# design 1

Fig. 1: design 1, clock routing
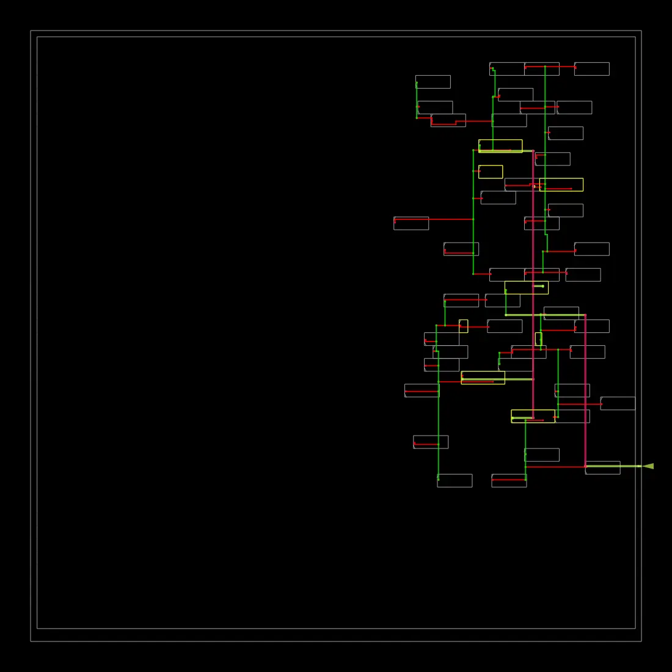
Fig. 2: design 1, pin placement
Pins as bars across the die edge, other pins in grey.
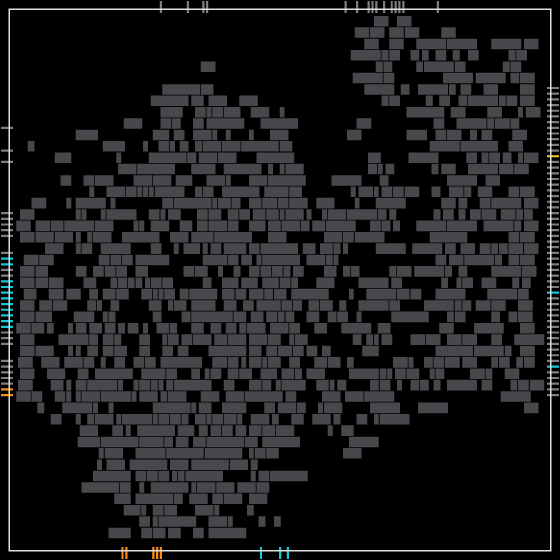
<file path="config.mk">
export PLATFORM = sky130hd
export DESIGN_NAME = sprite_rom_arbiter_flat
export DESIGN_NICKNAME = d
export VERILOG_FILES = /design/src/rtl/sprite_rom_arbiter_pkg.sv /design/src/rtl/sprite_rom_arbiter_if.sv /design/src/rtl/sprite_rom_arbiter_rr_arbiter2.sv /design/src/rtl/sprite_rom_arbiter.sv /design/src/flat_wrapper.sv
export SDC_FILE = /design/constraint.sdc
export NUM_CORES = 1
export LEC_CHECK = 0
export CAP_MARGIN = 20
export CORE_UTILIZATION = 30
export DETAILED_ROUTE_END_ITERATION = 10
export PLACE_DENSITY = 0.63
export REMOVE_ABC_BUFFERS = 1
export SETUP_SLACK_MARGIN = 0.05
export SKIP_LAST_GASP = 1
export SLEW_MARGIN = 20
export SYNTH_ARGS = -nofsm -noshare
export SYNTH_HDL_FRONTEND = slang
export SYNTH_SLANG_ARGS = --single-unit
</file>
<file path="constraint.sdc">
create_clock -name clk -period 5.61 [get_ports clk]
set_clock_uncertainty 0.15 [all_clocks]
set_input_delay 1.122 -clock clk [delete_from_list [all_inputs] [get_ports clk]]
set_output_delay 1.122 -clock clk [all_outputs]
set_load 0.01 [all_outputs]
</file>
<file path="src/rtl/sprite_rom_arbiter_pkg.sv">
// Shared types and constants for the sprite ROM arbiter: player state encoding,
// sprite frame indices, return-tag layout and the state-to-frame mapping.
package sprite_rom_arbiter_pkg;

   localparam int unsigned STATE_W      = 4;
   localparam int unsigned SPR_IDX_W    = 3;
   localparam int unsigned DEF_SPRITE_W = 100;
   localparam int unsigned DEF_SPRITE_H = 100;

   typedef enum logic [STATE_W-1:0] {
      ST_IDLE      = 4'd0,
      ST_FWD       = 4'd1,
      ST_BACK      = 4'd2,
      ST_ATK_START = 4'd3,
      ST_ATK_END   = 4'd4,
      ST_ATK_PULL  = 4'd5
   } player_state_e;

   localparam logic [SPR_IDX_W-1:0] SPR_IDLE      = 3'd0;
   localparam logic [SPR_IDX_W-1:0] SPR_MOVE      = 3'd1;
   localparam logic [SPR_IDX_W-1:0] SPR_ATK_START = 3'd2;
   localparam logic [SPR_IDX_W-1:0] SPR_ATK_END   = 3'd3;
   localparam logic [SPR_IDX_W-1:0] SPR_ATK_PULL  = 3'd4;

   // One in-flight ROM read: who asked, and whether it was out of the sprite box.
   typedef struct packed {
      logic valid;
      logic who;
      logic oob;
   } tag_t;

   // Forward and back movement share a frame; unknown states fall back to idle.
   function automatic logic [SPR_IDX_W-1:0] state_to_sprite(input logic [STATE_W-1:0] st);
      case (st)
         ST_IDLE:      return SPR_IDLE;
         ST_FWD:       return SPR_MOVE;
         ST_BACK:      return SPR_MOVE;
         ST_ATK_START: return SPR_ATK_START;
         ST_ATK_END:   return SPR_ATK_END;
         ST_ATK_PULL:  return SPR_ATK_PULL;
         default:      return SPR_IDLE;
      endcase
   endfunction

endpackage

</file>
<file path="src/rtl/sprite_rom_arbiter_if.sv">
// Per-player fetch port: renderer drives request and coordinates, arbiter
// returns grant and tagged pixel data.
interface sprite_rom_arbiter_if #(
   parameter int unsigned CRD_W  = 7,
   parameter int unsigned DATA_W = 16
) ();
   logic              req;
   logic [CRD_W-1:0]  px;
   logic [CRD_W-1:0]  py;
   logic              gnt;
   logic              rvalid;
   logic [DATA_W-1:0] rdata;

   modport master (output req, px, py, input gnt, rvalid, rdata);
   modport slave  (input req, px, py, output gnt, rvalid, rdata);
endinterface

</file>
<file path="src/rtl/sprite_rom_arbiter_rr_arbiter2.sv">
// Two-way round-robin arbiter; the pointer remembers the last winner and only
// moves when a grant is issued.
module sprite_rom_arbiter_rr_arbiter2 (
   input  logic       clk,
   input  logic       rst,
   input  logic [1:0] req,
   output logic [1:0] gnt_c
);
   logic last_q;  // 1: requester 1 won most recently

   always_comb begin
      gnt_c = 2'b00;
      if (!rst) begin
         if (req == 2'b11) gnt_c = last_q ? 2'b01 : 2'b10;
         else              gnt_c = req;
      end
   end

   always_ff @(posedge clk) begin
      if (rst)         last_q <= 1'b1;
      else if (|gnt_c) last_q <= gnt_c[1];
   end
endmodule

</file>
<file path="src/rtl/sprite_rom_arbiter.sv">
// Shares one sprite ROM between two player renderers: latches each player's
// frame at frame start, arbitrates fetches and routes tagged read data back.
module sprite_rom_arbiter
   import sprite_rom_arbiter_pkg::*;
#(
   parameter int unsigned SPRITE_W    = DEF_SPRITE_W,
   parameter int unsigned SPRITE_H    = DEF_SPRITE_H,
   parameter int unsigned NUM_SPRITES = 5,
   parameter int unsigned ADDR_W      = 16,
   parameter int unsigned DATA_W      = 16,
   parameter int unsigned ROM_LAT     = 1,
   parameter int unsigned CRD_W       = 7
) (
   input  logic                  clk,
   input  logic                  rst,
   input  logic                  frame_start,
   input  logic [STATE_W-1:0]    p0_state,
   input  logic [STATE_W-1:0]    p1_state,
   sprite_rom_arbiter_if.slave   p0,
   sprite_rom_arbiter_if.slave   p1,
   output logic                  rom_en,
   output logic [ADDR_W-1:0]     rom_addr,
   input  logic [DATA_W-1:0]     rom_data
);
   localparam int unsigned FRAME_SZ = SPRITE_W * SPRITE_H;

   logic [SPR_IDX_W-1:0] idx0_q, idx1_q;
   logic [SPR_IDX_W-1:0] spr0_c, spr1_c;
   logic [CRD_W-1:0]     px0_c, py0_c, px1_c, py1_c;
   logic [ADDR_W-1:0]    addr0_c, addr1_c;
   logic                 oob0_c, oob1_c, sel_oob_c;
   logic [1:0]           gnt_c;
   tag_t                 tag_in_c, ret_c;
   tag_t                 tag_q [ROM_LAT];
   logic [DATA_W-1:0]    ret_data_c, rdata0_q, rdata1_q;
   logic                 rvalid0_c, rvalid1_c;

   assign px0_c = p0.px;
   assign py0_c = p0.py;
   assign px1_c = p1.px;
   assign py1_c = p1.py;

   // Frame choice is frozen for the whole frame; a same-cycle fetch still sees the old one.
   always_comb begin
      spr0_c = state_to_sprite(p0_state);
      spr1_c = state_to_sprite(p1_state);
      if (32'(spr0_c) >= NUM_SPRITES) spr0_c = SPR_IDLE;
      if (32'(spr1_c) >= NUM_SPRITES) spr1_c = SPR_IDLE;
   end

   always_ff @(posedge clk) begin
      if (rst) begin
         idx0_q <= SPR_IDLE;
         idx1_q <= SPR_IDLE;
      end else if (frame_start) begin
         idx0_q <= spr0_c;
         idx1_q <= spr1_c;
      end
   end

   always_comb begin
      addr0_c = ADDR_W'(idx0_q) * ADDR_W'(FRAME_SZ) + ADDR_W'(py0_c) * ADDR_W'(SPRITE_W) + ADDR_W'(px0_c);
      addr1_c = ADDR_W'(idx1_q) * ADDR_W'(FRAME_SZ) + ADDR_W'(py1_c) * ADDR_W'(SPRITE_W) + ADDR_W'(px1_c);
      oob0_c  = (32'(px0_c) >= SPRITE_W) || (32'(py0_c) >= SPRITE_H);
      oob1_c  = (32'(px1_c) >= SPRITE_W) || (32'(py1_c) >= SPRITE_H);
   end

   sprite_rom_arbiter_rr_arbiter2 u_rr (
      .clk   (clk),
      .rst   (rst),
      .req   ({p1.req, p0.req}),
      .gnt_c (gnt_c)
   );

   assign p0.gnt = gnt_c[0];
   assign p1.gnt = gnt_c[1];

   // Out-of-box fetches are granted but never touch the ROM.
   always_comb begin
      sel_oob_c = gnt_c[1] ? oob1_c : oob0_c;
      rom_en    = 1'b0;
      rom_addr  = '0;
      if (|gnt_c) begin
         rom_en   = !sel_oob_c;
         rom_addr = gnt_c[1] ? addr1_c : addr0_c;
      end
      tag_in_c = '{valid: |gnt_c, who: gnt_c[1], oob: sel_oob_c};
   end

   always_ff @(posedge clk) begin
      if (rst) begin
         for (int i = 0; i < ROM_LAT; i++) tag_q[i] <= '0;
      end else begin
         tag_q[0] <= tag_in_c;
         for (int i = 1; i < ROM_LAT; i++) tag_q[i] <= tag_q[i-1];
      end
   end

   // Tag leaves the pipe in the same cycle the ROM presents its data.
   always_comb begin
      ret_c      = tag_q[ROM_LAT-1];
      ret_data_c = ret_c.oob ? '0 : rom_data;
      rvalid0_c  = !rst && ret_c.valid && !ret_c.who;
      rvalid1_c  = !rst && ret_c.valid &&  ret_c.who;
   end

   always_ff @(posedge clk) begin
      if (rst) begin
         rdata0_q <= '0;
         rdata1_q <= '0;
      end else begin
         if (rvalid0_c) rdata0_q <= ret_data_c;
         if (rvalid1_c) rdata1_q <= ret_data_c;
      end
   end

   assign p0.rvalid = rvalid0_c;
   assign p1.rvalid = rvalid1_c;
   assign p0.rdata  = rst ? '0 : (rvalid0_c ? ret_data_c : rdata0_q);
   assign p1.rdata  = rst ? '0 : (rvalid1_c ? ret_data_c : rdata1_q);

endmodule

</file>
<file path="src/flat_wrapper.sv">
// flat-port wrapper written by rule: the top's interface ports become plain ports
module sprite_rom_arbiter_flat import sprite_rom_arbiter_pkg::*;
#(
   parameter int unsigned SPRITE_W    = DEF_SPRITE_W,
   parameter int unsigned SPRITE_H    = DEF_SPRITE_H,
   parameter int unsigned NUM_SPRITES = 5,
   parameter int unsigned ADDR_W      = 16,
   parameter int unsigned DATA_W      = 16,
   parameter int unsigned ROM_LAT     = 1,
   parameter int unsigned CRD_W       = 7
)
  (clk, rst, frame_start, p0_state, p1_state, rom_en, rom_addr, rom_data, p0_req, p0_px, p0_py, p0_gnt, p0_rvalid, p0_rdata, p1_req, p1_px, p1_py, p1_gnt, p1_rvalid, p1_rdata);
  sprite_rom_arbiter_if #(.CRD_W(CRD_W), .DATA_W(DATA_W)) p0_i ();
  sprite_rom_arbiter_if #(.CRD_W(CRD_W), .DATA_W(DATA_W)) p1_i ();
  input  logic clk;
  input  logic rst;
  input  logic frame_start;
  input  logic [STATE_W-1:0] p0_state;
  input  logic [STATE_W-1:0] p1_state;
  output logic rom_en;
  output logic [ADDR_W-1:0] rom_addr;
  input  logic [DATA_W-1:0] rom_data;
  input wire logic [$bits(p0_i.req)-1:0] p0_req;
  input wire logic [$bits(p0_i.px)-1:0] p0_px;
  input wire logic [$bits(p0_i.py)-1:0] p0_py;
  output wire logic [$bits(p0_i.gnt)-1:0] p0_gnt;
  output wire logic [$bits(p0_i.rvalid)-1:0] p0_rvalid;
  output wire logic [$bits(p0_i.rdata)-1:0] p0_rdata;
  input wire logic [$bits(p1_i.req)-1:0] p1_req;
  input wire logic [$bits(p1_i.px)-1:0] p1_px;
  input wire logic [$bits(p1_i.py)-1:0] p1_py;
  output wire logic [$bits(p1_i.gnt)-1:0] p1_gnt;
  output wire logic [$bits(p1_i.rvalid)-1:0] p1_rvalid;
  output wire logic [$bits(p1_i.rdata)-1:0] p1_rdata;
  assign p0_i.req = p0_req;
  assign p0_i.px = p0_px;
  assign p0_i.py = p0_py;
  assign p0_gnt = p0_i.gnt;
  assign p0_rvalid = p0_i.rvalid;
  assign p0_rdata = p0_i.rdata;
  assign p1_i.req = p1_req;
  assign p1_i.px = p1_px;
  assign p1_i.py = p1_py;
  assign p1_gnt = p1_i.gnt;
  assign p1_rvalid = p1_i.rvalid;
  assign p1_rdata = p1_i.rdata;
  sprite_rom_arbiter #(.SPRITE_W(SPRITE_W), .SPRITE_H(SPRITE_H), .NUM_SPRITES(NUM_SPRITES), .ADDR_W(ADDR_W), .DATA_W(DATA_W), .ROM_LAT(ROM_LAT), .CRD_W(CRD_W)) u_core (.clk(clk), .rst(rst), .frame_start(frame_start), .p0_state(p0_state), .p1_state(p1_state), .p0(p0_i), .p1(p1_i), .rom_en(rom_en), .rom_addr(rom_addr), .rom_data(rom_data));
endmodule
</file>
==> reports/writeup.txt <==
The run finished, with violations left. The final reports fail on negative setup slack. Biggest area consumer among synthesized cells: sky130_fd_sc_hd__ha_1. The proportion of synthesized area in mux cells came out at 0. The required time at the worst endpoint is listed as 4340 ps.

The period utilization works out to 1.08. For the least setup slack across all paths after layout, the log shows -431 ps. With the average routed wire per standard cell at 13.4 µm, the post-CTS setup repair buffer count is 9. Yosys stat counts 549 cells in the synthesized netlist.

The tools report the flip-flop and latch count as 42. The register bit count reported by yosys works out to 42. The tools report the fmax as 166 MHz. Library cell appearing most often on the critical path: sky130_fd_sc_hd__ha_4. Per the layout report, the design carries 1459 filler cells. For reference, the most critical setup path is categorized as in2out.

The count of endpoints failing setup in the final report is 6, and the violation count after the first detailed-route iteration is 127. The tools report the number of nets with antenna violations after routing as 0. The run gives 0.0758 for the fraction of synthesized cell area in xor and xnor cells.
About Fig. 1:
total of clock buffers placed in the layout: 7
CTS buffer count: 5
clk pwr: 289 µW
insertion delay of the later-clocked pin in the worst-skew pair: 280 ps

About Fig. 2:
Key: rom_addr = cyan [pins 16, direction output, edge 11 left, 3 bottom, 2 right]; p1_py = orange [pins 7, direction input, edge 5 bottom, 2 left]; p0_rvalid = yellow [pins 1, direction output, edge right]
horizontal die size: 129 µm
number of input and output port buffers inserted: 109
Die Span Y: 129 µm

[registers in the layout (all words and copies together) (netlist names)]
register and count:
u_core.tag_q 3, u_core.rdata1_q 16, u_core.idx0_q 3, u_core.u_rr.last_q 1, u_core.rdata0_q 16, u_core.idx1_q 3
[power by group]
part	switching (µW)	total, µW	internal, µW
registers	7.32	319	312
logic	523	1150	624
clock network	113	289	176
[metrics by stage]
stage	std cells	util	hold slack [ps]
after floorplan	534	-	325
after global placement	944	0.429	321
after detailed placement	944	0.429	326
after CTS	961	0.477	337
after global routing	963	0.486	363
final	963	0.486	347

# design 2

**src/rtl/des_pkg.sv**
```systemverilog
// Shared DES key-schedule constants: permutation tables, shift schedule,
// sizes, FSM state type and the 28-bit half rotations.
package des_pkg;

    localparam int KEY_W  = 56;
    localparam int HALF_W = 28;
    localparam int SK_W   = 48;
    localparam int ROUNDS = 16;

    // PC-1 over the parity-stripped key: entry i names the stripped DES bit
    // (1 = MSB) that lands in output bit i+1.
    localparam int PC1 [KEY_W] = '{
        50, 43, 36, 29, 22, 15,  8,
         1, 51, 44, 37, 30, 23, 16,
         9,  2, 52, 45, 38, 31, 24,
        17, 10,  3, 53, 46, 39, 32,
        56, 49, 42, 35, 28, 21, 14,
         7, 55, 48, 41, 34, 27, 20,
        13,  6, 54, 47, 40, 33, 26,
        19, 12,  5, 25, 18, 11,  4
    };

    localparam int PC2 [SK_W] = '{
        14, 17, 11, 24,  1,  5,
         3, 28, 15,  6, 21, 10,
        23, 19, 12,  4, 26,  8,
        16,  7, 27, 20, 13,  2,
        41, 52, 31, 37, 47, 55,
        30, 40, 51, 45, 33, 48,
        44, 49, 39, 56, 34, 53,
        46, 42, 50, 36, 29, 32
    };

    // Left-shift amount of rounds 1..16, stored 0-based.
    localparam int SHIFTS [ROUNDS] = '{1, 1, 2, 2, 2, 2, 2, 2, 1, 2, 2, 2, 2, 2, 2, 1};

    typedef enum logic {
        IDLE,
        RUN
    } state_t;

    function automatic logic is_double(input logic [3:0] idx);
        return SHIFTS[idx] == 2;
    endfunction

    function automatic logic [HALF_W-1:0] rotl(input logic [HALF_W-1:0] x, input logic two);
        return two ? {x[HALF_W-3:0], x[HALF_W-1:HALF_W-2]} : {x[HALF_W-2:0], x[HALF_W-1]};
    endfunction

    function automatic logic [HALF_W-1:0] rotr(input logic [HALF_W-1:0] x, input logic two);
        return two ? {x[1:0], x[HALF_W-1:2]} : {x[0], x[HALF_W-1:1]};
    endfunction

endpackage

```
**src/rtl/des_pc2.sv**
```systemverilog
// PC-2 compression of the 56-bit C||D register into a 48-bit round subkey.
// Pure wiring; DES bit 1 is the MSB on both sides.
module des_pc2
    import des_pkg::*;
(
    input  logic [KEY_W-1:0] cd,
    output logic [SK_W-1:0]  subkey
);

    for (genvar i = 0; i < SK_W; i++) begin : g_pc2
        assign subkey[SK_W-1-i] = cd[KEY_W-PC2[i]];
    end

endmodule

```
**src/rtl/des_key_schedule.sv**
```systemverilog
// Sequential DES subkey generator: one C/D pair rotated in place, one
// subkey per valid/ready handshake, forward or reverse order.
module des_key_schedule #(
    parameter int KEY_W = 56,
    parameter int SK_W  = 48
) (
    input  logic             clk,
    input  logic             rst,
    input  logic             key_load,
    input  logic [KEY_W-1:0] key,
    input  logic             decrypt,
    output logic             sk_valid,
    input  logic             sk_ready,
    output logic [SK_W-1:0]  subkey,
    output logic [3:0]       round,
    output logic             last,
    output logic             busy
);

    localparam int HALF_W = des_pkg::HALF_W;
    localparam logic [3:0] LAST_IDX = 4'(des_pkg::ROUNDS - 1);

    des_pkg::state_t   state;
    logic [HALF_W-1:0] c;
    logic [HALF_W-1:0] d;
    logic [3:0]        round_q;
    logic              dec_q;

    logic [KEY_W-1:0]  pc1_key;
    logic [HALF_W-1:0] c0;
    logic [HALF_W-1:0] d0;
    logic              xfer;
    logic              at_end;
    logic              enc_two;
    logic              dec_two;

    for (genvar i = 0; i < KEY_W; i++) begin : g_pc1
        assign pc1_key[KEY_W-1-i] = key[KEY_W-des_pkg::PC1[i]];
    end

    assign c0 = pc1_key[KEY_W-1:HALF_W];
    assign d0 = pc1_key[HALF_W-1:0];

    assign xfer   = (state == des_pkg::RUN) && sk_ready;
    assign at_end = dec_q ? (round_q == 4'd0) : (round_q == LAST_IDX);

    // Encrypt moves on to the next round's shift; decrypt undoes the shift
    // of the round just delivered.
    assign enc_two = des_pkg::is_double(round_q + 4'd1);
    assign dec_two = des_pkg::is_double(round_q);

    // NOTE: async reset sits in the sensitivity list, and every state
    // register is updated with <= so all of them see pre-edge values.
    always_ff @(posedge clk or posedge rst) begin
        if (rst) begin
            state   <= des_pkg::IDLE;
            c       <= '0;
            d       <= '0;
            round_q <= '0;
            dec_q   <= 1'b0;
        end else if (key_load) begin
            state <= des_pkg::RUN;
            dec_q <= decrypt;
            if (decrypt) begin
                // The 28 total shifts return C,D to C0,D0, so K16 is PC-2 of PC-1.
                c       <= c0;
                d       <= d0;
                round_q <= LAST_IDX;
            end else begin
                c       <= des_pkg::rotl(c0, 1'b0);
                d       <= des_pkg::rotl(d0, 1'b0);
                round_q <= 4'd0;
            end
        end else if (xfer) begin
            if (dec_q) begin
                c       <= des_pkg::rotr(c, dec_two);
                d       <= des_pkg::rotr(d, dec_two);
                round_q <= round_q - 4'd1;
            end else begin
                c       <= des_pkg::rotl(c, enc_two);
                d       <= des_pkg::rotl(d, enc_two);
                round_q <= round_q + 4'd1;
            end
            if (at_end) begin
                state <= des_pkg::IDLE;
            end
        end
    end

    des_pc2 u_pc2 (
        .cd     ({c, d}),
        .subkey (subkey)
    );

    assign busy     = (state == des_pkg::RUN);
    assign sk_valid = busy;
    assign round    = round_q;
    assign last     = sk_valid && at_end;

endmodule

```
**config.mk**
```make
export PLATFORM = sky130hd
export DESIGN_NAME = des_key_schedule
export DESIGN_NICKNAME = d
export VERILOG_FILES = /design/src/rtl/des_pkg.sv /design/src/rtl/des_pc2.sv /design/src/rtl/des_key_schedule.sv
export SDC_FILE = /design/constraint.sdc
export NUM_CORES = 1
export LEC_CHECK = 0
export CORE_ASPECT_RATIO = 1.1
export CORE_MARGIN = 5
export CORE_UTILIZATION = 49
export DETAILED_ROUTE_END_ITERATION = 16
export GPL_ROUTABILITY_DRIVEN = 0
export PLACE_DENSITY = 0.79
export SLEW_MARGIN = 20
export SYNTH_ARGS = -nofsm -noshare
export SYNTH_HDL_FRONTEND = slang
export SYNTH_SLANG_ARGS = --single-unit
```
**constraint.sdc**
```tcl
create_clock -name clk -period 2.5 [get_ports clk]
set_clock_uncertainty 0.2 [all_clocks]
set_input_delay 0.5 -clock clk [delete_from_list [all_inputs] [get_ports clk]]
set_output_delay 0.5 -clock clk [all_outputs]
set_load 0.05 [all_outputs]
```
Fig. 3: design 2, selected gate families
Scale bar: 20 µm.
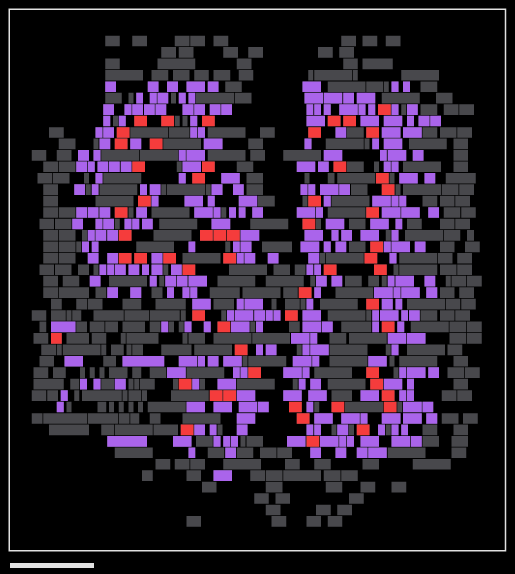
Key: inverting AOI/OAI gates = purple [cells 289, most used a21oi_1]; AND-OR and OR-AND gates = red [cells 57, most used o31a_1]
most instantiated logic cell after routing: sky130_fd_sc_hd__clkdlybuf4s50_1
non-filler instance count after layout: 875
Comb area share: 0.498

Fig. 4: design 2, pin placement
Pins as bars across the die edge, other pins in grey.
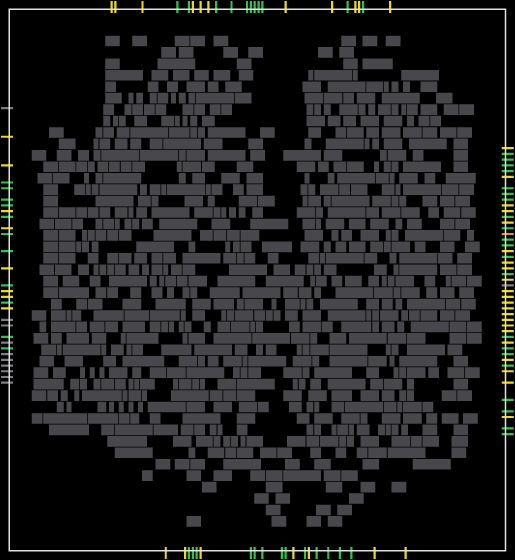
Key: subkey = yellow [pins 48, direction output, edge 22 right, 11 top, 8 left, 7 bottom]; decrypt = orange [pins 1, direction input, edge right]; key = green [pins 56, direction input, edge 21 right, 13 bottom, 11 top, 11 left]
All pins by edge: 45 right, 29 left, 22 top, 20 bottom.

## state kept, by name, summed over array words and instances (netlist names)
register and cells:
round 4, d 28, busy 1, c 28, dec_q 1
## per-stage QoR
step / utilization / power [µW] / setup TNS (ps) / instances
2_1_floorplan: - / 3420 / 0 / 686
3_3_place_gp: 0.570 / 3880 / 0 / 856
3_5_place_dp: 0.570 / 3940 / 0 / 856
4_1_cts: 0.592 / 5140 / 0 / 871
5_1_grt: 0.598 / 5490 / -18.9 / 875
6_report: 0.598 / 5260 / 0 / 875
==> reports/writeup.txt <==
The routed design has 18100 µm of wire. The timing report notes that buffer and inverter cells on the critical path total 4. The non-clock inverter instance count of the final layout came out at 63.

Of all cell types, the one taking the most synthesized area is sky130_fd_sc_hd__dfrtp_1. The flow ran to the end, and the final reports show no timing, DRC or antenna violations. The library cell contributing the largest single delay on the critical path was sky130_fd_sc_hd__dfrtp_2. STA puts the critical path data required time at 2500 ps. The longest individual stage delay on the worst path works out to 470 ps. In this run the worst setup path terminates at c[2].

The final design was reported to hold multi-input combinational gates totalling 437. The register-to-register path setup slack was 80 ps. The initial standard-cell utilization of the core was 0.498; the number of max-slew violations in the final report was 0. The critical path runs through a total of 10 cells.

Per the CTS log, the maximum H-tree level is 3. The tally of OpenROAD warnings was 30. The run gives 0 for the total of cells resized after clock tree synthesis. The tools report the count of distinct cell types in the synthesized netlist as 37. The logs give 0 for the diode insertion count for antenna repair and 330 ps for the clock network latency to the later pin of the worst-skew pair. Maximum buffer depth of the clock tree: 2.

The portion of the layout cell area used by clock cells was 0.0372; the count of endpoints failing setup in the final report was 0. Adder-cell area share of the yosys netlist: 0.00801. Final hold analysis gives a worst-case slack of 231 ps.

The routed design shows a via density per instance of 6.55.

# design 3

Fig. 5: design 3, clock routing
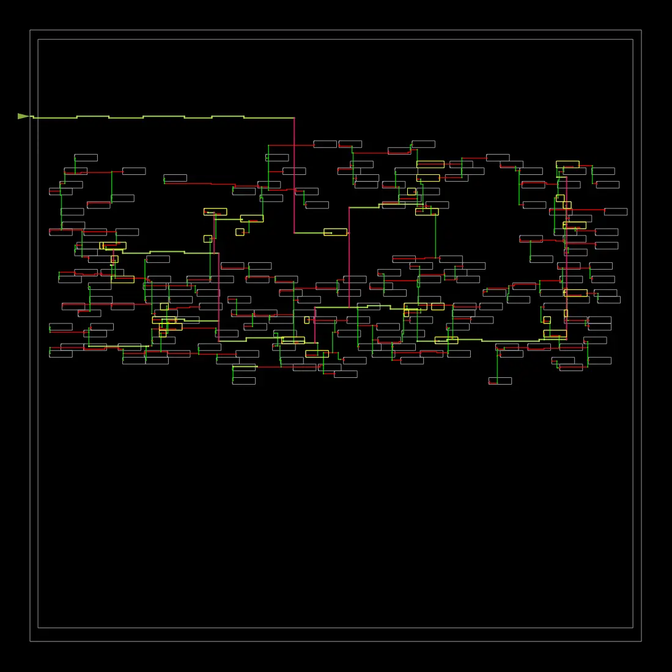
Fig. 6: design 3, signal wires by layer
Only two layers are drawn.
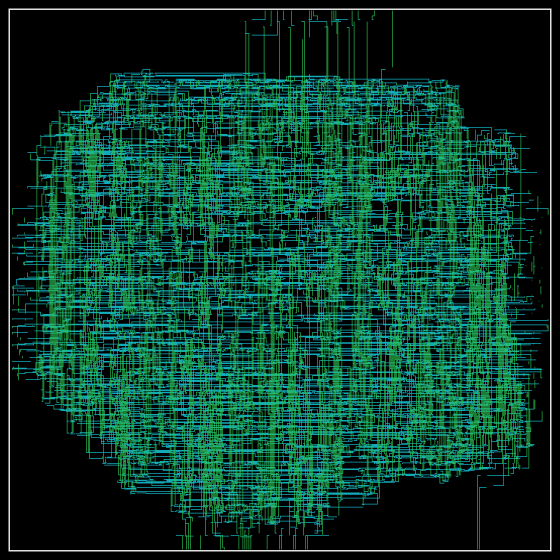
===== src/rtl/ula_seq_if.sv =====
// Request/result bundle for ula_seq: operands and opcode in, registered results,
// flags and busy/done handshake out.
interface ula_seq_if #(
  parameter int WIDTH = 32
);
  logic             start;
  logic [3:0]       ALUctl;
  logic [WIDTH-1:0] A;
  logic [WIDTH-1:0] B;
  logic [WIDTH-1:0] ALUOut;
  logic [WIDTH-1:0] Hi;
  logic             Zero;
  logic             Overflow;
  logic             DivZero;
  logic             busy;
  logic             done;

  modport master (
    output start, ALUctl, A, B,
    input  ALUOut, Hi, Zero, Overflow, DivZero, busy, done
  );

  modport slave (
    input  start, ALUctl, A, B,
    output ALUOut, Hi, Zero, Overflow, DivZero, busy, done
  );
endinterface


===== src/rtl/ula_seq.sv =====
// Sequential ALU: logic/arithmetic ops finish in one edge, MULT (shift-add) and
// DIVU (restoring) take WIDTH iterations and share one datapath register pair.
module ula_seq #(
  parameter int WIDTH = 32
) (
  input  logic     clock,
  input  logic     reset_n,
  ula_seq_if.slave bus
);
  localparam int CW = $clog2(WIDTH + 1);

  localparam logic [3:0] OP_AND  = 4'd0;
  localparam logic [3:0] OP_OR   = 4'd1;
  localparam logic [3:0] OP_ADD  = 4'd2;
  localparam logic [3:0] OP_SUB  = 4'd6;
  localparam logic [3:0] OP_SLT  = 4'd7;
  localparam logic [3:0] OP_MULT = 4'd8;
  localparam logic [3:0] OP_DIVU = 4'd9;
  localparam logic [3:0] OP_NOR  = 4'd12;

  typedef enum logic [1:0] {IDLE, MUL, DIV, FIN} state_t;

  state_t           state_reg;
  logic [CW-1:0]    cnt_reg;
  logic [WIDTH-1:0] p_hi_reg;    // MULT: partial product high / DIVU: remainder
  logic [WIDTH-1:0] p_lo_reg;    // MULT: multiplier shifting out / DIVU: dividend -> quotient
  logic [WIDTH-1:0] mcand_reg;   // multiplicand or divisor
  logic [WIDTH-1:0] alu_out_reg;
  logic [WIDTH-1:0] hi_reg;
  logic             zero_reg;
  logic             ovf_reg;
  logic             dz_reg;
  logic             busy_reg;
  logic             done_reg;

  logic [WIDTH:0]   add_sum;
  logic [WIDTH:0]   shifted;
  logic [WIDTH:0]   trial;
  logic [WIDTH-1:0] iter_hi;
  logic [WIDTH-1:0] iter_lo;

  always_comb begin
    add_sum = {1'b0, p_hi_reg} + (p_lo_reg[0] ? {1'b0, mcand_reg} : '0);
    shifted = {p_hi_reg, p_lo_reg[WIDTH-1]};
    trial   = shifted - {1'b0, mcand_reg};
    iter_hi = '0;
    iter_lo = '0;
    if (state_reg == MUL) begin
      iter_hi = add_sum[WIDTH:1];
      iter_lo = {add_sum[0], p_lo_reg[WIDTH-1:1]};
    end else if (!trial[WIDTH]) begin
      iter_hi = trial[WIDTH-1:0];
      iter_lo = {p_lo_reg[WIDTH-2:0], 1'b1};
    end else begin
      iter_hi = shifted[WIDTH-1:0];
      iter_lo = {p_lo_reg[WIDTH-2:0], 1'b0};
    end
  end

  logic [WIDTH-1:0] sum_ab;
  logic [WIDTH-1:0] dif_ab;
  logic [WIDTH-1:0] single_res;
  logic [WIDTH-1:0] single_hi;
  logic             single_zero;
  logic             single_ovf;
  logic             single_dz;

  // Single-edge results; DIVU only lands here when the divisor is zero.
  always_comb begin
    sum_ab      = bus.A + bus.B;
    dif_ab      = bus.A - bus.B;
    single_res  = '0;
    single_hi   = '0;
    single_ovf  = 1'b0;
    single_dz   = 1'b0;
    single_zero = 1'b0;
    case (bus.ALUctl)
      OP_AND: single_res = bus.A & bus.B;
      OP_OR:  single_res = bus.A | bus.B;
      OP_NOR: single_res = ~(bus.A | bus.B);
      OP_SLT: single_res = {{(WIDTH-1){1'b0}}, (bus.A < bus.B)};
      OP_ADD: begin
        single_res = sum_ab;
        single_ovf = (bus.A[WIDTH-1] == bus.B[WIDTH-1]) && (sum_ab[WIDTH-1] != bus.A[WIDTH-1]);
      end
      OP_SUB: begin
        single_res = dif_ab;
        single_ovf = (bus.A[WIDTH-1] != bus.B[WIDTH-1]) && (dif_ab[WIDTH-1] != bus.A[WIDTH-1]);
      end
      OP_DIVU: begin
        single_res = '1;
        single_hi  = bus.A;
        single_dz  = 1'b1;
      end
      default: ;
    endcase
    case (bus.ALUctl)
      OP_AND, OP_OR, OP_NOR, OP_SLT, OP_ADD, OP_SUB, OP_DIVU: single_zero = (single_res == '0);
      default: single_zero = 1'b0;
    endcase
  end

  always_ff @(posedge clock or negedge reset_n) begin
    if (!reset_n) begin
      state_reg   <= IDLE;
      cnt_reg     <= '0;
      p_hi_reg    <= '0;
      p_lo_reg    <= '0;
      mcand_reg   <= '0;
      alu_out_reg <= '0;
      hi_reg      <= '0;
      zero_reg    <= 1'b1;
      ovf_reg     <= 1'b0;
      dz_reg      <= 1'b0;
      busy_reg    <= 1'b0;
      done_reg    <= 1'b0;
    end else begin
      done_reg <= 1'b0;
      case (state_reg)
        IDLE, FIN: begin
          state_reg <= IDLE;
          if (bus.start) begin
            if (bus.ALUctl == OP_MULT) begin
              p_hi_reg  <= '0;
              p_lo_reg  <= bus.B;
              mcand_reg <= bus.A;
              cnt_reg   <= CW'(WIDTH);
              busy_reg  <= 1'b1;
              state_reg <= MUL;
            end else if (bus.ALUctl == OP_DIVU && bus.B != '0) begin
              p_hi_reg  <= '0;
              p_lo_reg  <= bus.A;
              mcand_reg <= bus.B;
              cnt_reg   <= CW'(WIDTH);
              busy_reg  <= 1'b1;
              state_reg <= DIV;
            end else begin
              alu_out_reg <= single_res;
              hi_reg      <= single_hi;
              zero_reg    <= single_zero;
              ovf_reg     <= single_ovf;
              dz_reg      <= single_dz;
              done_reg    <= 1'b1;
            end
          end
        end
        MUL, DIV: begin
          p_hi_reg <= iter_hi;
          p_lo_reg <= iter_lo;
          cnt_reg  <= cnt_reg - CW'(1);
          if (cnt_reg == CW'(1)) begin
            alu_out_reg <= iter_lo;
            hi_reg      <= iter_hi;
            zero_reg    <= (iter_lo == '0);
            ovf_reg     <= 1'b0;
            dz_reg      <= 1'b0;
            busy_reg    <= 1'b0;
            done_reg    <= 1'b1;
            state_reg   <= FIN;
          end
        end
        default: state_reg <= IDLE;
      endcase
    end
  end

  assign bus.ALUOut   = alu_out_reg;
  assign bus.Hi       = hi_reg;
  assign bus.Zero     = zero_reg;
  assign bus.Overflow = ovf_reg;
  assign bus.DivZero  = dz_reg;
  assign bus.busy     = busy_reg;
  assign bus.done     = done_reg;
endmodule


===== src/flat_wrapper.sv =====
// flat-port wrapper written by rule: the top's interface ports become plain ports
module ula_seq_flat 
#(
  parameter int WIDTH = 32
)
  (clock, reset_n, bus_start, bus_ALUctl, bus_A, bus_B, bus_ALUOut, bus_Hi, bus_Zero, bus_Overflow, bus_DivZero, bus_busy, bus_done);
  ula_seq_if #(.WIDTH(WIDTH)) bus_i ();
  input  logic clock;
  input  logic reset_n;
  input wire logic [$bits(bus_i.start)-1:0] bus_start;
  input wire logic [$bits(bus_i.ALUctl)-1:0] bus_ALUctl;
  input wire logic [$bits(bus_i.A)-1:0] bus_A;
  input wire logic [$bits(bus_i.B)-1:0] bus_B;
  output wire logic [$bits(bus_i.ALUOut)-1:0] bus_ALUOut;
  output wire logic [$bits(bus_i.Hi)-1:0] bus_Hi;
  output wire logic [$bits(bus_i.Zero)-1:0] bus_Zero;
  output wire logic [$bits(bus_i.Overflow)-1:0] bus_Overflow;
  output wire logic [$bits(bus_i.DivZero)-1:0] bus_DivZero;
  output wire logic [$bits(bus_i.busy)-1:0] bus_busy;
  output wire logic [$bits(bus_i.done)-1:0] bus_done;
  assign bus_i.start = bus_start;
  assign bus_i.ALUctl = bus_ALUctl;
  assign bus_i.A = bus_A;
  assign bus_i.B = bus_B;
  assign bus_ALUOut = bus_i.ALUOut;
  assign bus_Hi = bus_i.Hi;
  assign bus_Zero = bus_i.Zero;
  assign bus_Overflow = bus_i.Overflow;
  assign bus_DivZero = bus_i.DivZero;
  assign bus_busy = bus_i.busy;
  assign bus_done = bus_i.done;
  ula_seq #(.WIDTH(WIDTH)) u_core (.clock(clock), .reset_n(reset_n), .bus(bus_i));
endmodule

===== config.mk =====
export PLATFORM = sky130hd
export DESIGN_NAME = ula_seq_flat
export DESIGN_NICKNAME = d
export VERILOG_FILES = /design/src/rtl/ula_seq_if.sv /design/src/rtl/ula_seq.sv /design/src/flat_wrapper.sv
export SDC_FILE = /design/constraint.sdc
export NUM_CORES = 1
export LEC_CHECK = 0
export ABC_AREA = 1
export CAP_MARGIN = 20
export CORE_MARGIN = 3
export CORE_UTILIZATION = 35
export DETAILED_ROUTE_END_ITERATION = 8
export RECOVER_POWER = 50
export SETUP_SLACK_MARGIN = 0.4
export SYNTH_ARGS = -nofsm -noshare
export SYNTH_HDL_FRONTEND = slang
export SYNTH_SLANG_ARGS = --single-unit

===== constraint.sdc =====
create_clock -name clock -period 7 [get_ports clock]
set_input_delay 1.4 -clock clock [delete_from_list [all_inputs] [get_ports clock]]
set_output_delay 1.4 -clock clock [all_outputs]
set_load 0.02 [all_outputs]

==> reports/writeup.txt <==
The flow ran to the end, but the final reports show violations. The final reports fail on max-capacitance violations, max-slew violations. The tools report the final design utilization as 0.396. Clock buffers in the final layout number 20.

Endpoints failing hold in the final report were tallied at 0. For the number of max-capacitance violations reported, the log shows 1. The most common logic cells in the final layout are 963 x sky130_fd_sc_hd__nand2_1, 435 x sky130_fd_sc_hd__inv_1, 253 x sky130_fd_sc_hd__nor2_1, 223 x sky130_fd_sc_hd__nand3_1, 180 x sky130_fd_sc_hd__o21ai_0.

Yosys mapped the design onto 60 distinct sky130hd cell types. The run gives 38500 µm for the routed length on met1. The biggest area consumer among synthesized cells is sky130_fd_sc_hd__dfrtp_1. In this run the critical path is formed by clkbuf_1, buf_4.

The multi-input gate share of total cell area came out at 0.594. The commonest cells after synthesis are 964 x sky130_fd_sc_hd__nand2_1, 436 x sky130_fd_sc_hd__inv_1, 252 x sky130_fd_sc_hd__nor2_1. TritonCTS built the clock tree. The design has 173 sequential cells.

The worst-margin pin slew is 4370 ps, and the number of max-slew violations in the final report is 80. The worst-case headroom to the max-slew limit is -1.91, and the number of instances in the synthesized netlist is 3208. Setup slack on the critical path of the routed design comes to 2020 ps. Final RePlAce weighted congestion: 1.02. The portion of the layout cell area used by clock cells is 0.0250.

The layout has 6232 filler cells. The tools report the final layout net count as 3511. The die outline height is 246 µm, and the final-layout setup total negative slack is 0 ps. The warning tally printed by Yosys for this design is 0.
## Picture notes: Fig. 5
TritonCTS sink count: 173
Layout Skew: 12.5 ps
CTS buffer count: 17

## Picture notes: Fig. 6
Key: metal 2 = green [wire length 34.8 mm]; metal 1 = cyan [wire length 38.5 mm]
via total after detailed routing: 21700
aggregate routed wire length: 83600 µm

how the worst max path moves through the flow:
| stage | startpoint | endpoint | slack, ps |
|---|---|---|---|
| after floorplan | bus_A[0] | u_core.bus.Zero | 3630 |
| after global placement | bus_B[31] | u_core.bus.Hi[7] | 2010 |
| after detailed placement | bus_B[31] | u_core.bus.Hi[12] | 2000 |
| after CTS | bus_B[31] | u_core.bus.Hi[11] | 2450 |
| after global routing | reset_n | u_core.p_lo_reg[27] | 1270 |
| final | reset_n | u_core.mcand_reg[30] | 2020 |
report_power, final:
group,internal (µW),switching [µW]
Clock,503,451
Sequential,1480,430
Combinational,2200,4340

# design 4

Fig. 7: design 4, pin placement
Pins as bars across the die edge, other pins in grey.
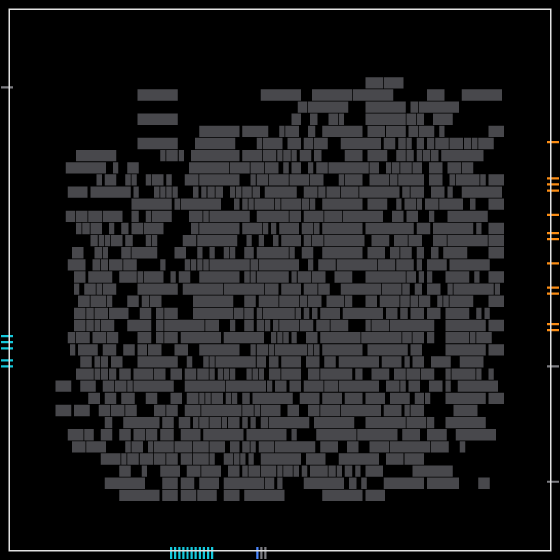
Fig. 8: design 4, signal wires by layer
Only two layers are drawn.
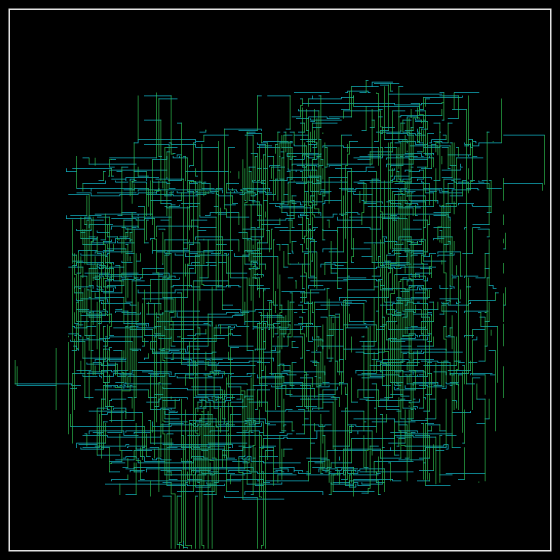
Fig. 9: design 4, selected gate families
Scale bar: 20 µm.
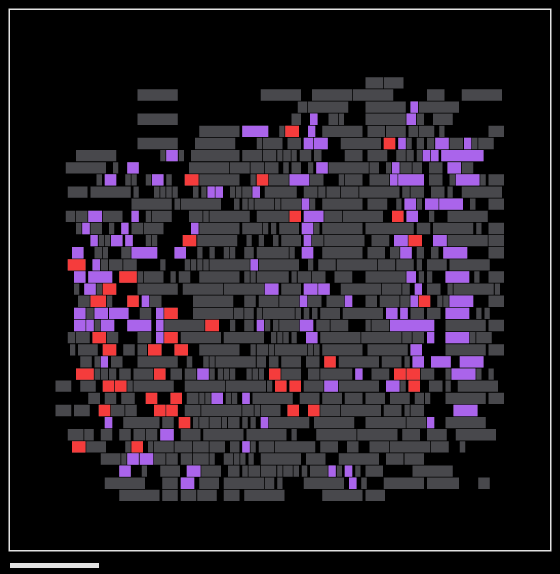
--- config.mk ---
export PLATFORM = sky130hd
export DESIGN_NAME = pid_sched
export DESIGN_NICKNAME = d
export VERILOG_FILES = /design/src/rtl/pid_pkg.sv /design/src/rtl/pid_shared_mult.sv /design/src/rtl/pid_sched.sv
export SDC_FILE = /design/constraint.sdc
export NUM_CORES = 1
export LEC_CHECK = 0
export ABC_AREA = 0
export CAP_MARGIN = 15
export CORE_MARGIN = 10
export CORE_UTILIZATION = 55
export CTS_BUF_LIST = sky130_fd_sc_hd__clkbuf_16
export DETAILED_ROUTE_END_ITERATION = 10
export PLACE_DENSITY = 0.87
export SLEW_MARGIN = 15
export SYNTH_ARGS = -nofsm -noshare
export SYNTH_HDL_FRONTEND = slang
export SYNTH_SLANG_ARGS = --single-unit
--- constraint.sdc ---
create_clock -name clk -period 3.8 [get_ports clk]
set_input_delay 0.76 -clock clk [delete_from_list [all_inputs] [get_ports clk]]
set_output_delay 0.76 -clock clk [all_outputs]
set_load 0.05 [all_outputs]
--- src/rtl/pid_pkg.sv ---
// Shared types, widths and the saturation helper for the PID sequencer.
package pid_pkg;

   typedef enum logic [1:0] {IDLE, MUL_P, MUL_D, SUM} state_t;

   localparam int RAW_W  = 16;
   localparam int ERR_W  = 10;
   localparam int DIFF_W = 7;
   localparam int PID_W  = 12;
   localparam int INT_W  = 16;
   localparam int COEF_W = 6;
   localparam int PROD_W = 16;

   // Clips a signed value into the range representable in 'width' bits.
   function automatic logic signed [31:0] sat_signed(input logic signed [31:0] value,
                                                     input int width);
      logic signed [31:0] hi;
      logic signed [31:0] lo;
      hi = (32'sd1 <<< (width - 1)) - 32'sd1;
      lo = -(32'sd1 <<< (width - 1));
      if (value > hi) return hi;
      if (value < lo) return lo;
      return value;
   endfunction

endpackage

--- src/rtl/pid_shared_mult.sv ---
// Registered signed 10x6 multiply with one cycle of latency; the caller muxes the operands.
module pid_shared_mult
   import pid_pkg::*;
(
   input  logic                     clk,
   input  logic                     rst_n,
   input  logic                     en,
   input  logic signed [ERR_W-1:0]  a,
   input  logic signed [COEF_W-1:0] b,
   output logic signed [PROD_W-1:0] prod
);

   // NOTE: sequential state is assigned with <= so every flop samples pre-edge values.
   always_ff @(posedge clk or negedge rst_n) begin
      if (!rst_n) begin
         prod <= '0;
      end else if (en) begin
         prod <= PROD_W'(a) * PROD_W'(b);
      end
   end

endmodule

--- src/rtl/pid_sched.sv ---
// PID sequencer: saturates error samples, time-shares one multiplier for P and D, sums P+I+D.
// Define PID_I_TERM_EN to build the integrator and add the I term into the sum.
module pid_sched
   import pid_pkg::*;
#(
   parameter logic signed [COEF_W-1:0] P_COEFF       = 6'sh03,
   parameter logic signed [COEF_W-1:0] D_COEFF       = 6'sh0B,
   parameter int                       D_QUEUE_DEPTH = 2
) (
   input  logic                    clk,
   input  logic                    rst_n,
   input  logic signed [RAW_W-1:0] error,
   input  logic                    err_in_vld,
   output logic                    err_rdy,
   input  logic                    clr_int,
   output logic signed [PID_W-1:0] pid,
   output logic                    pid_vld
);

   state_t                   state;
   logic signed [ERR_W-1:0]  err_sat_c;
   logic signed [ERR_W:0]    diff_c;
   logic signed [DIFF_W-1:0] diff_sat_c;
   logic signed [ERR_W-1:0]  err_q;
   logic signed [DIFF_W-1:0] diff_q;
   logic signed [ERR_W-1:0]  hist [D_QUEUE_DEPTH];
   logic signed [PROD_W-1:0] p_q;
   logic signed [PROD_W-1:0] prod;
   logic signed [PROD_W-1:0] i_term;
   logic signed [PROD_W-1:0] sum_c;
   logic signed [ERR_W-1:0]  mult_a;
   logic signed [COEF_W-1:0] mult_b;
   logic                     mult_en;
   logic                     accept;

   assign err_rdy = (state == IDLE) && !clr_int;
   assign accept  = err_in_vld && err_rdy;

   // NOTE: every always_comb output gets a default first so no path can infer a latch.
   always_comb begin
      err_sat_c  = ERR_W'(sat_signed(32'(error), ERR_W));
      diff_c     = (ERR_W + 1)'(err_sat_c) - (ERR_W + 1)'(hist[D_QUEUE_DEPTH-1]);
      diff_sat_c = DIFF_W'(sat_signed(32'(diff_c), DIFF_W));
      mult_en    = (state == MUL_P) || (state == MUL_D);
      mult_a     = err_q;
      mult_b     = P_COEFF;
      if (state == MUL_D) begin
         mult_a = ERR_W'(diff_q);
         mult_b = D_COEFF;
      end
   end

   pid_shared_mult u_mult (
      .clk   (clk),
      .rst_n (rst_n),
      .en    (mult_en),
      .a     (mult_a),
      .b     (mult_b),
      .prod  (prod)
   );

`ifdef PID_I_TERM_EN
   logic signed [INT_W-1:0] integ;
   logic signed [INT_W-1:0] integ_next;
   logic signed [INT_W-1:0] i_q;

   assign integ_next = INT_W'(sat_signed(32'(integ) + 32'(err_sat_c), INT_W));
   assign i_term     = i_q;

   // The I term is captured at accept so a later clear cannot disturb the sample in flight.
   always_ff @(posedge clk or negedge rst_n) begin
      if (!rst_n) begin
         integ <= '0;
         i_q   <= '0;
      end else if (clr_int) begin
         integ <= '0;
      end else if (accept) begin
         integ <= integ_next;
         i_q   <= integ_next >>> 4;
      end
   end
`else
   assign i_term = '0;
`endif

   assign sum_c = p_q + i_term + prod;

   always_ff @(posedge clk or negedge rst_n) begin
      if (!rst_n) begin
         state   <= IDLE;
         err_q   <= '0;
         diff_q  <= '0;
         p_q     <= '0;
         pid     <= '0;
         pid_vld <= 1'b0;
         // NOTE: the history array is reset explicitly because the first derivative depends on it.
         for (int i = 0; i < D_QUEUE_DEPTH; i++) hist[i] <= '0;
      end else begin
         pid_vld <= 1'b0;
         if (clr_int) begin
            for (int i = 0; i < D_QUEUE_DEPTH; i++) hist[i] <= '0;
         end else if (accept) begin
            err_q   <= err_sat_c;
            diff_q  <= diff_sat_c;
            hist[0] <= err_sat_c;
            for (int i = 1; i < D_QUEUE_DEPTH; i++) hist[i] <= hist[i-1];
         end
         case (state)
            IDLE:    if (accept) state <= MUL_P;
            MUL_P:   state <= MUL_D;
            MUL_D: begin
               p_q   <= prod;
               state <= SUM;
            end
            SUM: begin
               pid     <= PID_W'(sat_signed(32'(sum_c), PID_W));
               pid_vld <= 1'b1;
               state   <= IDLE;
            end
            default: state <= IDLE;
         endcase
      end
   end

endmodule
==> reports/writeup.txt <==
The run gives 5620 µm² for the synthesized chip area reported by yosys. The most used routing layer in global routing was met2. In the final layout, the fill cell count is 734. The tally of OpenROAD warnings works out to 29.

Across the routed clock network, the largest skew measured is 8.44 ps. The buffers plus inverters on the worst setup path is 3. The first-pass GRT wire length was 21200 µm. The required time at the worst endpoint is listed as 4020 ps.

The synthesized-area fraction occupied by ao, oa, aoi and oai cells is 0.210, and the area of all sequential standard cells is 2050 µm². In the final layout, excluding clock buffers the buffer count is 68. Sorting the synthesis cell report by count puts at the top sky130_fd_sc_hd__dfrtp_1. Leaving out filler cells and counting taps, the final layout contains 776.

The registers of the reported paths see a clock transition of 60 ps. A synthesized cell averages 9.63 µm². The tree is rooted in a sky130_fd_sc_hd__clkbuf_16. Library cell contributing the largest single delay on the critical path: sky130_fd_sc_hd__clkdlybuf4s50_1.

The count of input and output buffers was 33. The count of nets left with antenna violations once routing finished came out at 0. With the register bit count reported by yosys at 82, the number of top-level design ports is 34. The run gives 83 as the maximum number of pins on one net before global-route repair. The layout report lists the multi-input gate area as 3320 µm². The core outline area is 9860 µm².

The pre-CTS setup slack is -476 ps, and the count of multi-input gates is 412. The nature of the critical path startpoint was an input pin. Flip-flop and latch count: 82. With the portion of the layout cell area used by clock cells at 0.0478, the total die size is 14700 µm². Flip-flop count of the largest register, all copies and words added: 20. The routed design shows a via density per instance of 5.67. The die extent in x is 121 µm. The total instance count after detailed placement is 757, and the final hold slack is 480 ps. The detailed router reports a met3 wire length of 465 µm. The number of nets handed over by synthesis was 662. The worst-margin pin slew is 1110 ps. After synthesis the cells add up to 5620 µm². The dominant logic cell type in the layout is sky130_fd_sc_hd__dfrtp_1. The flow ran to the end, and the final reports show no timing, DRC or antenna violations. The tools report the placed instance area as 6220 µm². After synthesis, the most frequently instantiated cells are 82 x sky130_fd_sc_hd__dfrtp_1, 76 x sky130_fd_sc_hd__nand2_1, 65 x sky130_fd_sc_hd__inv_1.
About Fig. 7:
Key: clr_int = blue [pins 1, direction input, edge bottom]; error = cyan [pins 16, direction input, edge 11 bottom, 5 left]; pid = orange [pins 12, direction output, edge right]
All pins by edge: 14 bottom, 14 right, 6 left.

About Fig. 8:
Key: metal 1 = cyan [wire length 5050 µm]; metal 2 = green [wire length 6560 µm]
aggregate routed wire length: 12400 µm
total global-route track usage: 0.176
final routed wire length divided by cell count: 16.0 µm
via total after detailed routing: 4403

About Fig. 9:
Key: inverting AOI/OAI gates = purple [cells 112, most used a21oi_1]; AND-OR and OR-AND gates = red [cells 42, most used a21o_1]

==> path summary, 6_finish.rpt <==
check	slack, ps	depth (start not counted)	from	endpoint
min	480	2	hist[16]	hist[16]
min reg2reg	480	2	hist[16]	hist[16]
max reg2reg	180	17	state[0]	u_mult.prod[9]
max in group asynchronous	2560	1	rst_n	err_q[9]
max	140	15	error[9]	diff_q[4]
min in group asynchronous	600	1	rst_n	pid[2]

# design 5

Fig. 10: design 5, signal wires by layer
Only two layers are drawn.
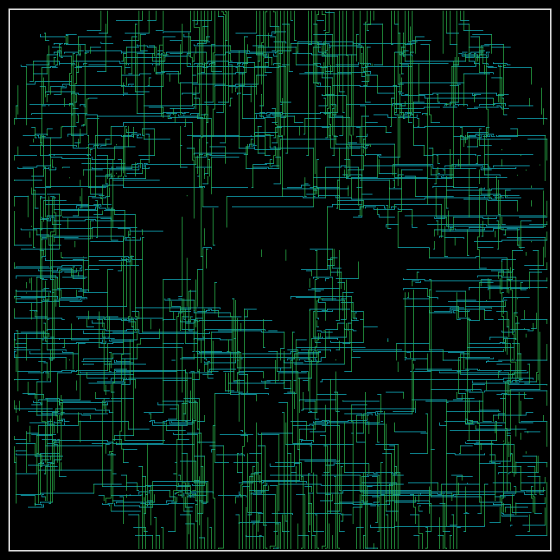
Fig. 11: design 5, pin placement
Pins as bars across the die edge, other pins in grey.
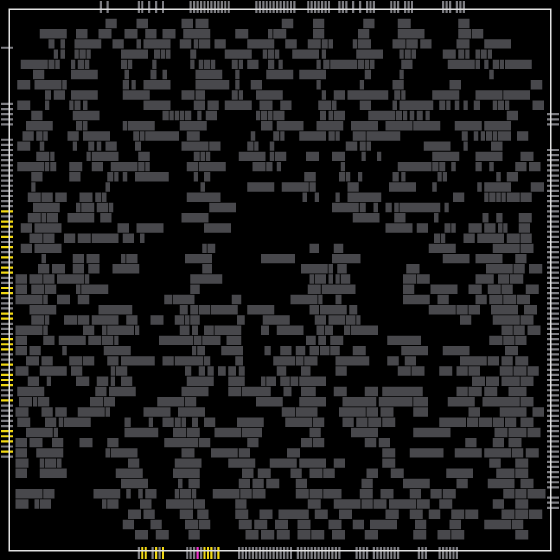
Fig. 12: design 5, sequential cells coloured by netlist name
Scale bar: 50 µm. Other sequential cells in the stronger grey, the rest of the logic in the fainter grey.
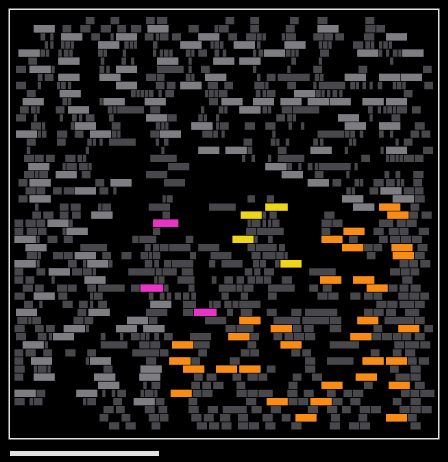
**config.mk**
```make
export PLATFORM = sky130hd
export DESIGN_NAME = unified_mem_arbiter
export DESIGN_NICKNAME = d
export VERILOG_FILES = /design/src/rtl/unified_mem_arbiter_pkg.sv /design/src/rtl/unified_mem_arbiter_starve_counter.sv /design/src/rtl/unified_mem_arbiter.sv
export SDC_FILE = /design/constraint.sdc
export NUM_CORES = 1
export LEC_CHECK = 0
export CELL_PAD_IN_SITES_DETAIL_PLACEMENT = 0
export CELL_PAD_IN_SITES_GLOBAL_PLACEMENT = 1
export CORE_UTILIZATION = 26
export CTS_BUF_LIST = sky130_fd_sc_hd__clkbuf_16
export DETAILED_ROUTE_END_ITERATION = 16
export GPL_ROUTABILITY_DRIVEN = 1
export HOLD_SLACK_MARGIN = 0.12
export PLACE_DENSITY_LB_ADDON = 0.1
export SYNTH_ARGS = -nofsm -noshare
export SYNTH_HDL_FRONTEND = slang
export SYNTH_SLANG_ARGS = --single-unit
```
**constraint.sdc**
```tcl
create_clock -name clk -period 1.55 [get_ports clk]
set_input_delay 0.155 -clock clk [delete_from_list [all_inputs] [get_ports clk]]
set_output_delay 0.155 -clock clk [all_outputs]
set_load 0.03 [all_outputs]
```
**src/rtl/unified_mem_arbiter_pkg.sv**
```systemverilog
// Shared types for the unified I/D memory arbiter.
// Address/data widths default to the core-wide sizes.
`ifndef ADDR_SIZE
`define ADDR_SIZE 32
`endif
`ifndef DATA_SIZE
`define DATA_SIZE 32
`endif
`ifndef INST_SIZE
`define INST_SIZE `DATA_SIZE
`endif

package unified_mem_arbiter_pkg;

    typedef enum logic [2:0] {
        IDLE,
        BUSY_IF,
        BUSY_DM,
        RESP_IF,
        RESP_DM
    } arb_state_t;

    typedef enum logic {
        OWN_IF,
        OWN_DM
    } arb_owner_t;

    localparam int unsigned STARVE_MAX_DEF = 4;
    localparam int unsigned STARVE_CNT_W   = 4;

endpackage

```
**src/rtl/unified_mem_arbiter_starve_counter.sv**
```systemverilog
// Saturating count of data grants taken while a fetch waits.
// at_max_o tells the arbiter that fetch must win next.
module arb_starve_counter
    import unified_mem_arbiter_pkg::*;
#(
    parameter int unsigned MAX = STARVE_MAX_DEF
) (
    input  logic clk,
    input  logic rst_n,
    input  logic clr_i,
    input  logic inc_i,
    output logic at_max_o
);

    localparam logic [STARVE_CNT_W-1:0] MAX_C = STARVE_CNT_W'(MAX);

    logic [STARVE_CNT_W-1:0] cnt_q;
    logic [STARVE_CNT_W-1:0] cnt_d;

    // Clear wins over increment; increment stops at MAX.
    always_comb begin
        cnt_d = cnt_q;
        if (clr_i) begin
            cnt_d = '0;
        end else if (inc_i && (cnt_q != MAX_C)) begin
            cnt_d = cnt_q + 1'b1;
        end
    end

    // Counter register.
    always_ff @(posedge clk) begin
        if (!rst_n) begin
            cnt_q <= '0;
        end else begin
            cnt_q <= cnt_d;
        end
    end

    assign at_max_o = (cnt_q == MAX_C);

endmodule

```
**src/rtl/unified_mem_arbiter.sv**
```systemverilog
// Arbitrates one single-port memory between fetch and load/store.
// Data has priority; a starvation counter forces fetch through.
module unified_mem_arbiter
    import unified_mem_arbiter_pkg::*;
#(
    parameter int unsigned ADDR_W     = `ADDR_SIZE,
    parameter int unsigned DATA_W     = `DATA_SIZE,
    parameter int unsigned STARVE_MAX = STARVE_MAX_DEF
) (
    input  logic              clk,
    input  logic              rst_n,
    input  logic              if_req,
    input  logic [ADDR_W-1:0] if_addr,
    input  logic              if_flush,
    output logic              if_ready,
    output logic [DATA_W-1:0] if_rdata,
    input  logic              dm_req,
    input  logic              dm_we,
    input  logic [ADDR_W-1:0] dm_addr,
    input  logic [DATA_W-1:0] dm_wdata,
    output logic              dm_ready,
    output logic [DATA_W-1:0] dm_rdata,
    output logic              mem_req,
    output logic              mem_we,
    output logic [ADDR_W-1:0] mem_addr,
    output logic [DATA_W-1:0] mem_wdata,
    input  logic              mem_ack,
    input  logic [DATA_W-1:0] mem_rdata
);

    arb_state_t        state_q, state_d;
    logic              drop_q, drop_d;
    logic              mem_req_q, mem_req_d;
    logic              mem_we_q, mem_we_d;
    logic [ADDR_W-1:0] mem_addr_q, mem_addr_d;
    logic [DATA_W-1:0] mem_wdata_q, mem_wdata_d;
    logic [DATA_W-1:0] if_rdata_q, if_rdata_d;
    logic [DATA_W-1:0] dm_rdata_q, dm_rdata_d;

    logic       grant;
    arb_owner_t owner;
    logic       at_max;
    logic       in_idle;
    logic       cnt_clr;
    logic       cnt_inc;

    assign in_idle = (state_q == IDLE);

    // Pick the winner of an IDLE-cycle arbitration.
    always_comb begin
        grant = 1'b0;
        owner = OWN_DM;
        if (if_req && !if_flush && (!dm_req || at_max)) begin
            grant = 1'b1;
            owner = OWN_IF;
        end else if (dm_req) begin
            grant = 1'b1;
            owner = OWN_DM;
        end
    end

    assign cnt_clr = in_idle && grant && ((owner == OWN_IF) || !if_req);
    assign cnt_inc = in_idle && grant && (owner == OWN_DM) && if_req;

    arb_starve_counter #(
        .MAX (STARVE_MAX)
    ) u_starve (
        .clk      (clk),
        .rst_n    (rst_n),
        .clr_i    (cnt_clr),
        .inc_i    (cnt_inc),
        .at_max_o (at_max)
    );

    // Next state, memory-side registers and read-data capture.
    always_comb begin
        state_d     = state_q;
        drop_d      = drop_q;
        mem_req_d   = mem_req_q;
        mem_we_d    = mem_we_q;
        mem_addr_d  = mem_addr_q;
        mem_wdata_d = mem_wdata_q;
        if_rdata_d  = if_rdata_q;
        dm_rdata_d  = dm_rdata_q;
        unique case (state_q)
            IDLE: begin
                drop_d = 1'b0;
                if (grant) begin
                    mem_req_d = 1'b1;
                    if (owner == OWN_IF) begin
                        mem_we_d    = 1'b0;
                        mem_addr_d  = if_addr;
                        mem_wdata_d = '0;
                        state_d     = BUSY_IF;
                    end else begin
                        mem_we_d    = dm_we;
                        mem_addr_d  = dm_addr;
                        mem_wdata_d = dm_wdata;
                        state_d     = BUSY_DM;
                    end
                end
            end
            BUSY_IF: begin
                if (if_flush) begin
                    drop_d = 1'b1;
                end
                if (mem_ack) begin
                    if_rdata_d  = mem_rdata;
                    mem_req_d   = 1'b0;
                    mem_we_d    = 1'b0;
                    mem_addr_d  = '0;
                    mem_wdata_d = '0;
                    state_d     = RESP_IF;
                end
            end
            BUSY_DM: begin
                if (mem_ack) begin
                    if (!mem_we_q) begin
                        dm_rdata_d = mem_rdata;
                    end
                    mem_req_d   = 1'b0;
                    mem_we_d    = 1'b0;
                    mem_addr_d  = '0;
                    mem_wdata_d = '0;
                    state_d     = RESP_DM;
                end
            end
            RESP_IF: begin
                drop_d  = 1'b0;
                state_d = IDLE;
            end
            RESP_DM: begin
                state_d = IDLE;
            end
            default: begin
                state_d = IDLE;
            end
        endcase
    end

    // State and datapath registers, synchronous reset.
    always_ff @(posedge clk) begin
        if (!rst_n) begin
            state_q     <= IDLE;
            drop_q      <= 1'b0;
            mem_req_q   <= 1'b0;
            mem_we_q    <= 1'b0;
            mem_addr_q  <= '0;
            mem_wdata_q <= '0;
            if_rdata_q  <= '0;
            dm_rdata_q  <= '0;
        end else begin
            state_q     <= state_d;
            drop_q      <= drop_d;
            mem_req_q   <= mem_req_d;
            mem_we_q    <= mem_we_d;
            mem_addr_q  <= mem_addr_d;
            mem_wdata_q <= mem_wdata_d;
            if_rdata_q  <= if_rdata_d;
            dm_rdata_q  <= dm_rdata_d;
        end
    end

    assign if_ready  = (state_q == RESP_IF) && !drop_q && !if_flush;
    assign dm_ready  = (state_q == RESP_DM);
    assign if_rdata  = if_rdata_q;
    assign dm_rdata  = dm_rdata_q;
    assign mem_req   = mem_req_q;
    assign mem_we    = mem_we_q;
    assign mem_addr  = mem_addr_q;
    assign mem_wdata = mem_wdata_q;

endmodule

```
==> reports/writeup.txt <==
The run finished, with violations left. The final reports fail on negative setup slack. After global routing, the most crowded layer is met2.

The run gives -2.46 ps for the least setup slack across all paths after layout. The tightest hold path in the finished design has a slack of 315 ps. The run gives 0.283 as the met2 track demand over resource. With the post-synthesis async set-or-reset flop share at 0, the count of instantiated cells in the yosys netlist is 565. The synthesized cell area is 5220 µm², and the count of endpoints failing setup in the final report is 2. Global routing usage summed across all routing layers: 0.167. The number of cells on the worst hold path is listed as 3.

Pin placement for this block handled 267 I/O pins. For reference, the top cells by area after synthesis are sky130_fd_sc_hd__dfxtp_1 53%, sky130_fd_sc_hd__nand2_1 9.3%, sky130_fd_sc_hd__a21oi_1 6.4%, sky130_fd_sc_hd__mux2i_1 6.3%, sky130_fd_sc_hd__a32oi_1 5.5%. After detailed routing, the number of remaining DRC violations is 0. The die is 144 µm tall. The tools report the initial antenna violation count as 0. Family of cells with the greatest summed delay on the critical path: buffers and inverters.

By count the netlist is led by 138 x sky130_fd_sc_hd__dfxtp_1, 129 x sky130_fd_sc_hd__nand2_1, 67 x sky130_fd_sc_hd__a21oi_1.
About Fig. 10:
Key: metal 2 = green [wire length 8330 µm]; metal 1 = cyan [wire length 7470 µm]

About Fig. 11:
Key: dm_we = magenta [pins 1, direction input, edge bottom]; mem_wdata = yellow [pins 32, direction output, edge 24 left, 8 bottom]
All pins by edge: 73 right, 69 left, 67 bottom, 58 top.

About Fig. 12:
Key: state_q = magenta [sequential cells 3]; u_starve.cnt_q = yellow [sequential cells 4, where centre]; mem_addr = orange [sequential cells 32]
Another 99 sequential cells are not coloured.

registers in the layout (all words and copies together), names as in the netlist:
register	cells
if_rdata	32
mem_wdata	32
mem_addr	32
mem_req	1
mem_we	1
state_q	3
drop_q	1
dm_rdata	32
u_starve.cnt_q	4
final cells by class:
class,count,area (µm²)
Clock inverter,14,169
Sequential cell,138,2770
Timing Repair Buffer,304,3030
Fill cell,1939,10600
Tap cell,265,332
Clock buffer,17,425
Inverter,3,12.5
Multi-Input combinational cell,377,2290

# design 6

<file path="src/rtl/braille_sequencer.sv">
// Shows a 4-digit BCD word as a Braille number sign plus four digits, each held then blanked.
// Registered outputs follow the state one cycle after acceptance; in_ready is high only in IDLE, abort cancels.
module braille_sequencer #(
  parameter int unsigned HOLD_CYCLES = 1000,
  parameter int unsigned GAP_CYCLES  = 200
) (
  input  logic        clk,
  input  logic        rst_n,
  input  logic        in_valid,
  output logic        in_ready,
  input  logic [15:0] in_bcd,
  input  logic        abort,
  output logic [3:0]  digit,
  output logic        cell_on,
  output logic        num_sign,
  output logic        busy,
  output logic        done,
  output logic        err
);

  localparam logic [15:0] HOLD_LAST = 16'(HOLD_CYCLES - 1);
  localparam logic [15:0] GAP_LAST  = 16'(GAP_CYCLES - 1);

  typedef enum logic [2:0] {
    IDLE     = 3'd0,
    SIGN     = 3'd1,
    SIGN_GAP = 3'd2,
    DIG      = 3'd3,
    DIG_GAP  = 3'd4
  } state_t;

  state_t      state, state_nxt;
  logic [15:0] cnt, cnt_nxt;
  logic [1:0]  idx, idx_nxt;
  logic [15:0] word, word_nxt;
  logic        done_nxt, err_nxt;
  logic        cell_on_nxt, num_sign_nxt, busy_nxt;
  logic [3:0]  digit_nxt;

  function automatic logic bcd_ok(input logic [15:0] w);
    for (int i = 0; i < 4; i++) begin
      if (w[i*4 +: 4] > 4'd9) return 1'b0;
    end
    return 1'b1;
  endfunction

  always_comb begin
    state_nxt = state;
    cnt_nxt   = cnt;
    idx_nxt   = idx;
    word_nxt  = word;
    done_nxt  = 1'b0;
    err_nxt   = 1'b0;

    case (state)
      IDLE: begin
        cnt_nxt = 16'd0;
        if (in_valid && !abort) begin
          if (bcd_ok(in_bcd)) begin
            word_nxt  = in_bcd;
            idx_nxt   = 2'd3;
            state_nxt = SIGN;
          end else begin
            err_nxt = 1'b1;
          end
        end
      end
      SIGN: begin
        if (cnt == HOLD_LAST) begin
          cnt_nxt   = 16'd0;
          state_nxt = SIGN_GAP;
        end else begin
          cnt_nxt = cnt + 16'd1;
        end
      end
      SIGN_GAP: begin
        if (cnt == GAP_LAST) begin
          cnt_nxt   = 16'd0;
          state_nxt = DIG;
        end else begin
          cnt_nxt = cnt + 16'd1;
        end
      end
      DIG: begin
        if (cnt == HOLD_LAST) begin
          cnt_nxt   = 16'd0;
          state_nxt = DIG_GAP;
        end else begin
          cnt_nxt = cnt + 16'd1;
        end
      end
      DIG_GAP: begin
        if (cnt == GAP_LAST) begin
          cnt_nxt = 16'd0;
          if (idx != 2'd0) begin
            idx_nxt   = idx - 2'd1;
            state_nxt = DIG;
          end else begin
            state_nxt = IDLE;
            done_nxt  = 1'b1;
          end
        end else begin
          cnt_nxt = cnt + 16'd1;
        end
      end
      default: begin
        state_nxt = IDLE;
        cnt_nxt   = 16'd0;
      end
    endcase

    // Abort outranks a normal finish landing on the same edge.
    if (state != IDLE && abort) begin
      state_nxt = IDLE;
      cnt_nxt   = 16'd0;
      done_nxt  = 1'b0;
    end
  end

  // Outputs are decoded from the next state so they line up with the state register.
  always_comb begin
    cell_on_nxt  = (state_nxt == SIGN) || (state_nxt == DIG);
    num_sign_nxt = (state_nxt == SIGN);
    busy_nxt     = (state_nxt != IDLE);
    digit_nxt    = 4'd0;
    if (state_nxt == DIG) digit_nxt = word_nxt[{idx_nxt, 2'b00} +: 4];
  end

  always_ff @(posedge clk or negedge rst_n) begin
    if (!rst_n) begin
      state    <= IDLE;
      cnt      <= 16'd0;
      idx      <= 2'd0;
      word     <= 16'd0;
      digit    <= 4'd0;
      cell_on  <= 1'b0;
      num_sign <= 1'b0;
      busy     <= 1'b0;
      done     <= 1'b0;
      err      <= 1'b0;
    end else begin
      state    <= state_nxt;
      cnt      <= cnt_nxt;
      idx      <= idx_nxt;
      word     <= word_nxt;
      digit    <= digit_nxt;
      cell_on  <= cell_on_nxt;
      num_sign <= num_sign_nxt;
      busy     <= busy_nxt;
      done     <= done_nxt;
      err      <= err_nxt;
    end
  end

  assign in_ready = (state == IDLE);

endmodule

</file>
<file path="config.mk">
export PLATFORM = sky130hd
export DESIGN_NAME = braille_sequencer
export DESIGN_NICKNAME = d
export VERILOG_FILES = /design/src/rtl/braille_sequencer.sv
export SDC_FILE = /design/constraint.sdc
export NUM_CORES = 1
export LEC_CHECK = 0
export ABC_AREA = 1
export CAP_MARGIN = 40
export CORE_MARGIN = 2
export CORE_UTILIZATION = 50
export CTS_CLUSTER_DIAMETER = 60
export CTS_CLUSTER_SIZE = 25
export DETAILED_ROUTE_END_ITERATION = 6
export GPL_TIMING_DRIVEN = 0
export HOLD_SLACK_MARGIN = 0.1
export PLACE_DENSITY_LB_ADDON = 0.3
export SETUP_SLACK_MARGIN = 0.1
export SKIP_CTS_REPAIR_TIMING = 1
export SYNTH_ARGS = -nofsm -noshare
export SYNTH_HDL_FRONTEND = slang
export SYNTH_SLANG_ARGS = --single-unit
export TNS_END_PERCENT = 10
</file>
<file path="constraint.sdc">
create_clock -name clk -period 1.6 [get_ports clk]
set_input_delay 0.48 -clock clk [delete_from_list [all_inputs] [get_ports clk]]
set_output_delay 0.48 -clock clk [all_outputs]
set_load 0.05 [all_outputs]
</file>
Fig. 13: design 6, pin placement
Pins as bars across the die edge, other pins in grey.
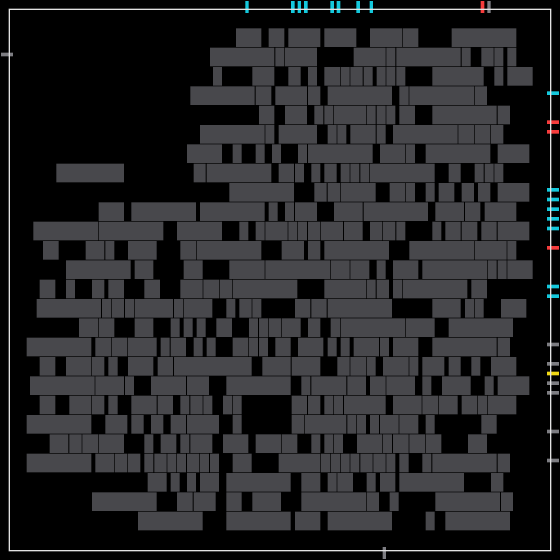
Key: in_bcd = cyan [pins 16, direction input, edge 8 right, 8 top]; digit = red [pins 4, direction output, edge 3 right, 1 top]; abort = yellow [pins 1, direction input, edge right]

==> reports/writeup.txt <==
The flow ran to the end, but the final reports show violations. The final reports fail on negative setup slack. In the final layout, the registers with the most flip-flops are cnt x16, word x16, digit x4. Switching power share of the total: 0.383. The multi-input gate share of total cell area came out at 0.403. The die extent in x was 76.0 µm. Maximum fanout along the worst path: 10. Counting endpoints that fail hold in the final report gives 0. The logs give 0.385 for the power share of the sequential group and 1150 µm² for the area of all sequential standard cells.

The synthesized-area fraction occupied by ao, oa, aoi and oai cells works out to 0.0604. The worst setup path is captured at a flip-flop. Per the gpl log, the routability congestion estimate is 0.823. Together, buffers and inverters on the worst path number 2. The via count of the first global-routing pass came out at 2001. The final hold slack was 100 ps. The run gives 0.344 for the flop share of the area. Counting tap cells, the placed design contains a total of 411 instances.

The relative area of non-clock buffer cells in the final design works out to 0.147. The maximum buffer depth of the clock tree is 2, and the total detailed-routing wirelength is 5900 µm. The synthesis report lists the Yosys warning total as 0. The met3 routing resource usage after global routing is 0.0533. With the share of synthesized cell area in and, or, nand and nor gates at 0.384, the met1 layer usage reported by global route is 0.257. The run gives 5 for the total CTS buffers. The number of nets with antenna violations after routing is 0, and the number of top-level design ports is 30. Entering global routing, the biggest net connects 29 pins.

The register-to-register path setup slack came out at -230 ps. The run gives 0 for the total congestion overflow after global routing. The root cell of the clock tree was sky130_fd_sc_hd__clkbuf_8. The internal power of the cells totals 2440 µW.

The run gives 0 as the initial antenna violation count. The most used routing layer in global routing was met2. The run gives 10.7 ps as the final worst clock skew.

The origin of the critical flop-to-flop path is cnt[0]. By instance count after routing, the leading logic cell types are 63 x sky130_fd_sc_hd__nand2_1, 45 x sky130_fd_sc_hd__dfrtp_1, 27 x sky130_fd_sc_hd__inv_1, 22 x sky130_fd_sc_hd__nor2_1, 21 x sky130_fd_sc_hd__nor2_2. The post-placement cell area is 2990 µm². The most common logic cell in the final layout is sky130_fd_sc_hd__nand2_1. Per the power-grid run, VDD falls by no more than 583 µV.

The synthesized chip area reported by yosys is 2590 µm², and the fmax is 546 MHz. Max-slew check failures listed in the final report amount to 0. The synthesized design spends more area on one cell type than any other, namely sky130_fd_sc_hd__dfrtp_1.

The run gives 2192 for the vias after detailed routing. Fraction of post-synthesis cell area in the top cell type by area: 0.444. Listed in order, past its start point the critical path passes ha_4, nand2_4, inv_4, nand3_4, nor2_4, nand3_2, nand3_2, nand2_2, o21ai_4, buf_8, nor2_2. Layout buffer count excluding clock buffers: 50. The tools report the length of routed met3 wiring as 299 µm. The tool flagged a number of max-cap violations equal to 0. The design draws 3950 µW. The final cell count without fillers came out at 433. Counting flops with a built-in enable in the synthesized netlist gives 0. The via density per instance came out at 5.06. After layout, the inverter instance count without clock inverters stands at 39. The fraction of layout cells with a size suffix above 1 is 0.377, and the net count of the mapped netlist is 332. The run gives 26 for the count of endpoints failing setup in the final report. The logs give 26 for the number of core rows and 1510 µW for the switching power. For the least setup slack across all paths after layout, the log shows -230 ps. The path class of the lowest-slack min-delay path is in2async.
-- power groups by stage --
stage / registers (µW) / clock network [µW] / logic [µW]
global placement: 1530 / 0 / 1360
CTS: 1510 / 876 / 1400
global route: 1560 / 930 / 1700
detailed placement: 1530 / 0 / 1390
floorplan: 1650 / 0 / 898
finish: 1520 / 859 / 1570
-- worst paths after layout --
path / endpoint / cells past startpoint
max: cnt[13] / 11
min: word[15] / 1
max reg2reg: cnt[13] / 11
min reg2reg: word[3] / 2
max in group asynchronous: cnt[12] / 2
min in group clk: done / 2

# design 7

==> src/rtl/prio_enc16to4_if.sv <==
// Request/response bundle for prio_enc16to4: request vector and load in,
// encoded index with status out. The master side drives requests.
interface prio_enc16to4_if;
   logic [15:0] W;
   logic        load;
   logic        out_ready;
   logic [3:0]  Y;
   logic        valid;
   logic        busy;
   logic        zero;
   logic [4:0]  cnt;

   modport master (
      output W, load, out_ready,
      input  Y, valid, busy, zero, cnt
   );

   modport slave (
      input  W, load, out_ready,
      output Y, valid, busy, zero, cnt
   );
endinterface

==> src/rtl/prio_enc16to4.sv <==
// Captures a multi-hot request vector and emits one set index per accepted transfer.
// Emit order is MSB first; define PRIO_LSB_FIRST_EN to emit LSB first instead.
module prio_enc16to4 (
   input  logic              clk,
   input  logic              rst_n,
   prio_enc16to4_if.slave    bus
);

   typedef enum logic [0:0] {
      S_IDLE = 1'b0,
      S_EMIT = 1'b1
   } state_t;

   state_t      state_q;
   logic [15:0] pend_q;
   logic [15:0] pend_d;
   logic [3:0]  y_q;
   logic        valid_q;
   logic        busy_q;
   logic        zero_q;
   logic [4:0]  cnt_q;

   function automatic logic [4:0] popcnt16(input logic [15:0] v);
      logic [4:0] c;
      c = 5'd0;
      for (int i = 0; i < 16; i++) begin
         c = c + {4'd0, v[i]};
      end
      return c;
   endfunction

   // The last set bit visited by the loop wins, so loop direction sets the priority.
   function automatic logic [3:0] sel_idx(input logic [15:0] v);
      logic [3:0] idx;
      idx = 4'd0;
`ifdef PRIO_LSB_FIRST_EN
      for (int i = 15; i >= 0; i--) begin
`else
      for (int i = 0; i < 16; i++) begin
`endif
         if (v[i]) begin
            idx = i[3:0];
         end else begin
            idx = idx;
         end
      end
      return idx;
   endfunction

   // Pending set with the index currently on Y removed.
   always_comb begin
      pend_d = pend_q & ~(16'h0001 << y_q);
   end

   // Control state, pending bits and all registered outputs.
   always_ff @(posedge clk or negedge rst_n) begin
      if (!rst_n) begin
         state_q <= S_IDLE;
         pend_q  <= 16'h0000;
         y_q     <= 4'h0;
         valid_q <= 1'b0;
         busy_q  <= 1'b0;
         zero_q  <= 1'b0;
         cnt_q   <= 5'd0;
      end else begin
         zero_q <= 1'b0;
         case (state_q)
            S_IDLE: begin
               if (bus.load) begin
                  if (bus.W != 16'h0000) begin
                     pend_q  <= bus.W;
                     cnt_q   <= popcnt16(bus.W);
                     y_q     <= sel_idx(bus.W);
                     valid_q <= 1'b1;
                     busy_q  <= 1'b1;
                     state_q <= S_EMIT;
                  end else begin
                     pend_q  <= 16'h0000;
                     cnt_q   <= 5'd0;
                     valid_q <= 1'b0;
                     busy_q  <= 1'b0;
                     zero_q  <= 1'b1;
                  end
               end
            end
            S_EMIT: begin
               if (valid_q && bus.out_ready) begin
                  // Y keeps its last index when the final bit leaves.
                  if (cnt_q == 5'd1) begin
                     pend_q  <= 16'h0000;
                     cnt_q   <= 5'd0;
                     valid_q <= 1'b0;
                     busy_q  <= 1'b0;
                     state_q <= S_IDLE;
                  end else begin
                     pend_q <= pend_d;
                     y_q    <= sel_idx(pend_d);
                     cnt_q  <= cnt_q - 5'd1;
                  end
               end
            end
            default: begin
               state_q <= S_IDLE;
               pend_q  <= 16'h0000;
               valid_q <= 1'b0;
               busy_q  <= 1'b0;
               cnt_q   <= 5'd0;
            end
         endcase
      end
   end

   assign bus.Y     = y_q;
   assign bus.valid = valid_q;
   assign bus.busy  = busy_q;
   assign bus.zero  = zero_q;
   assign bus.cnt   = cnt_q;

endmodule

==> src/flat_wrapper.sv <==
// flat-port wrapper written by rule: the top's interface ports become plain ports
module prio_enc16to4_flat 
  (clk, rst_n, bus_W, bus_load, bus_out_ready, bus_Y, bus_valid, bus_busy, bus_zero, bus_cnt);
  prio_enc16to4_if bus_i ();
  input  logic clk;
  input  logic rst_n;
  input wire logic [$bits(bus_i.W)-1:0] bus_W;
  input wire logic [$bits(bus_i.load)-1:0] bus_load;
  input wire logic [$bits(bus_i.out_ready)-1:0] bus_out_ready;
  output wire logic [$bits(bus_i.Y)-1:0] bus_Y;
  output wire logic [$bits(bus_i.valid)-1:0] bus_valid;
  output wire logic [$bits(bus_i.busy)-1:0] bus_busy;
  output wire logic [$bits(bus_i.zero)-1:0] bus_zero;
  output wire logic [$bits(bus_i.cnt)-1:0] bus_cnt;
  assign bus_i.W = bus_W;
  assign bus_i.load = bus_load;
  assign bus_i.out_ready = bus_out_ready;
  assign bus_Y = bus_i.Y;
  assign bus_valid = bus_i.valid;
  assign bus_busy = bus_i.busy;
  assign bus_zero = bus_i.zero;
  assign bus_cnt = bus_i.cnt;
  prio_enc16to4 u_core (.clk(clk), .rst_n(rst_n), .bus(bus_i));
endmodule
==> config.mk <==
export PLATFORM = sky130hd
export DESIGN_NAME = prio_enc16to4_flat
export DESIGN_NICKNAME = d
export VERILOG_FILES = /design/src/rtl/prio_enc16to4_if.sv /design/src/rtl/prio_enc16to4.sv /design/src/flat_wrapper.sv
export SDC_FILE = /design/constraint.sdc
export NUM_CORES = 1
export LEC_CHECK = 0
export CAP_MARGIN = 20
export CORE_AREA = 2 2 67 69
export DETAILED_ROUTE_END_ITERATION = 10
export DIE_AREA = 0 0 69 71
export PLACE_DENSITY = 0.94
export SLEW_MARGIN = 10
export SYNTH_ARGS = -nofsm -noshare
export SYNTH_HDL_FRONTEND = slang
export SYNTH_SLANG_ARGS = --single-unit
==> constraint.sdc <==
create_clock -name clk -period 5.01 [get_ports clk]
set_input_delay 0.7515 -clock clk [delete_from_list [all_inputs] [get_ports clk]]
set_output_delay 0.7515 -clock clk [all_outputs]
set_load 0.02 [all_outputs]
Fig. 14: design 7, pin placement
Pins as bars across the die edge, other pins in grey.
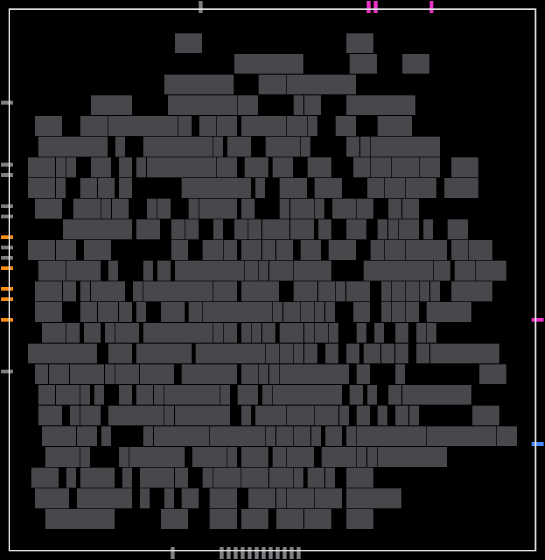
Key: rst_n = blue [pins 1, direction input, edge right]; bus_cnt = orange [pins 5, direction output, edge left]; bus_Y = magenta [pins 4, direction output, edge 3 top, 1 right]

Fig. 15: design 7, selected gate families
Scale bar: 20 µm.
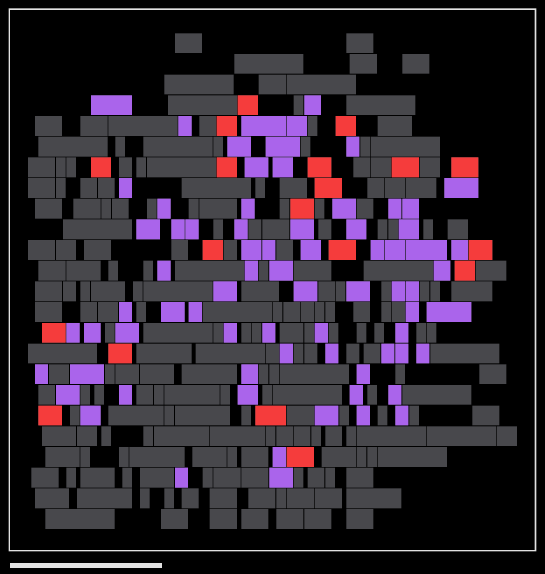
Key: inverting AOI/OAI gates = purple [cells 73, most used o21ai_0]; AND-OR and OR-AND gates = red [cells 19, most used o21a_1]

==> reports/writeup.txt <==
Routability-driven placement finished with a final weighted congestion of 0.968. The vias after detailed routing was 2285; the via count of the first global-routing pass was 2225. The critical path goes through clkdlybuf4s50_1, inv_1, ha_1, inv_1, fa_1, fa_1, fa_1, fa_1, inv_1, ha_1, nor2b_1, o21ai_0, nor3b_1, o32ai_1, a22o_1. For the maximum level of the CTS H-tree, the log shows 1.

The time the worst path needs with I/O delays and setup is 4640 ps, and the number of nets with antenna violations after routing is 0. Summed over all failing endpoints, the final setup total negative slack is 0 ps. The run gives 0.280 for the post-synthesis sequential area ratio. The worst-case headroom to the max-slew limit is 0.398. TritonCTS built the clock tree.

The logs give 0.458 for the met2 track demand over resource and 0 for the total congestion overflow after global routing. The logs give a warning total of 29. Per the OpenROAD floorplan log, the area of the core is 4200 µm². The average footprint of a synthesized cell was 8.54 µm².

The run gives 351 for the total instance count after detailed placement. The worst register-to-register path has a setup slack of 2700 ps. The worst hold path begins at u_core.bus.valid. The first-pass iteration count of the detailed router was 5; the fmax was 215 MHz. The root cell of the clock tree is sky130_fd_sc_hd__clkbuf_8. The count of endpoints failing setup in the final report came out at 0. met2 is the most crowded layer. The run gives 368 ps as the least setup slack across all paths after layout.

The run finished with clean final reports. From bottom edge to top edge, the die measures 71 µm. The gate-level netlist out of Yosys references 61 unique cell types. DRC violations left: 0.
Fig. 16: design 7, clock routing
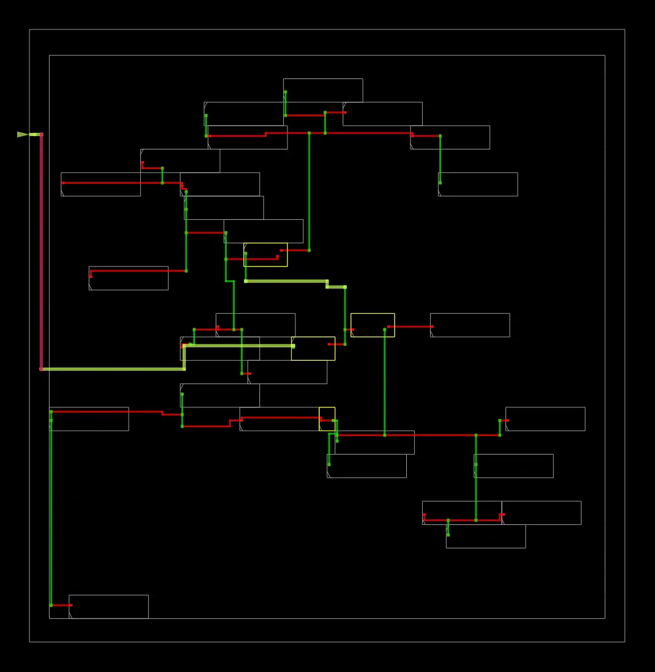
CTS buffer count: 3
total of clock buffers placed in the layout: 3
flop count: 27
insertion delay of the later-clocked pin in the worst-skew pair: 270 ps
TritonCTS sink count: 27

==> state kept, by name, indices dropped and copies added (netlist names) <==
register          flops
u_core.bus.cnt        5
u_core.pend_q        15
u_core.state_q        1
u_core.bus.valid      1
u_core.bus.Y          4
u_core.bus.zero       1
==> area by class of cell <==
type,instances,area share
Sequential cell,27,0.245
Clock inverter,1,0.00181
Inverter,31,0.0422
Tap cell,52,0.0236
Multi-Input combinational cell,208,0.555
Clock buffer,3,0.0150
Timing Repair Buffer,33,0.118

# design 8

--- src/rtl/mult_div_unit_if.sv ---
// mult_div_unit_if: operand/result bundle between the control unit / register
// bank (master) and the iterative multiply/divide unit (slave).
//   Start   - begin operation (level, sampled only while the unit is idle)
//   Op      - 00 MULTU, 01 MULT, 10 DIVU, 11 DIV
//   A, B    - operands (bank read ports L1, L2)
//   Busy    - operation in progress
//   Done    - one-cycle completion pulse
//   Hi, Lo  - product upper/lower half, or remainder/quotient
//   DivZero - last divide had a zero divisor
interface mult_div_unit_if #(
  parameter int WIDTH = 32
);
  logic             Start;
  logic [1:0]       Op;
  logic [WIDTH-1:0] A;
  logic [WIDTH-1:0] B;
  logic             Busy;
  logic             Done;
  logic [WIDTH-1:0] Hi;
  logic [WIDTH-1:0] Lo;
  logic             DivZero;

  modport master (
    output Start, Op, A, B,
    input  Busy, Done, Hi, Lo, DivZero
  );

  modport slave (
    input  Start, Op, A, B,
    output Busy, Done, Hi, Lo, DivZero
  );
endinterface

--- src/rtl/mult_div_unit.sv ---
// mult_div_unit: iterative signed/unsigned multiply (shift-add) and divide
// (restoring), one bit per cycle. The 2*WIDTH result is held in Hi/Lo until
// the next operation completes.
// Ports:
//   clk - rising-edge clock
//   rst - asynchronous active-high reset; discards any in-flight operation
//   bus - mult_div_unit_if slave: Start/Op/A/B in, Busy/Done/Hi/Lo/DivZero out
module mult_div_unit #(
  parameter int WIDTH = 32
) (
  input  logic             clk,
  input  logic             rst,
  mult_div_unit_if.slave   bus
);

  localparam logic [1:0] IDLE = 2'd0;
  localparam logic [1:0] CALC = 2'd1;
  localparam logic [1:0] FIX  = 2'd2;
  localparam logic [1:0] DONE = 2'd3;

  localparam logic [5:0] LAST = 6'(WIDTH - 1);

  logic [1:0]         state;
  logic [5:0]         cnt;
  logic               is_div;
  logic               neg_q;     // negate product / quotient in FIX
  logic               neg_r;     // negate remainder in FIX
  logic               dz_pend;   // divide-by-zero result still to be posted
  logic [WIDTH-1:0]   mcand;     // multiplicand or divisor magnitude
  // Multiply: {partial product, multiplier}. Divide: {remainder, dividend/quotient}.
  logic [2*WIDTH-1:0] acc;

  logic               start_signed;
  logic [WIDTH-1:0]   a_mag;
  logic [WIDTH-1:0]   b_mag;
  logic [WIDTH:0]     mul_sum;
  logic [WIDTH:0]     div_sh;
  logic [WIDTH+1:0]   div_diff;
  logic               div_keep;
  logic [2*WIDTH-1:0] prod_fix;
  logic [WIDTH-1:0]   q_fix;
  logic [WIDTH-1:0]   r_fix;

  always_comb begin
    start_signed = bus.Op[0];
    a_mag = (start_signed && bus.A[WIDTH-1]) ? -bus.A : bus.A;
    b_mag = (start_signed && bus.B[WIDTH-1]) ? -bus.B : bus.B;

    mul_sum = {1'b0, acc[2*WIDTH-1:WIDTH]} + (acc[0] ? {1'b0, mcand} : '0);

    // Remainder after a restore is always below the divisor, so only the
    // shifted value needs the extra bit; one more bit exposes the borrow.
    div_sh   = {acc[2*WIDTH-1:WIDTH], acc[WIDTH-1]};
    div_diff = {1'b0, div_sh} - {2'b00, mcand};
    div_keep = ~div_diff[WIDTH+1];

    prod_fix = neg_q ? -acc : acc;
    q_fix    = neg_q ? -acc[WIDTH-1:0] : acc[WIDTH-1:0];
    r_fix    = neg_r ? -acc[2*WIDTH-1:WIDTH] : acc[2*WIDTH-1:WIDTH];
  end

  always_ff @(posedge clk or posedge rst) begin
    if (rst) begin
      state       <= IDLE;
      cnt         <= '0;
      is_div      <= 1'b0;
      neg_q       <= 1'b0;
      neg_r       <= 1'b0;
      dz_pend     <= 1'b0;
      mcand       <= '0;
      acc         <= '0;
      bus.Busy    <= 1'b0;
      bus.Done    <= 1'b0;
      bus.Hi      <= '0;
      bus.Lo      <= '0;
      bus.DivZero <= 1'b0;
    end else begin
      case (state)
        IDLE: begin
          if (bus.Start) begin
            is_div <= bus.Op[1];
            cnt    <= '0;
            if (bus.Op[1] && bus.B == '0) begin
              // Raw dividend is parked in acc so A may change after Start.
              dz_pend <= 1'b1;
              acc     <= {{WIDTH{1'b0}}, bus.A};
              state   <= DONE;
            end else begin
              neg_q    <= start_signed && (bus.A[WIDTH-1] ^ bus.B[WIDTH-1]);
              neg_r    <= start_signed && bus.Op[1] && bus.A[WIDTH-1];
              mcand    <= bus.Op[1] ? b_mag : a_mag;
              acc      <= {{WIDTH{1'b0}}, (bus.Op[1] ? a_mag : b_mag)};
              bus.Busy <= 1'b1;
              state    <= CALC;
            end
          end
        end

        CALC: begin
          if (is_div)
            acc <= {(div_keep ? div_diff[WIDTH-1:0] : div_sh[WIDTH-1:0]),
                    acc[WIDTH-2:0], div_keep};
          else
            acc <= {mul_sum, acc[WIDTH-1:1]};
          cnt <= cnt + 6'd1;
          if (cnt == LAST)
            state <= FIX;
        end

        FIX: begin
          if (is_div) begin
            bus.Hi <= r_fix;
            bus.Lo <= q_fix;
          end else begin
            bus.Hi <= prod_fix[2*WIDTH-1:WIDTH];
            bus.Lo <= prod_fix[WIDTH-1:0];
          end
          bus.DivZero <= 1'b0;
          bus.Busy    <= 1'b0;
          bus.Done    <= 1'b1;
          state       <= DONE;
        end

        DONE: begin
          // A divide-by-zero arrives here one cycle early and posts its
          // result here, so Done follows Start by a single cycle.
          if (dz_pend) begin
            bus.Hi      <= acc[WIDTH-1:0];
            bus.Lo      <= '1;
            bus.DivZero <= 1'b1;
            bus.Done    <= 1'b1;
            dz_pend     <= 1'b0;
          end else begin
            bus.Done <= 1'b0;
            state    <= IDLE;
          end
        end

        default: state <= IDLE;
      endcase
    end
  end

endmodule

--- src/flat_wrapper.sv ---
// flat-port wrapper written by rule: the top's interface ports become plain ports
module mult_div_unit_flat 
#(
  parameter int WIDTH = 32
)
  (clk, rst, bus_Start, bus_Op, bus_A, bus_B, bus_Busy, bus_Done, bus_Hi, bus_Lo, bus_DivZero);
  mult_div_unit_if #(.WIDTH(WIDTH)) bus_i ();
  input  logic clk;
  input  logic rst;
  input wire logic [$bits(bus_i.Start)-1:0] bus_Start;
  input wire logic [$bits(bus_i.Op)-1:0] bus_Op;
  input wire logic [$bits(bus_i.A)-1:0] bus_A;
  input wire logic [$bits(bus_i.B)-1:0] bus_B;
  output wire logic [$bits(bus_i.Busy)-1:0] bus_Busy;
  output wire logic [$bits(bus_i.Done)-1:0] bus_Done;
  output wire logic [$bits(bus_i.Hi)-1:0] bus_Hi;
  output wire logic [$bits(bus_i.Lo)-1:0] bus_Lo;
  output wire logic [$bits(bus_i.DivZero)-1:0] bus_DivZero;
  assign bus_i.Start = bus_Start;
  assign bus_i.Op = bus_Op;
  assign bus_i.A = bus_A;
  assign bus_i.B = bus_B;
  assign bus_Busy = bus_i.Busy;
  assign bus_Done = bus_i.Done;
  assign bus_Hi = bus_i.Hi;
  assign bus_Lo = bus_i.Lo;
  assign bus_DivZero = bus_i.DivZero;
  mult_div_unit #(.WIDTH(WIDTH)) u_core (.clk(clk), .rst(rst), .bus(bus_i));
endmodule
--- config.mk ---
export PLATFORM = sky130hd
export DESIGN_NAME = mult_div_unit_flat
export DESIGN_NICKNAME = d
export VERILOG_FILES = /design/src/rtl/mult_div_unit_if.sv /design/src/rtl/mult_div_unit.sv /design/src/flat_wrapper.sv
export SDC_FILE = /design/constraint.sdc
export NUM_CORES = 1
export LEC_CHECK = 0
export ABC_AREA = 1
export ABC_CLOCK_PERIOD_IN_PS = 6400
export CAP_MARGIN = 30
export CELL_PAD_IN_SITES_DETAIL_PLACEMENT = 0
export CELL_PAD_IN_SITES_GLOBAL_PLACEMENT = 2
export CORE_UTILIZATION = 29
export CTS_CLUSTER_SIZE = 30
export DETAILED_ROUTE_END_ITERATION = 10
export PLACE_DENSITY = 0.87
export SKIP_CTS_REPAIR_TIMING = 1
export SKIP_LAST_GASP = 1
export SYNTH_ARGS = -nofsm -noshare
export SYNTH_HDL_FRONTEND = slang
export SYNTH_SLANG_ARGS = --single-unit
--- constraint.sdc ---
create_clock -name clk -period 6.4 [get_ports clk]
set_clock_uncertainty 0.1 [all_clocks]
set_input_delay 1.28 -clock clk [delete_from_list [all_inputs] [get_ports clk]]
set_output_delay 1.28 -clock clk [all_outputs]
set_load 0.05 [all_outputs]
Fig. 17: design 8, selected gate families
Scale bar: 100 µm.
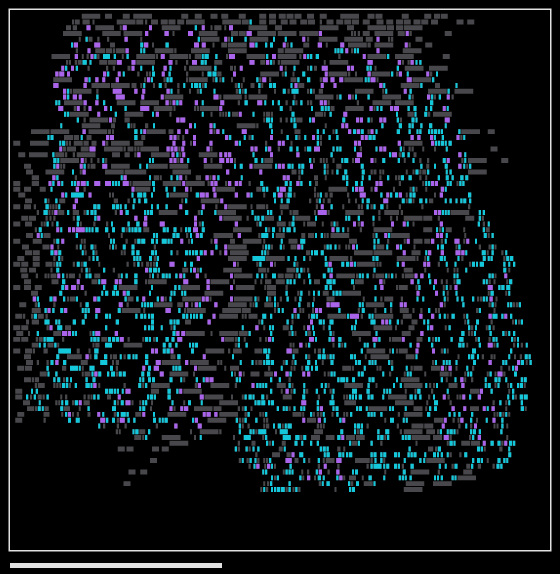
Key: inverting AOI/OAI gates = purple [cells 507, most used o21ai_0]; NAND gates = cyan [cells 1387, most used nand2_1]

==> reports/writeup.txt <==
Summing all placed instances gives a cell area of 20600 µm². The worst setup path is launched from an input pin. The flow ran to the end, and the final reports show no timing, DRC or antenna violations. The tools report the worst-case headroom to the max-slew limit as 0.320.

The start point of the worst hold path is u_core.bus.Lo[2]. With the required time of the worst setup path at 6740 ps, the met1 layer usage reported by global route is 0.374. The critical path crosses 13 cells after its start point. The met3 routing resource usage after global routing is 0.0390. Per the STA report, the cell with the highest stage delay on the worst path is sky130_fd_sc_hd__nand3_2. The number of warning messages in the yosys log was 0. For the power dissipated in combinational cells, the log shows 8810 µW. In the setup report, the worst path falls into the class in2reg. The fraction of synthesized cell area in xor and xnor cells is 0.0218. Counting cells, the worst reg-to-reg path comes to 15. The run gives 0 as the number of max-capacitance violations reported. The count of endpoints failing setup in the final report was 0; the share of synthesized cell area in and, or, nand and nor gates was 0.414. The internal power consumption was 4920 µW. TritonCTS sink count: 175. Most common flop cell mapped by yosys: sky130_fd_sc_hd__dfrtp_1.
stage by stage:
step / total power, µW / util / hold slack (ps)
after global routing: 13600 / 0.336 / 434
final: 12500 / 0.336 / 405
after detailed placement: 11300 / 0.327 / 383
after CTS: 12500 / 0.336 / 410
after floorplan: 8310 / - / 366
after global placement: 11300 / 0.326 / 391
area by class of cell:
class                      count  area, µm²
clock buffer                  18        439
clock inverter                14        165
fill                        7262      41900
inverter                     478       1800
multi-input combinational   2429      11900
sequential                   175       4380
tap                          846       1060
timing repair buffer         155       1510

# design 9

[config.mk]
export PLATFORM = sky130hd
export DESIGN_NAME = noc_inject
export DESIGN_NICKNAME = d
export VERILOG_FILES = /design/src/rtl/noc_inject.sv
export SDC_FILE = /design/constraint.sdc
export NUM_CORES = 1
export LEC_CHECK = 0
export ABC_AREA = 1
export CAP_MARGIN = 25
export CELL_PAD_IN_SITES_DETAIL_PLACEMENT = 2
export CELL_PAD_IN_SITES_GLOBAL_PLACEMENT = 2
export CORE_ASPECT_RATIO = 0.6
export CORE_MARGIN = 3
export CORE_UTILIZATION = 35
export CTS_CLUSTER_SIZE = 25
export DETAILED_ROUTE_END_ITERATION = 7
export GPL_ROUTABILITY_DRIVEN = 0
export GPL_TIMING_DRIVEN = 0
export PLACE_DENSITY = 0.77
export SYNTH_ARGS = -nofsm -noshare
export SYNTH_HDL_FRONTEND = slang
export SYNTH_SLANG_ARGS = --single-unit
[constraint.sdc]
create_clock -name clk -period 2.5 [get_ports clk]
set_input_delay 0.375 -clock clk [delete_from_list [all_inputs] [get_ports clk]]
set_output_delay 0.375 -clock clk [all_outputs]
set_load 0.005 [all_outputs]
[src/rtl/noc_inject.sv]
// Injection interface: queues whole messages from a core and serializes each into a head flit
// plus 1..MAX_LEN payload flits for the router's local port. Self-addressed messages are dropped.
module noc_inject #(
    parameter int unsigned MESH_WIDTH = 4,
    parameter int unsigned FLIT_W     = 8,
    parameter int unsigned MAX_LEN    = 4,
    parameter int unsigned FIFO_DEPTH = 4,
    parameter int unsigned SRC_X      = 0,
    parameter int unsigned SRC_Y      = 0,
    localparam int unsigned CW = $clog2(MESH_WIDTH),
    localparam int unsigned DW = FLIT_W - 2,
    localparam int unsigned LW = $clog2(MAX_LEN)
) (
    input  logic                  clk,
    input  logic                  rst,
    input  logic                  req_valid,
    output logic                  req_ready,
    input  logic [CW-1:0]         req_dest_x,
    input  logic [CW-1:0]         req_dest_y,
    input  logic [LW-1:0]         req_len,
    input  logic [MAX_LEN*DW-1:0] req_data,
    output logic [FLIT_W-1:0]     out_flit,
    output logic                  out_valid,
    input  logic                  out_ready,
    output logic                  drop,
    output logic [15:0]           pkt_count
);

    localparam int unsigned AW = $clog2(FIFO_DEPTH);

    typedef enum logic [1:0] {StIdle, StHead, StPayload} state_e;

    logic [CW-1:0]         mem_x    [FIFO_DEPTH];
    logic [CW-1:0]         mem_y    [FIFO_DEPTH];
    logic [LW-1:0]         mem_len  [FIFO_DEPTH];
    logic [MAX_LEN*DW-1:0] mem_data [FIFO_DEPTH];

    logic [AW-1:0] wr_ptr_q, wr_ptr_d, rd_ptr_q, rd_ptr_d;
    logic [AW:0]   count_q, count_d;
    logic          full, empty, accept, self_dest, push, pop;

    state_e                state_q, state_d;
    logic [LW-1:0]         idx_q, idx_d, nxt_idx;
    logic [LW-1:0]         sh_len_q, sh_len_d;
    logic [MAX_LEN*DW-1:0] sh_data_q, sh_data_d;
    logic [FLIT_W-1:0]     out_flit_q, out_flit_d, head_flit, pay_flit;
    logic                  out_valid_q, out_valid_d, drop_q, drop_d, hs;
    logic [15:0]           pkt_count_q, pkt_count_d;

    assign full      = (count_q == FIFO_DEPTH[AW:0]);
    assign empty     = (count_q == '0);
    assign req_ready = !full;
    assign accept    = req_valid && req_ready;
    assign self_dest = (req_dest_x == SRC_X[CW-1:0]) && (req_dest_y == SRC_Y[CW-1:0]);
    assign push      = accept && !self_dest;
    assign drop_d    = accept && self_dest;
    assign hs        = out_valid_q && out_ready;

    always_comb begin
        wr_ptr_d = push ? wr_ptr_q + 1'b1 : wr_ptr_q;
        rd_ptr_d = pop  ? rd_ptr_q + 1'b1 : rd_ptr_q;
        count_d  = count_q;
        if (push && !pop) begin
            count_d = count_q + 1'b1;
        end else if (pop && !push) begin
            count_d = count_q - 1'b1;
        end
    end

    always_comb begin
        head_flit                      = '0;
        head_flit[FLIT_W-1 -: 2]       = 2'b01;
        head_flit[2*CW+LW-1:0]         = {mem_x[rd_ptr_q], mem_y[rd_ptr_q], mem_len[rd_ptr_q]};
        // In HEAD the next payload flit is slot 0; in PAYLOAD it is the following slot.
        nxt_idx                        = (state_q == StHead) ? '0 : idx_q + 1'b1;
        pay_flit                       = '0;
        pay_flit[FLIT_W-1 -: 2]        = (nxt_idx == sh_len_q) ? 2'b10 : 2'b00;
        pay_flit[DW-1:0]               = sh_data_q[DW*nxt_idx +: DW];
    end

    always_comb begin
        state_d     = state_q;
        idx_d       = idx_q;
        sh_len_d    = sh_len_q;
        sh_data_d   = sh_data_q;
        out_flit_d  = out_flit_q;
        out_valid_d = out_valid_q;
        pkt_count_d = pkt_count_q;
        pop         = 1'b0;
        unique case (state_q)
            StIdle: begin
                if (!empty) begin
                    pop         = 1'b1;
                    out_flit_d  = head_flit;
                    out_valid_d = 1'b1;
                    state_d     = StHead;
                end
            end
            StHead: begin
                if (hs) begin
                    out_flit_d = pay_flit;
                    idx_d      = '0;
                    state_d    = StPayload;
                end
            end
            StPayload: begin
                if (hs) begin
                    if (idx_q == sh_len_q) begin
                        pkt_count_d = pkt_count_q + 16'd1;
                        if (!empty) begin
                            pop        = 1'b1;
                            out_flit_d = head_flit;
                            state_d    = StHead;
                        end else begin
                            out_valid_d = 1'b0;
                            state_d     = StIdle;
                        end
                    end else begin
                        idx_d      = nxt_idx;
                        out_flit_d = pay_flit;
                    end
                end
            end
            default: state_d = StIdle;
        endcase
        if (pop) begin
            sh_len_d  = mem_len[rd_ptr_q];
            sh_data_d = mem_data[rd_ptr_q];
        end
    end

    always_ff @(posedge clk) begin
        if (push) begin
            mem_x[wr_ptr_q]    <= req_dest_x;
            mem_y[wr_ptr_q]    <= req_dest_y;
            mem_len[wr_ptr_q]  <= req_len;
            mem_data[wr_ptr_q] <= req_data;
        end
    end

    always_ff @(posedge clk or negedge rst) begin
        if (!rst) begin
            wr_ptr_q    <= '0;
            rd_ptr_q    <= '0;
            count_q     <= '0;
            state_q     <= StIdle;
            idx_q       <= '0;
            sh_len_q    <= '0;
            sh_data_q   <= '0;
            out_flit_q  <= '0;
            out_valid_q <= 1'b0;
            drop_q      <= 1'b0;
            pkt_count_q <= '0;
        end else begin
            wr_ptr_q    <= wr_ptr_d;
            rd_ptr_q    <= rd_ptr_d;
            count_q     <= count_d;
            state_q     <= state_d;
            idx_q       <= idx_d;
            sh_len_q    <= sh_len_d;
            sh_data_q   <= sh_data_d;
            out_flit_q  <= out_flit_d;
            out_valid_q <= out_valid_d;
            drop_q      <= drop_d;
            pkt_count_q <= pkt_count_d;
        end
    end

    assign out_flit  = out_flit_q;
    assign out_valid = out_valid_q;
    assign drop      = drop_q;
    assign pkt_count = pkt_count_q;

endmodule

Fig. 18: design 9, pin placement
Pins as bars across the die edge, other pins in grey.
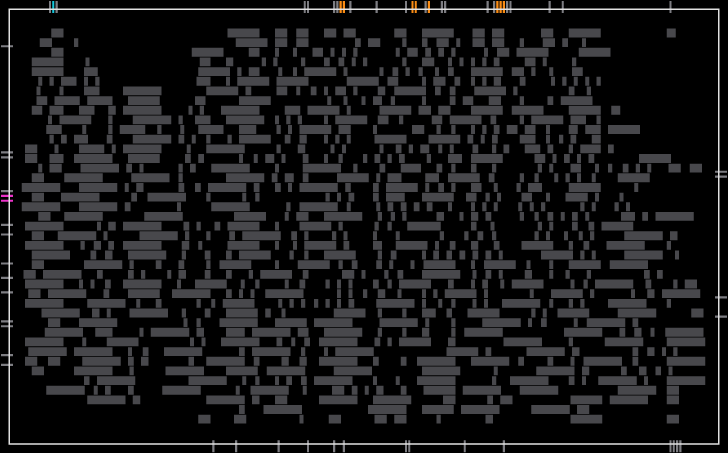
Key: out_flit = orange [pins 8, direction output, edge top]; req_ready = cyan [pins 1, direction output, edge top]; req_dest_y = magenta [pins 2, direction input, edge left]
All pins by edge: 28 top, 15 left, 14 bottom, 4 right.
number of input and output port buffers inserted: 60
Die Span Y: 122 µm

==> reports/writeup.txt <==
After detailed routing, the average wire length per cell comes to 21.7 µm. Power dissipated in combinational cells: 5310 µW. The tree is rooted in a sky130_fd_sc_hd__clkbuf_16. The floorplan report gives the top-level pin count as 61. Per the CTS log, the maximum H-tree level is 4. The run gives 24300 µm² as the total die size. Fraction of post-synthesis cell area in the top cell type by area: 0.459. The worst setup path is launched from a flip-flop.

The number of different library cells used by synthesis comes to 33. The routed layout reports a DRC error count of 0. Per the OpenROAD power report, switching power amounts to 5160 µW. With the number of instances in the synthesized netlist at 743, the power share of the sequential group is 0.361. Fmax: 419 MHz.

The run gives 38100 µm as the first-pass GRT wire length. For the static power due to leakage, the log shows 0.00376 µW. The run gives 440 ps for the longest individual stage delay on the worst path. TritonCTS built the clock tree.

The number of sequential cells reported for the layout is 183. The worst setup path category was reg2reg. The synthesized design spends more area on one cell type than any other, namely sky130_fd_sc_hd__edfxtp_1. The number of placed instances, taps included, is 1086. The run gives 681 µV as the maximum vdd ir drop. The run gives 17300 µm as the estimated wirelength of the detail-placed design.

In the synthesized netlist the dominant register cell turns out to be sky130_fd_sc_hd__edfxtp_1. The flow ran to the end, and the final reports show no timing, DRC or antenna violations. At the pin with the least slew margin, the transition time is 902 ps. With the pre-CTS setup slack at -561 ps, the layout buffer count excluding clock buffers is 97.

The most instantiated library cell after synthesis is sky130_fd_sc_hd__nand2_1. For the number of nets with antenna violations after routing, the log shows 0. With the hold violation total from the final report at 0, the required time of the worst setup path is 2830 ps. The tools report the maximum number of pins on one net before global-route repair as 64. The endpoint identified for the worst register-to-register timing path is count_q[1]. The critical path in the final layout is reported with a setup slack of 114 ps.

With the final cell count without fillers at 1121, the CTS clock-pin slew for the worst setup and hold paths is 70 ps. In the synthesis report, Yosys lists the chip area as 7860 µm². The most critical setup path has its endpoint at count_q[1]. Among the stages of the critical path, the cell type that occurs most often is sky130_fd_sc_hd__nand2_1.

The script reports the combined buffer and inverter count of the critical path as 3. The tools report the count of multi-input gates as 476. The placed instance area came out at 8920 µm².

With the global routing usage summed across all routing layers at 0.212, the layout overhead on the synthesized area is 21.4%. The tools report the fraction of power consumed by combinational cells as 0.426. The flop share of the area works out to 0.543. The diode insertion count for antenna repair came out at 0. Final design utilization: 0.443.

The synthesized design contains 120 enable-type register cells. In the final layout, excluding clock inverters the inverter count is 54. The power report lists the sequential group at 4490 µW.

Counting along the longest clock path gives a buffer depth of 2. By count the netlist is led by 174 x sky130_fd_sc_hd__nand2_1, 120 x sky130_fd_sc_hd__edfxtp_1, 91 x sky130_fd_sc_hd__nor2_1. The run gives 0.659 as the post-synthesis sequential area ratio. The power attributed to the clock group is 2660 µW.

Max-cap violations in this run came to 0. The post-synthesis async set-or-reset flop share was 0.344; the core outline area was 21500 µm². The first TritonRoute pass finished after 4 iterations.

With the cell area after layout at 9540 µm², the register-to-register path setup slack is 110 ps. Between clock sinks in the finished design, the worst skew comes to 10.2 ps. The synthesis report lists the Yosys warning total as 0. The dominant logic cell type in the layout was sky130_fd_sc_hd__nand2_1.
==> logic make-up after synthesis <==
kind of cell               share of synthesized area
muxes                                        0.00143
adders and majority gates                     0.0185
AOI/OAI and AO/OA                             0.0893
buffers and inverters                         0.0457
and+or+nand+nor                                0.164
DFF                                            0.659
xor gates and xnor gates                      0.0223
==> layer usage <==
layer  track usage  vias to the layer above  share of wire
li1              -                     2681              -
met1         0.301                     2997           0.49
met5             0                        -              0
met4        0.0514                        0         0.0087
met3        0.0392                       17          0.026
met2         0.339                       71           0.47

# design 10

File: src/rtl/fifo_wr_arbiter.sv
`default_nettype none
// ---------------------------------------------------------------------------
// fifo_wr_arbiter : round-robin burst arbiter feeding an async FIFO write port
// Revision 1.0
// ---------------------------------------------------------------------------
module fifo_wr_arbiter #(
  parameter  int DATA_SIZE = 8,
  parameter  int NUM_REQ   = 4,
  parameter  int MAX_BURST = 4,
  localparam int ID_W      = $clog2(NUM_REQ)
) (
  input  logic                         w_clk,
  input  logic                         w_rst,
  input  logic [NUM_REQ-1:0]           req_valid,
  input  logic [NUM_REQ*DATA_SIZE-1:0] req_data,
  output logic [NUM_REQ-1:0]           req_ready,
  input  logic                         fifo_w_full,
  output logic                         fifo_w_en,
  output logic [ID_W+DATA_SIZE-1:0]    fifo_w_data,
  output logic                         grant_valid,
  output logic [ID_W-1:0]              grant_id
);

  typedef enum logic [0:0] {
    IDLE  = 1'b0,
    GRANT = 1'b1
  } state_t;

  state_t              state;
  state_t              state_nxt;
  logic [ID_W-1:0]     owner;
  logic [ID_W-1:0]     owner_nxt;
  logic [ID_W-1:0]     last_id;
  logic [ID_W-1:0]     last_id_nxt;
  logic [ID_W-1:0]     grant_id_nxt;
  logic [ID_W-1:0]     pick;
  logic [ID_W-1:0]     probe;
  logic                found;
  logic [7:0]          beat_cnt;
  logic [7:0]          beat_cnt_nxt;
  logic                grant_valid_nxt;
  logic                owner_valid;
  logic [DATA_SIZE-1:0] owner_data;
  logic                beat;
  logic                last_beat;

  // Round-robin search: first valid requester starting just after last_id.
  // NUM_REQ is a power of two, so ID_W-bit addition wraps modulo NUM_REQ.
  always_comb begin
    pick  = '0;
    probe = '0;
    found = 1'b0;
    for (int k = 0; k < NUM_REQ; k++) begin
      probe = last_id + ID_W'(1) + ID_W'(k);
      if (!found && req_valid[probe]) begin
        pick  = probe;
        found = 1'b1;
      end
    end
  end

  always_comb begin
    owner_valid = 1'b0;
    owner_data  = '0;
    for (int i = 0; i < NUM_REQ; i++) begin
      if (owner == ID_W'(i)) begin
        owner_valid = req_valid[i];
        owner_data  = req_data[i*DATA_SIZE +: DATA_SIZE];
      end
    end
  end

  // Ready is gated by full directly, so no write can ever reach a full FIFO.
  assign beat      = (state == GRANT) && owner_valid && !fifo_w_full;
  assign last_beat = (beat_cnt == 8'(MAX_BURST - 1));

  always_comb begin
    req_ready   = '0;
    fifo_w_en   = 1'b0;
    fifo_w_data = '0;
    if (state == GRANT && !fifo_w_full) begin
      req_ready[owner] = 1'b1;
    end
    if (beat) begin
      fifo_w_en   = 1'b1;
      fifo_w_data = {owner, owner_data};
    end
  end

  always_comb begin
    state_nxt       = state;
    owner_nxt       = owner;
    last_id_nxt     = last_id;
    grant_id_nxt    = grant_id;
    beat_cnt_nxt    = beat_cnt;
    grant_valid_nxt = grant_valid;
    case (state)
      IDLE: begin
        if (found) begin
          state_nxt       = GRANT;
          owner_nxt       = pick;
          grant_id_nxt    = pick;
          beat_cnt_nxt    = 8'd0;
          grant_valid_nxt = 1'b1;
        end
      end
      GRANT: begin
        if (!owner_valid) begin
          state_nxt       = IDLE;
          last_id_nxt     = owner;
          grant_valid_nxt = 1'b0;
        end else if (beat) begin
          beat_cnt_nxt = beat_cnt + 8'd1;
          if (last_beat) begin
            state_nxt       = IDLE;
            last_id_nxt     = owner;
            grant_valid_nxt = 1'b0;
          end
        end
      end
      default: begin
        state_nxt       = IDLE;
        grant_valid_nxt = 1'b0;
      end
    endcase
  end

  // last_id resets to NUM_REQ-1 so the first search begins at requester 0.
  always_ff @(posedge w_clk or posedge w_rst) begin
    if (w_rst) begin
      state       <= IDLE;
      owner       <= '0;
      last_id     <= ID_W'(NUM_REQ - 1);
      grant_id    <= '0;
      beat_cnt    <= 8'd0;
      grant_valid <= 1'b0;
    end else begin
      state       <= state_nxt;
      owner       <= owner_nxt;
      last_id     <= last_id_nxt;
      grant_id    <= grant_id_nxt;
      beat_cnt    <= beat_cnt_nxt;
      grant_valid <= grant_valid_nxt;
    end
  end

  a_no_write_when_full : assert property (
    @(posedge w_clk) disable iff (w_rst) !(fifo_w_en && fifo_w_full));
  a_ready_onehot : assert property (
    @(posedge w_clk) disable iff (w_rst) $onehot0(req_ready));

endmodule
`default_nettype wire

File: config.mk
export PLATFORM = sky130hd
export DESIGN_NAME = fifo_wr_arbiter
export DESIGN_NICKNAME = d
export VERILOG_FILES = /design/src/rtl/fifo_wr_arbiter.sv
export SDC_FILE = /design/constraint.sdc
export NUM_CORES = 1
export LEC_CHECK = 0
export CAP_MARGIN = 0
export CORE_MARGIN = 1.5
export CORE_UTILIZATION = 30
export CTS_BUF_LIST = sky130_fd_sc_hd__clkbuf_2 sky130_fd_sc_hd__clkbuf_4 sky130_fd_sc_hd__clkbuf_8
export DETAILED_ROUTE_END_ITERATION = 7
export PLACE_DENSITY = 0.78
export SLEW_MARGIN = 20
export SYNTH_ARGS = -nofsm -noshare
export SYNTH_HDL_FRONTEND = slang
export SYNTH_SLANG_ARGS = --single-unit
File: constraint.sdc
create_clock -name w_clk -period 2.3 [get_ports w_clk]
set_input_delay 0.69 -clock w_clk [delete_from_list [all_inputs] [get_ports w_clk]]
set_output_delay 0.69 -clock w_clk [all_outputs]
set_load 0.02 [all_outputs]
Fig. 19: design 10, clock routing
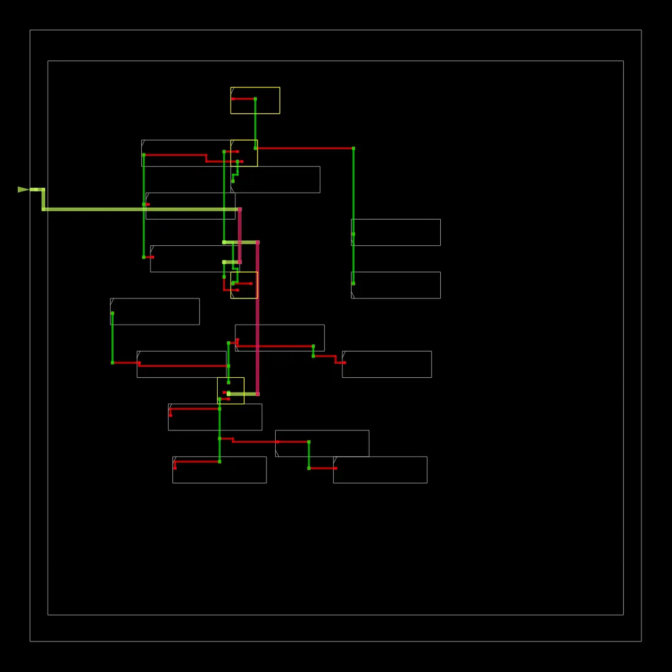
Layout Skew: 6.68 ps
flop count: 14
total of clock buffers placed in the layout: 4
TritonCTS sink count: 14
CTS buffer count: 3

Fig. 20: design 10, sequential cells coloured by netlist name
Scale bar: 20 µm. Other sequential cells in the stronger grey, the rest of the logic in the fainter grey.
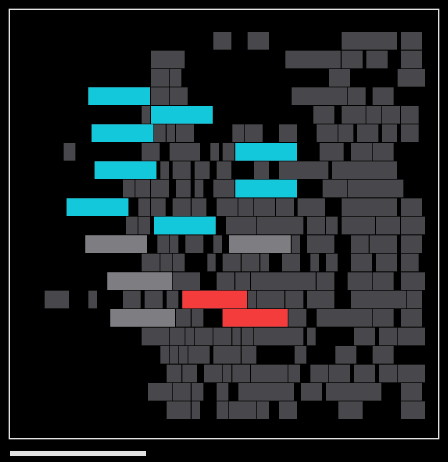
Key: owner = red [sequential cells 2]; beat_cnt = cyan [sequential cells 8]
combined flip-flop and latch cell area: 355 µm²
sequential share of cell area: 0.186
Seq power: 425 µW
utilization after layout: 0.564

==> reports/writeup.txt <==
The run finished, with violations left. The final reports fail on negative setup slack. The part of the total power dissipated in the clock network was 0.096. The cell group occupying the most layout area was logic gates.

Entering global routing, the biggest net connects 17 pins. The top cell types in the final layout, fill and taps aside, are 26 x sky130_fd_sc_hd__dlygate4sd2_1, 21 x sky130_fd_sc_hd__buf_4, 11 x sky130_fd_sc_hd__inv_1, 10 x sky130_fd_sc_hd__dfrtp_1. With the DRC violations left at 0, the number of core rows is 21. The number of logic stages on the critical path including buffering was 4. The met1 layer usage reported by global route is 0.208. Along the worst path, the maximum fanout reaches 9. The area taken by multi-input combinational cells is reported as 744 µm². With the internal power consumption at 1130 µW, the average footprint of a synthesized cell is 9.83 µm².

The run gives 1281 for the via count of the first global-routing pass. For the total detailed-routing wirelength, the log shows 3730 µm. Across the VDD grid, the largest voltage drop is 360 µV. The routed length on met1 was 1460 µm; the tally of OpenROAD warnings was 28. The tools report the worst-case headroom to the max-slew limit as 0.633. Violation count after the first detailed-route iteration: 45.

The length of routed met3 wiring is 305 µm, and the total of hold buffers inserted after clock tree synthesis is 0. The flow inserted 46 tap cells. The first global-routing pass estimated 5950 µm of wire. For the net count of the mapped netlist, the log shows 150. At the worst endpoint, the required time is 1610 ps. The number of max-slew violations in the final report is 0. The script logs the mean routed wire length per placed instance as 16.0 µm.

The post-synthesis async set-or-reset flop share was 1.00; the adder-cell area share of the yosys netlist was 0.0116. The uppermost layer routed was met4. With the least setup slack across all paths after layout at -72.8 ps, the global routing usage summed across all routing layers is 0.192. The finished layout holds 234 standard cells, fillers aside.

The layout stage reports a final design area of 1910 µm². The registers reported with the highest flop counts are beat_cnt x8, last_id x2, owner x2. Clock latency on the worst-skew pair, taken at its later pin, is 290 ps. Once placement finished, the instance area stood at 1810 µm².

The time the worst path needs with I/O delays and setup is 2370 ps. Number of nets with antenna violations after routing: 0. With the hold-critical path depth at 1, the core outline area is 3390 µm². After synthesis, the netlist uses 37 different library cells. The biggest area consumer among synthesized cells was sky130_fd_sc_hd__dfrtp_1.

From the final report, the count of setup violators was given as 9. Per the timing report, the most critical flop-to-flop path originates at owner[0]. The synthesis stat section lists a flop and latch total of 14. The run gives 220 ps for the register-to-register path setup slack. The relative area of non-clock buffer cells in the final design was 0.354; the data arrival at the endpoint of the critical path was 1680 ps. Setup repair after global routing could not meet its margin everywhere.

The path class of the lowest-slack min-delay path was reg2reg. With the areal power density over the cells at 984 nW/µm², the final RePlAce weighted congestion is 0.789. CTS clock-pin slew for the worst setup and hold paths: 90 ps.
-- repair_timing --
item | in CTS | in global routing
cloned | 1 | 0
buffers inserted | 6 | 2
pin swaps | 3 | 2
setup endpoints to repair | 15 | 11
gates resized | 138 | 5
-- stage by stage --
stage	util	power [µW]	setup slack [ps]	TNS, ps
2_1_floorplan	-	1070	4.22	0
3_3_place_gp	0.533	1530	-840	-11540
3_5_place_dp	0.533	1550	-935	-12790
4_1_cts	0.560	1860	-84.9	-546
5_1_grt	0.564	1990	-123	-1040
6_report	0.564	1880	-72.8	-545


==> screenshots <==
Pin placement.
Pins as bars across the die edge, other pins in grey.
panel A
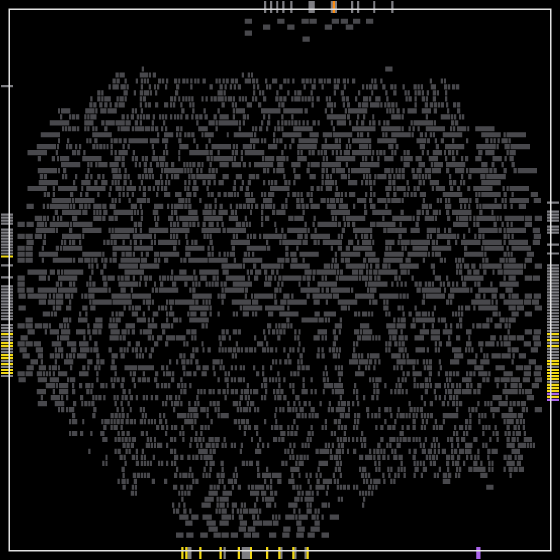
panel B
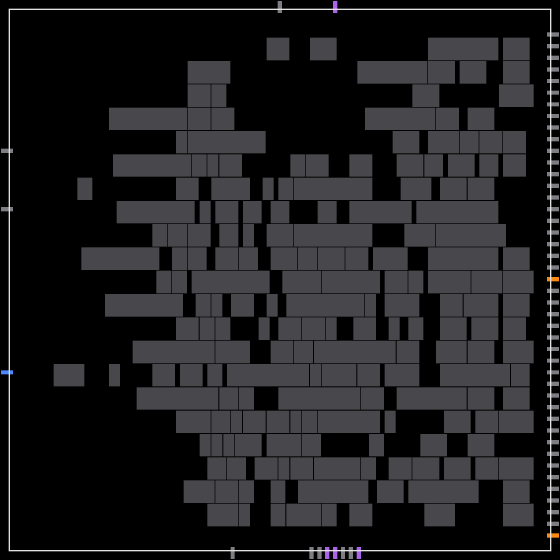
panel C
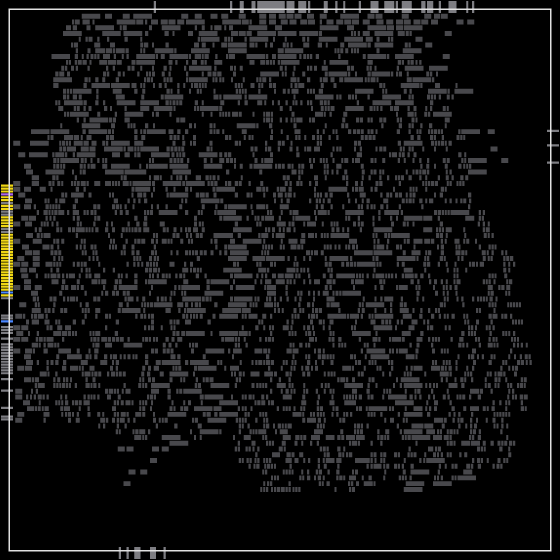
panel B -> design 10
panel C -> design 8
panel A -> design 3

Key to panel B:
Key: req_ready = purple [pins 4, direction output, edge 3 bottom, 1 top]; grant_id = orange [pins 2, direction output, edge right]; w_rst = blue [pins 1, direction input, edge left]
All pins by edge: 44 right, 8 bottom, 3 left, 2 top.


## Gallery

Selected gate families.
(a)
Scale bar: 20 µm.
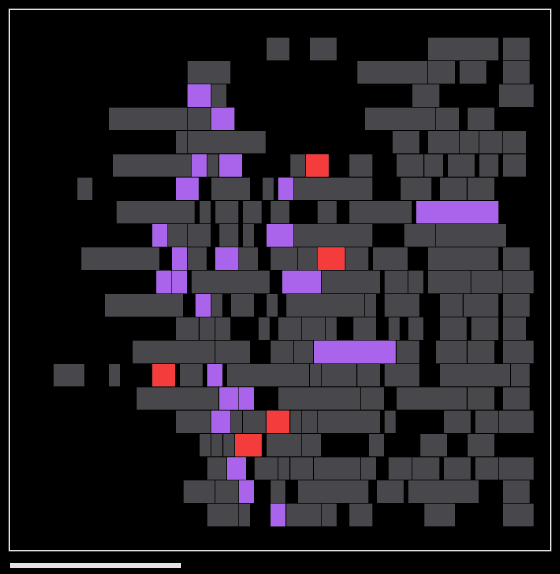
(b)
Scale bar: 20 µm.
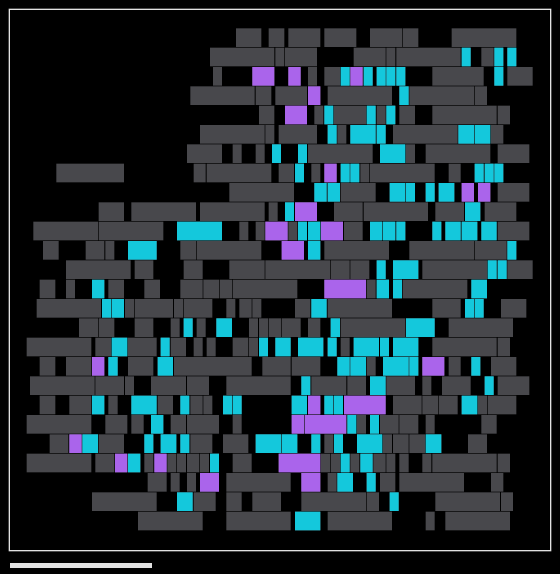
(c)
Scale bar: 50 µm.
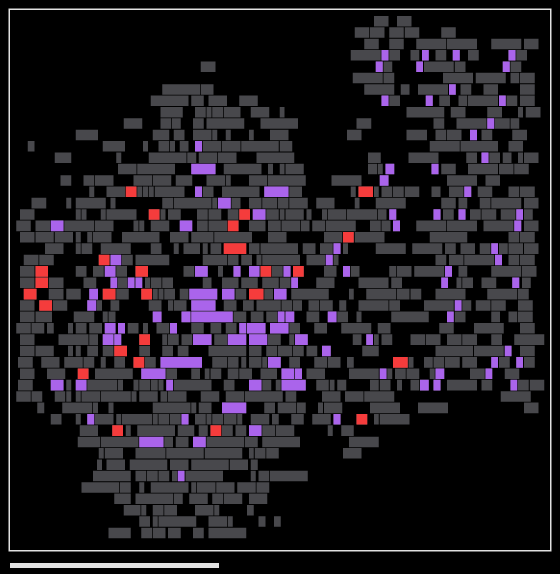
(d)
Scale bar: 50 µm.
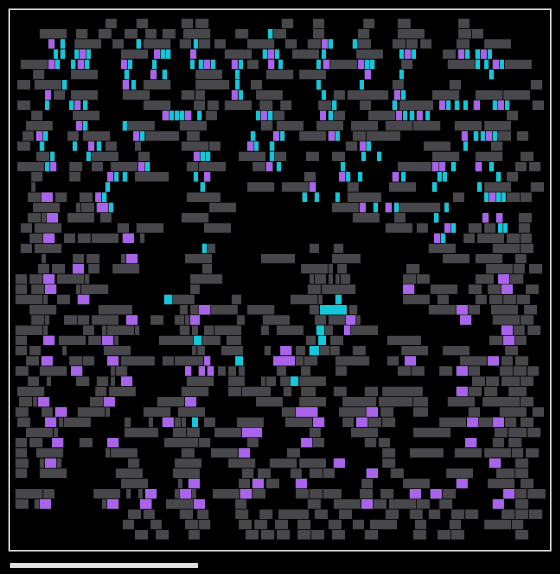
(e)
Scale bar: 50 µm.
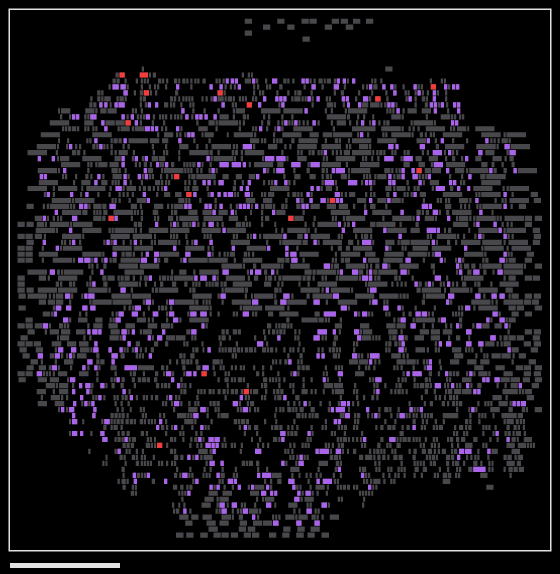
(f)
Scale bar: 50 µm.
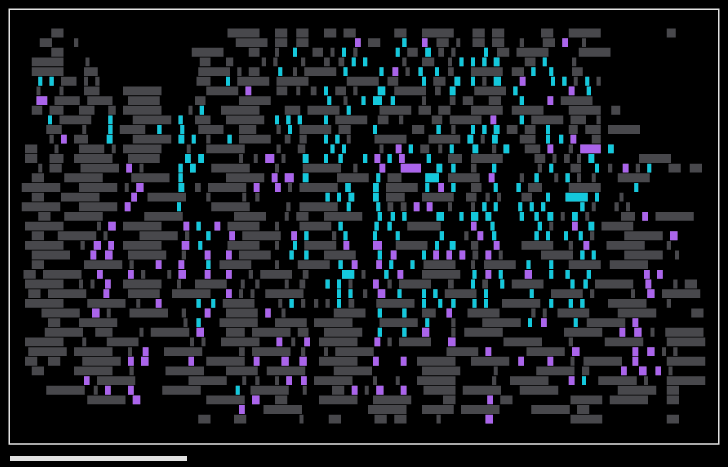
For design 9, see (f).
For design 10, see (a).
For design 5, see (d).
For design 3, see (e).
For design 1, see (c).
For design 6, see (b).
- smallest die: (a)

Power is estimated from default activity; no workload was simulated.
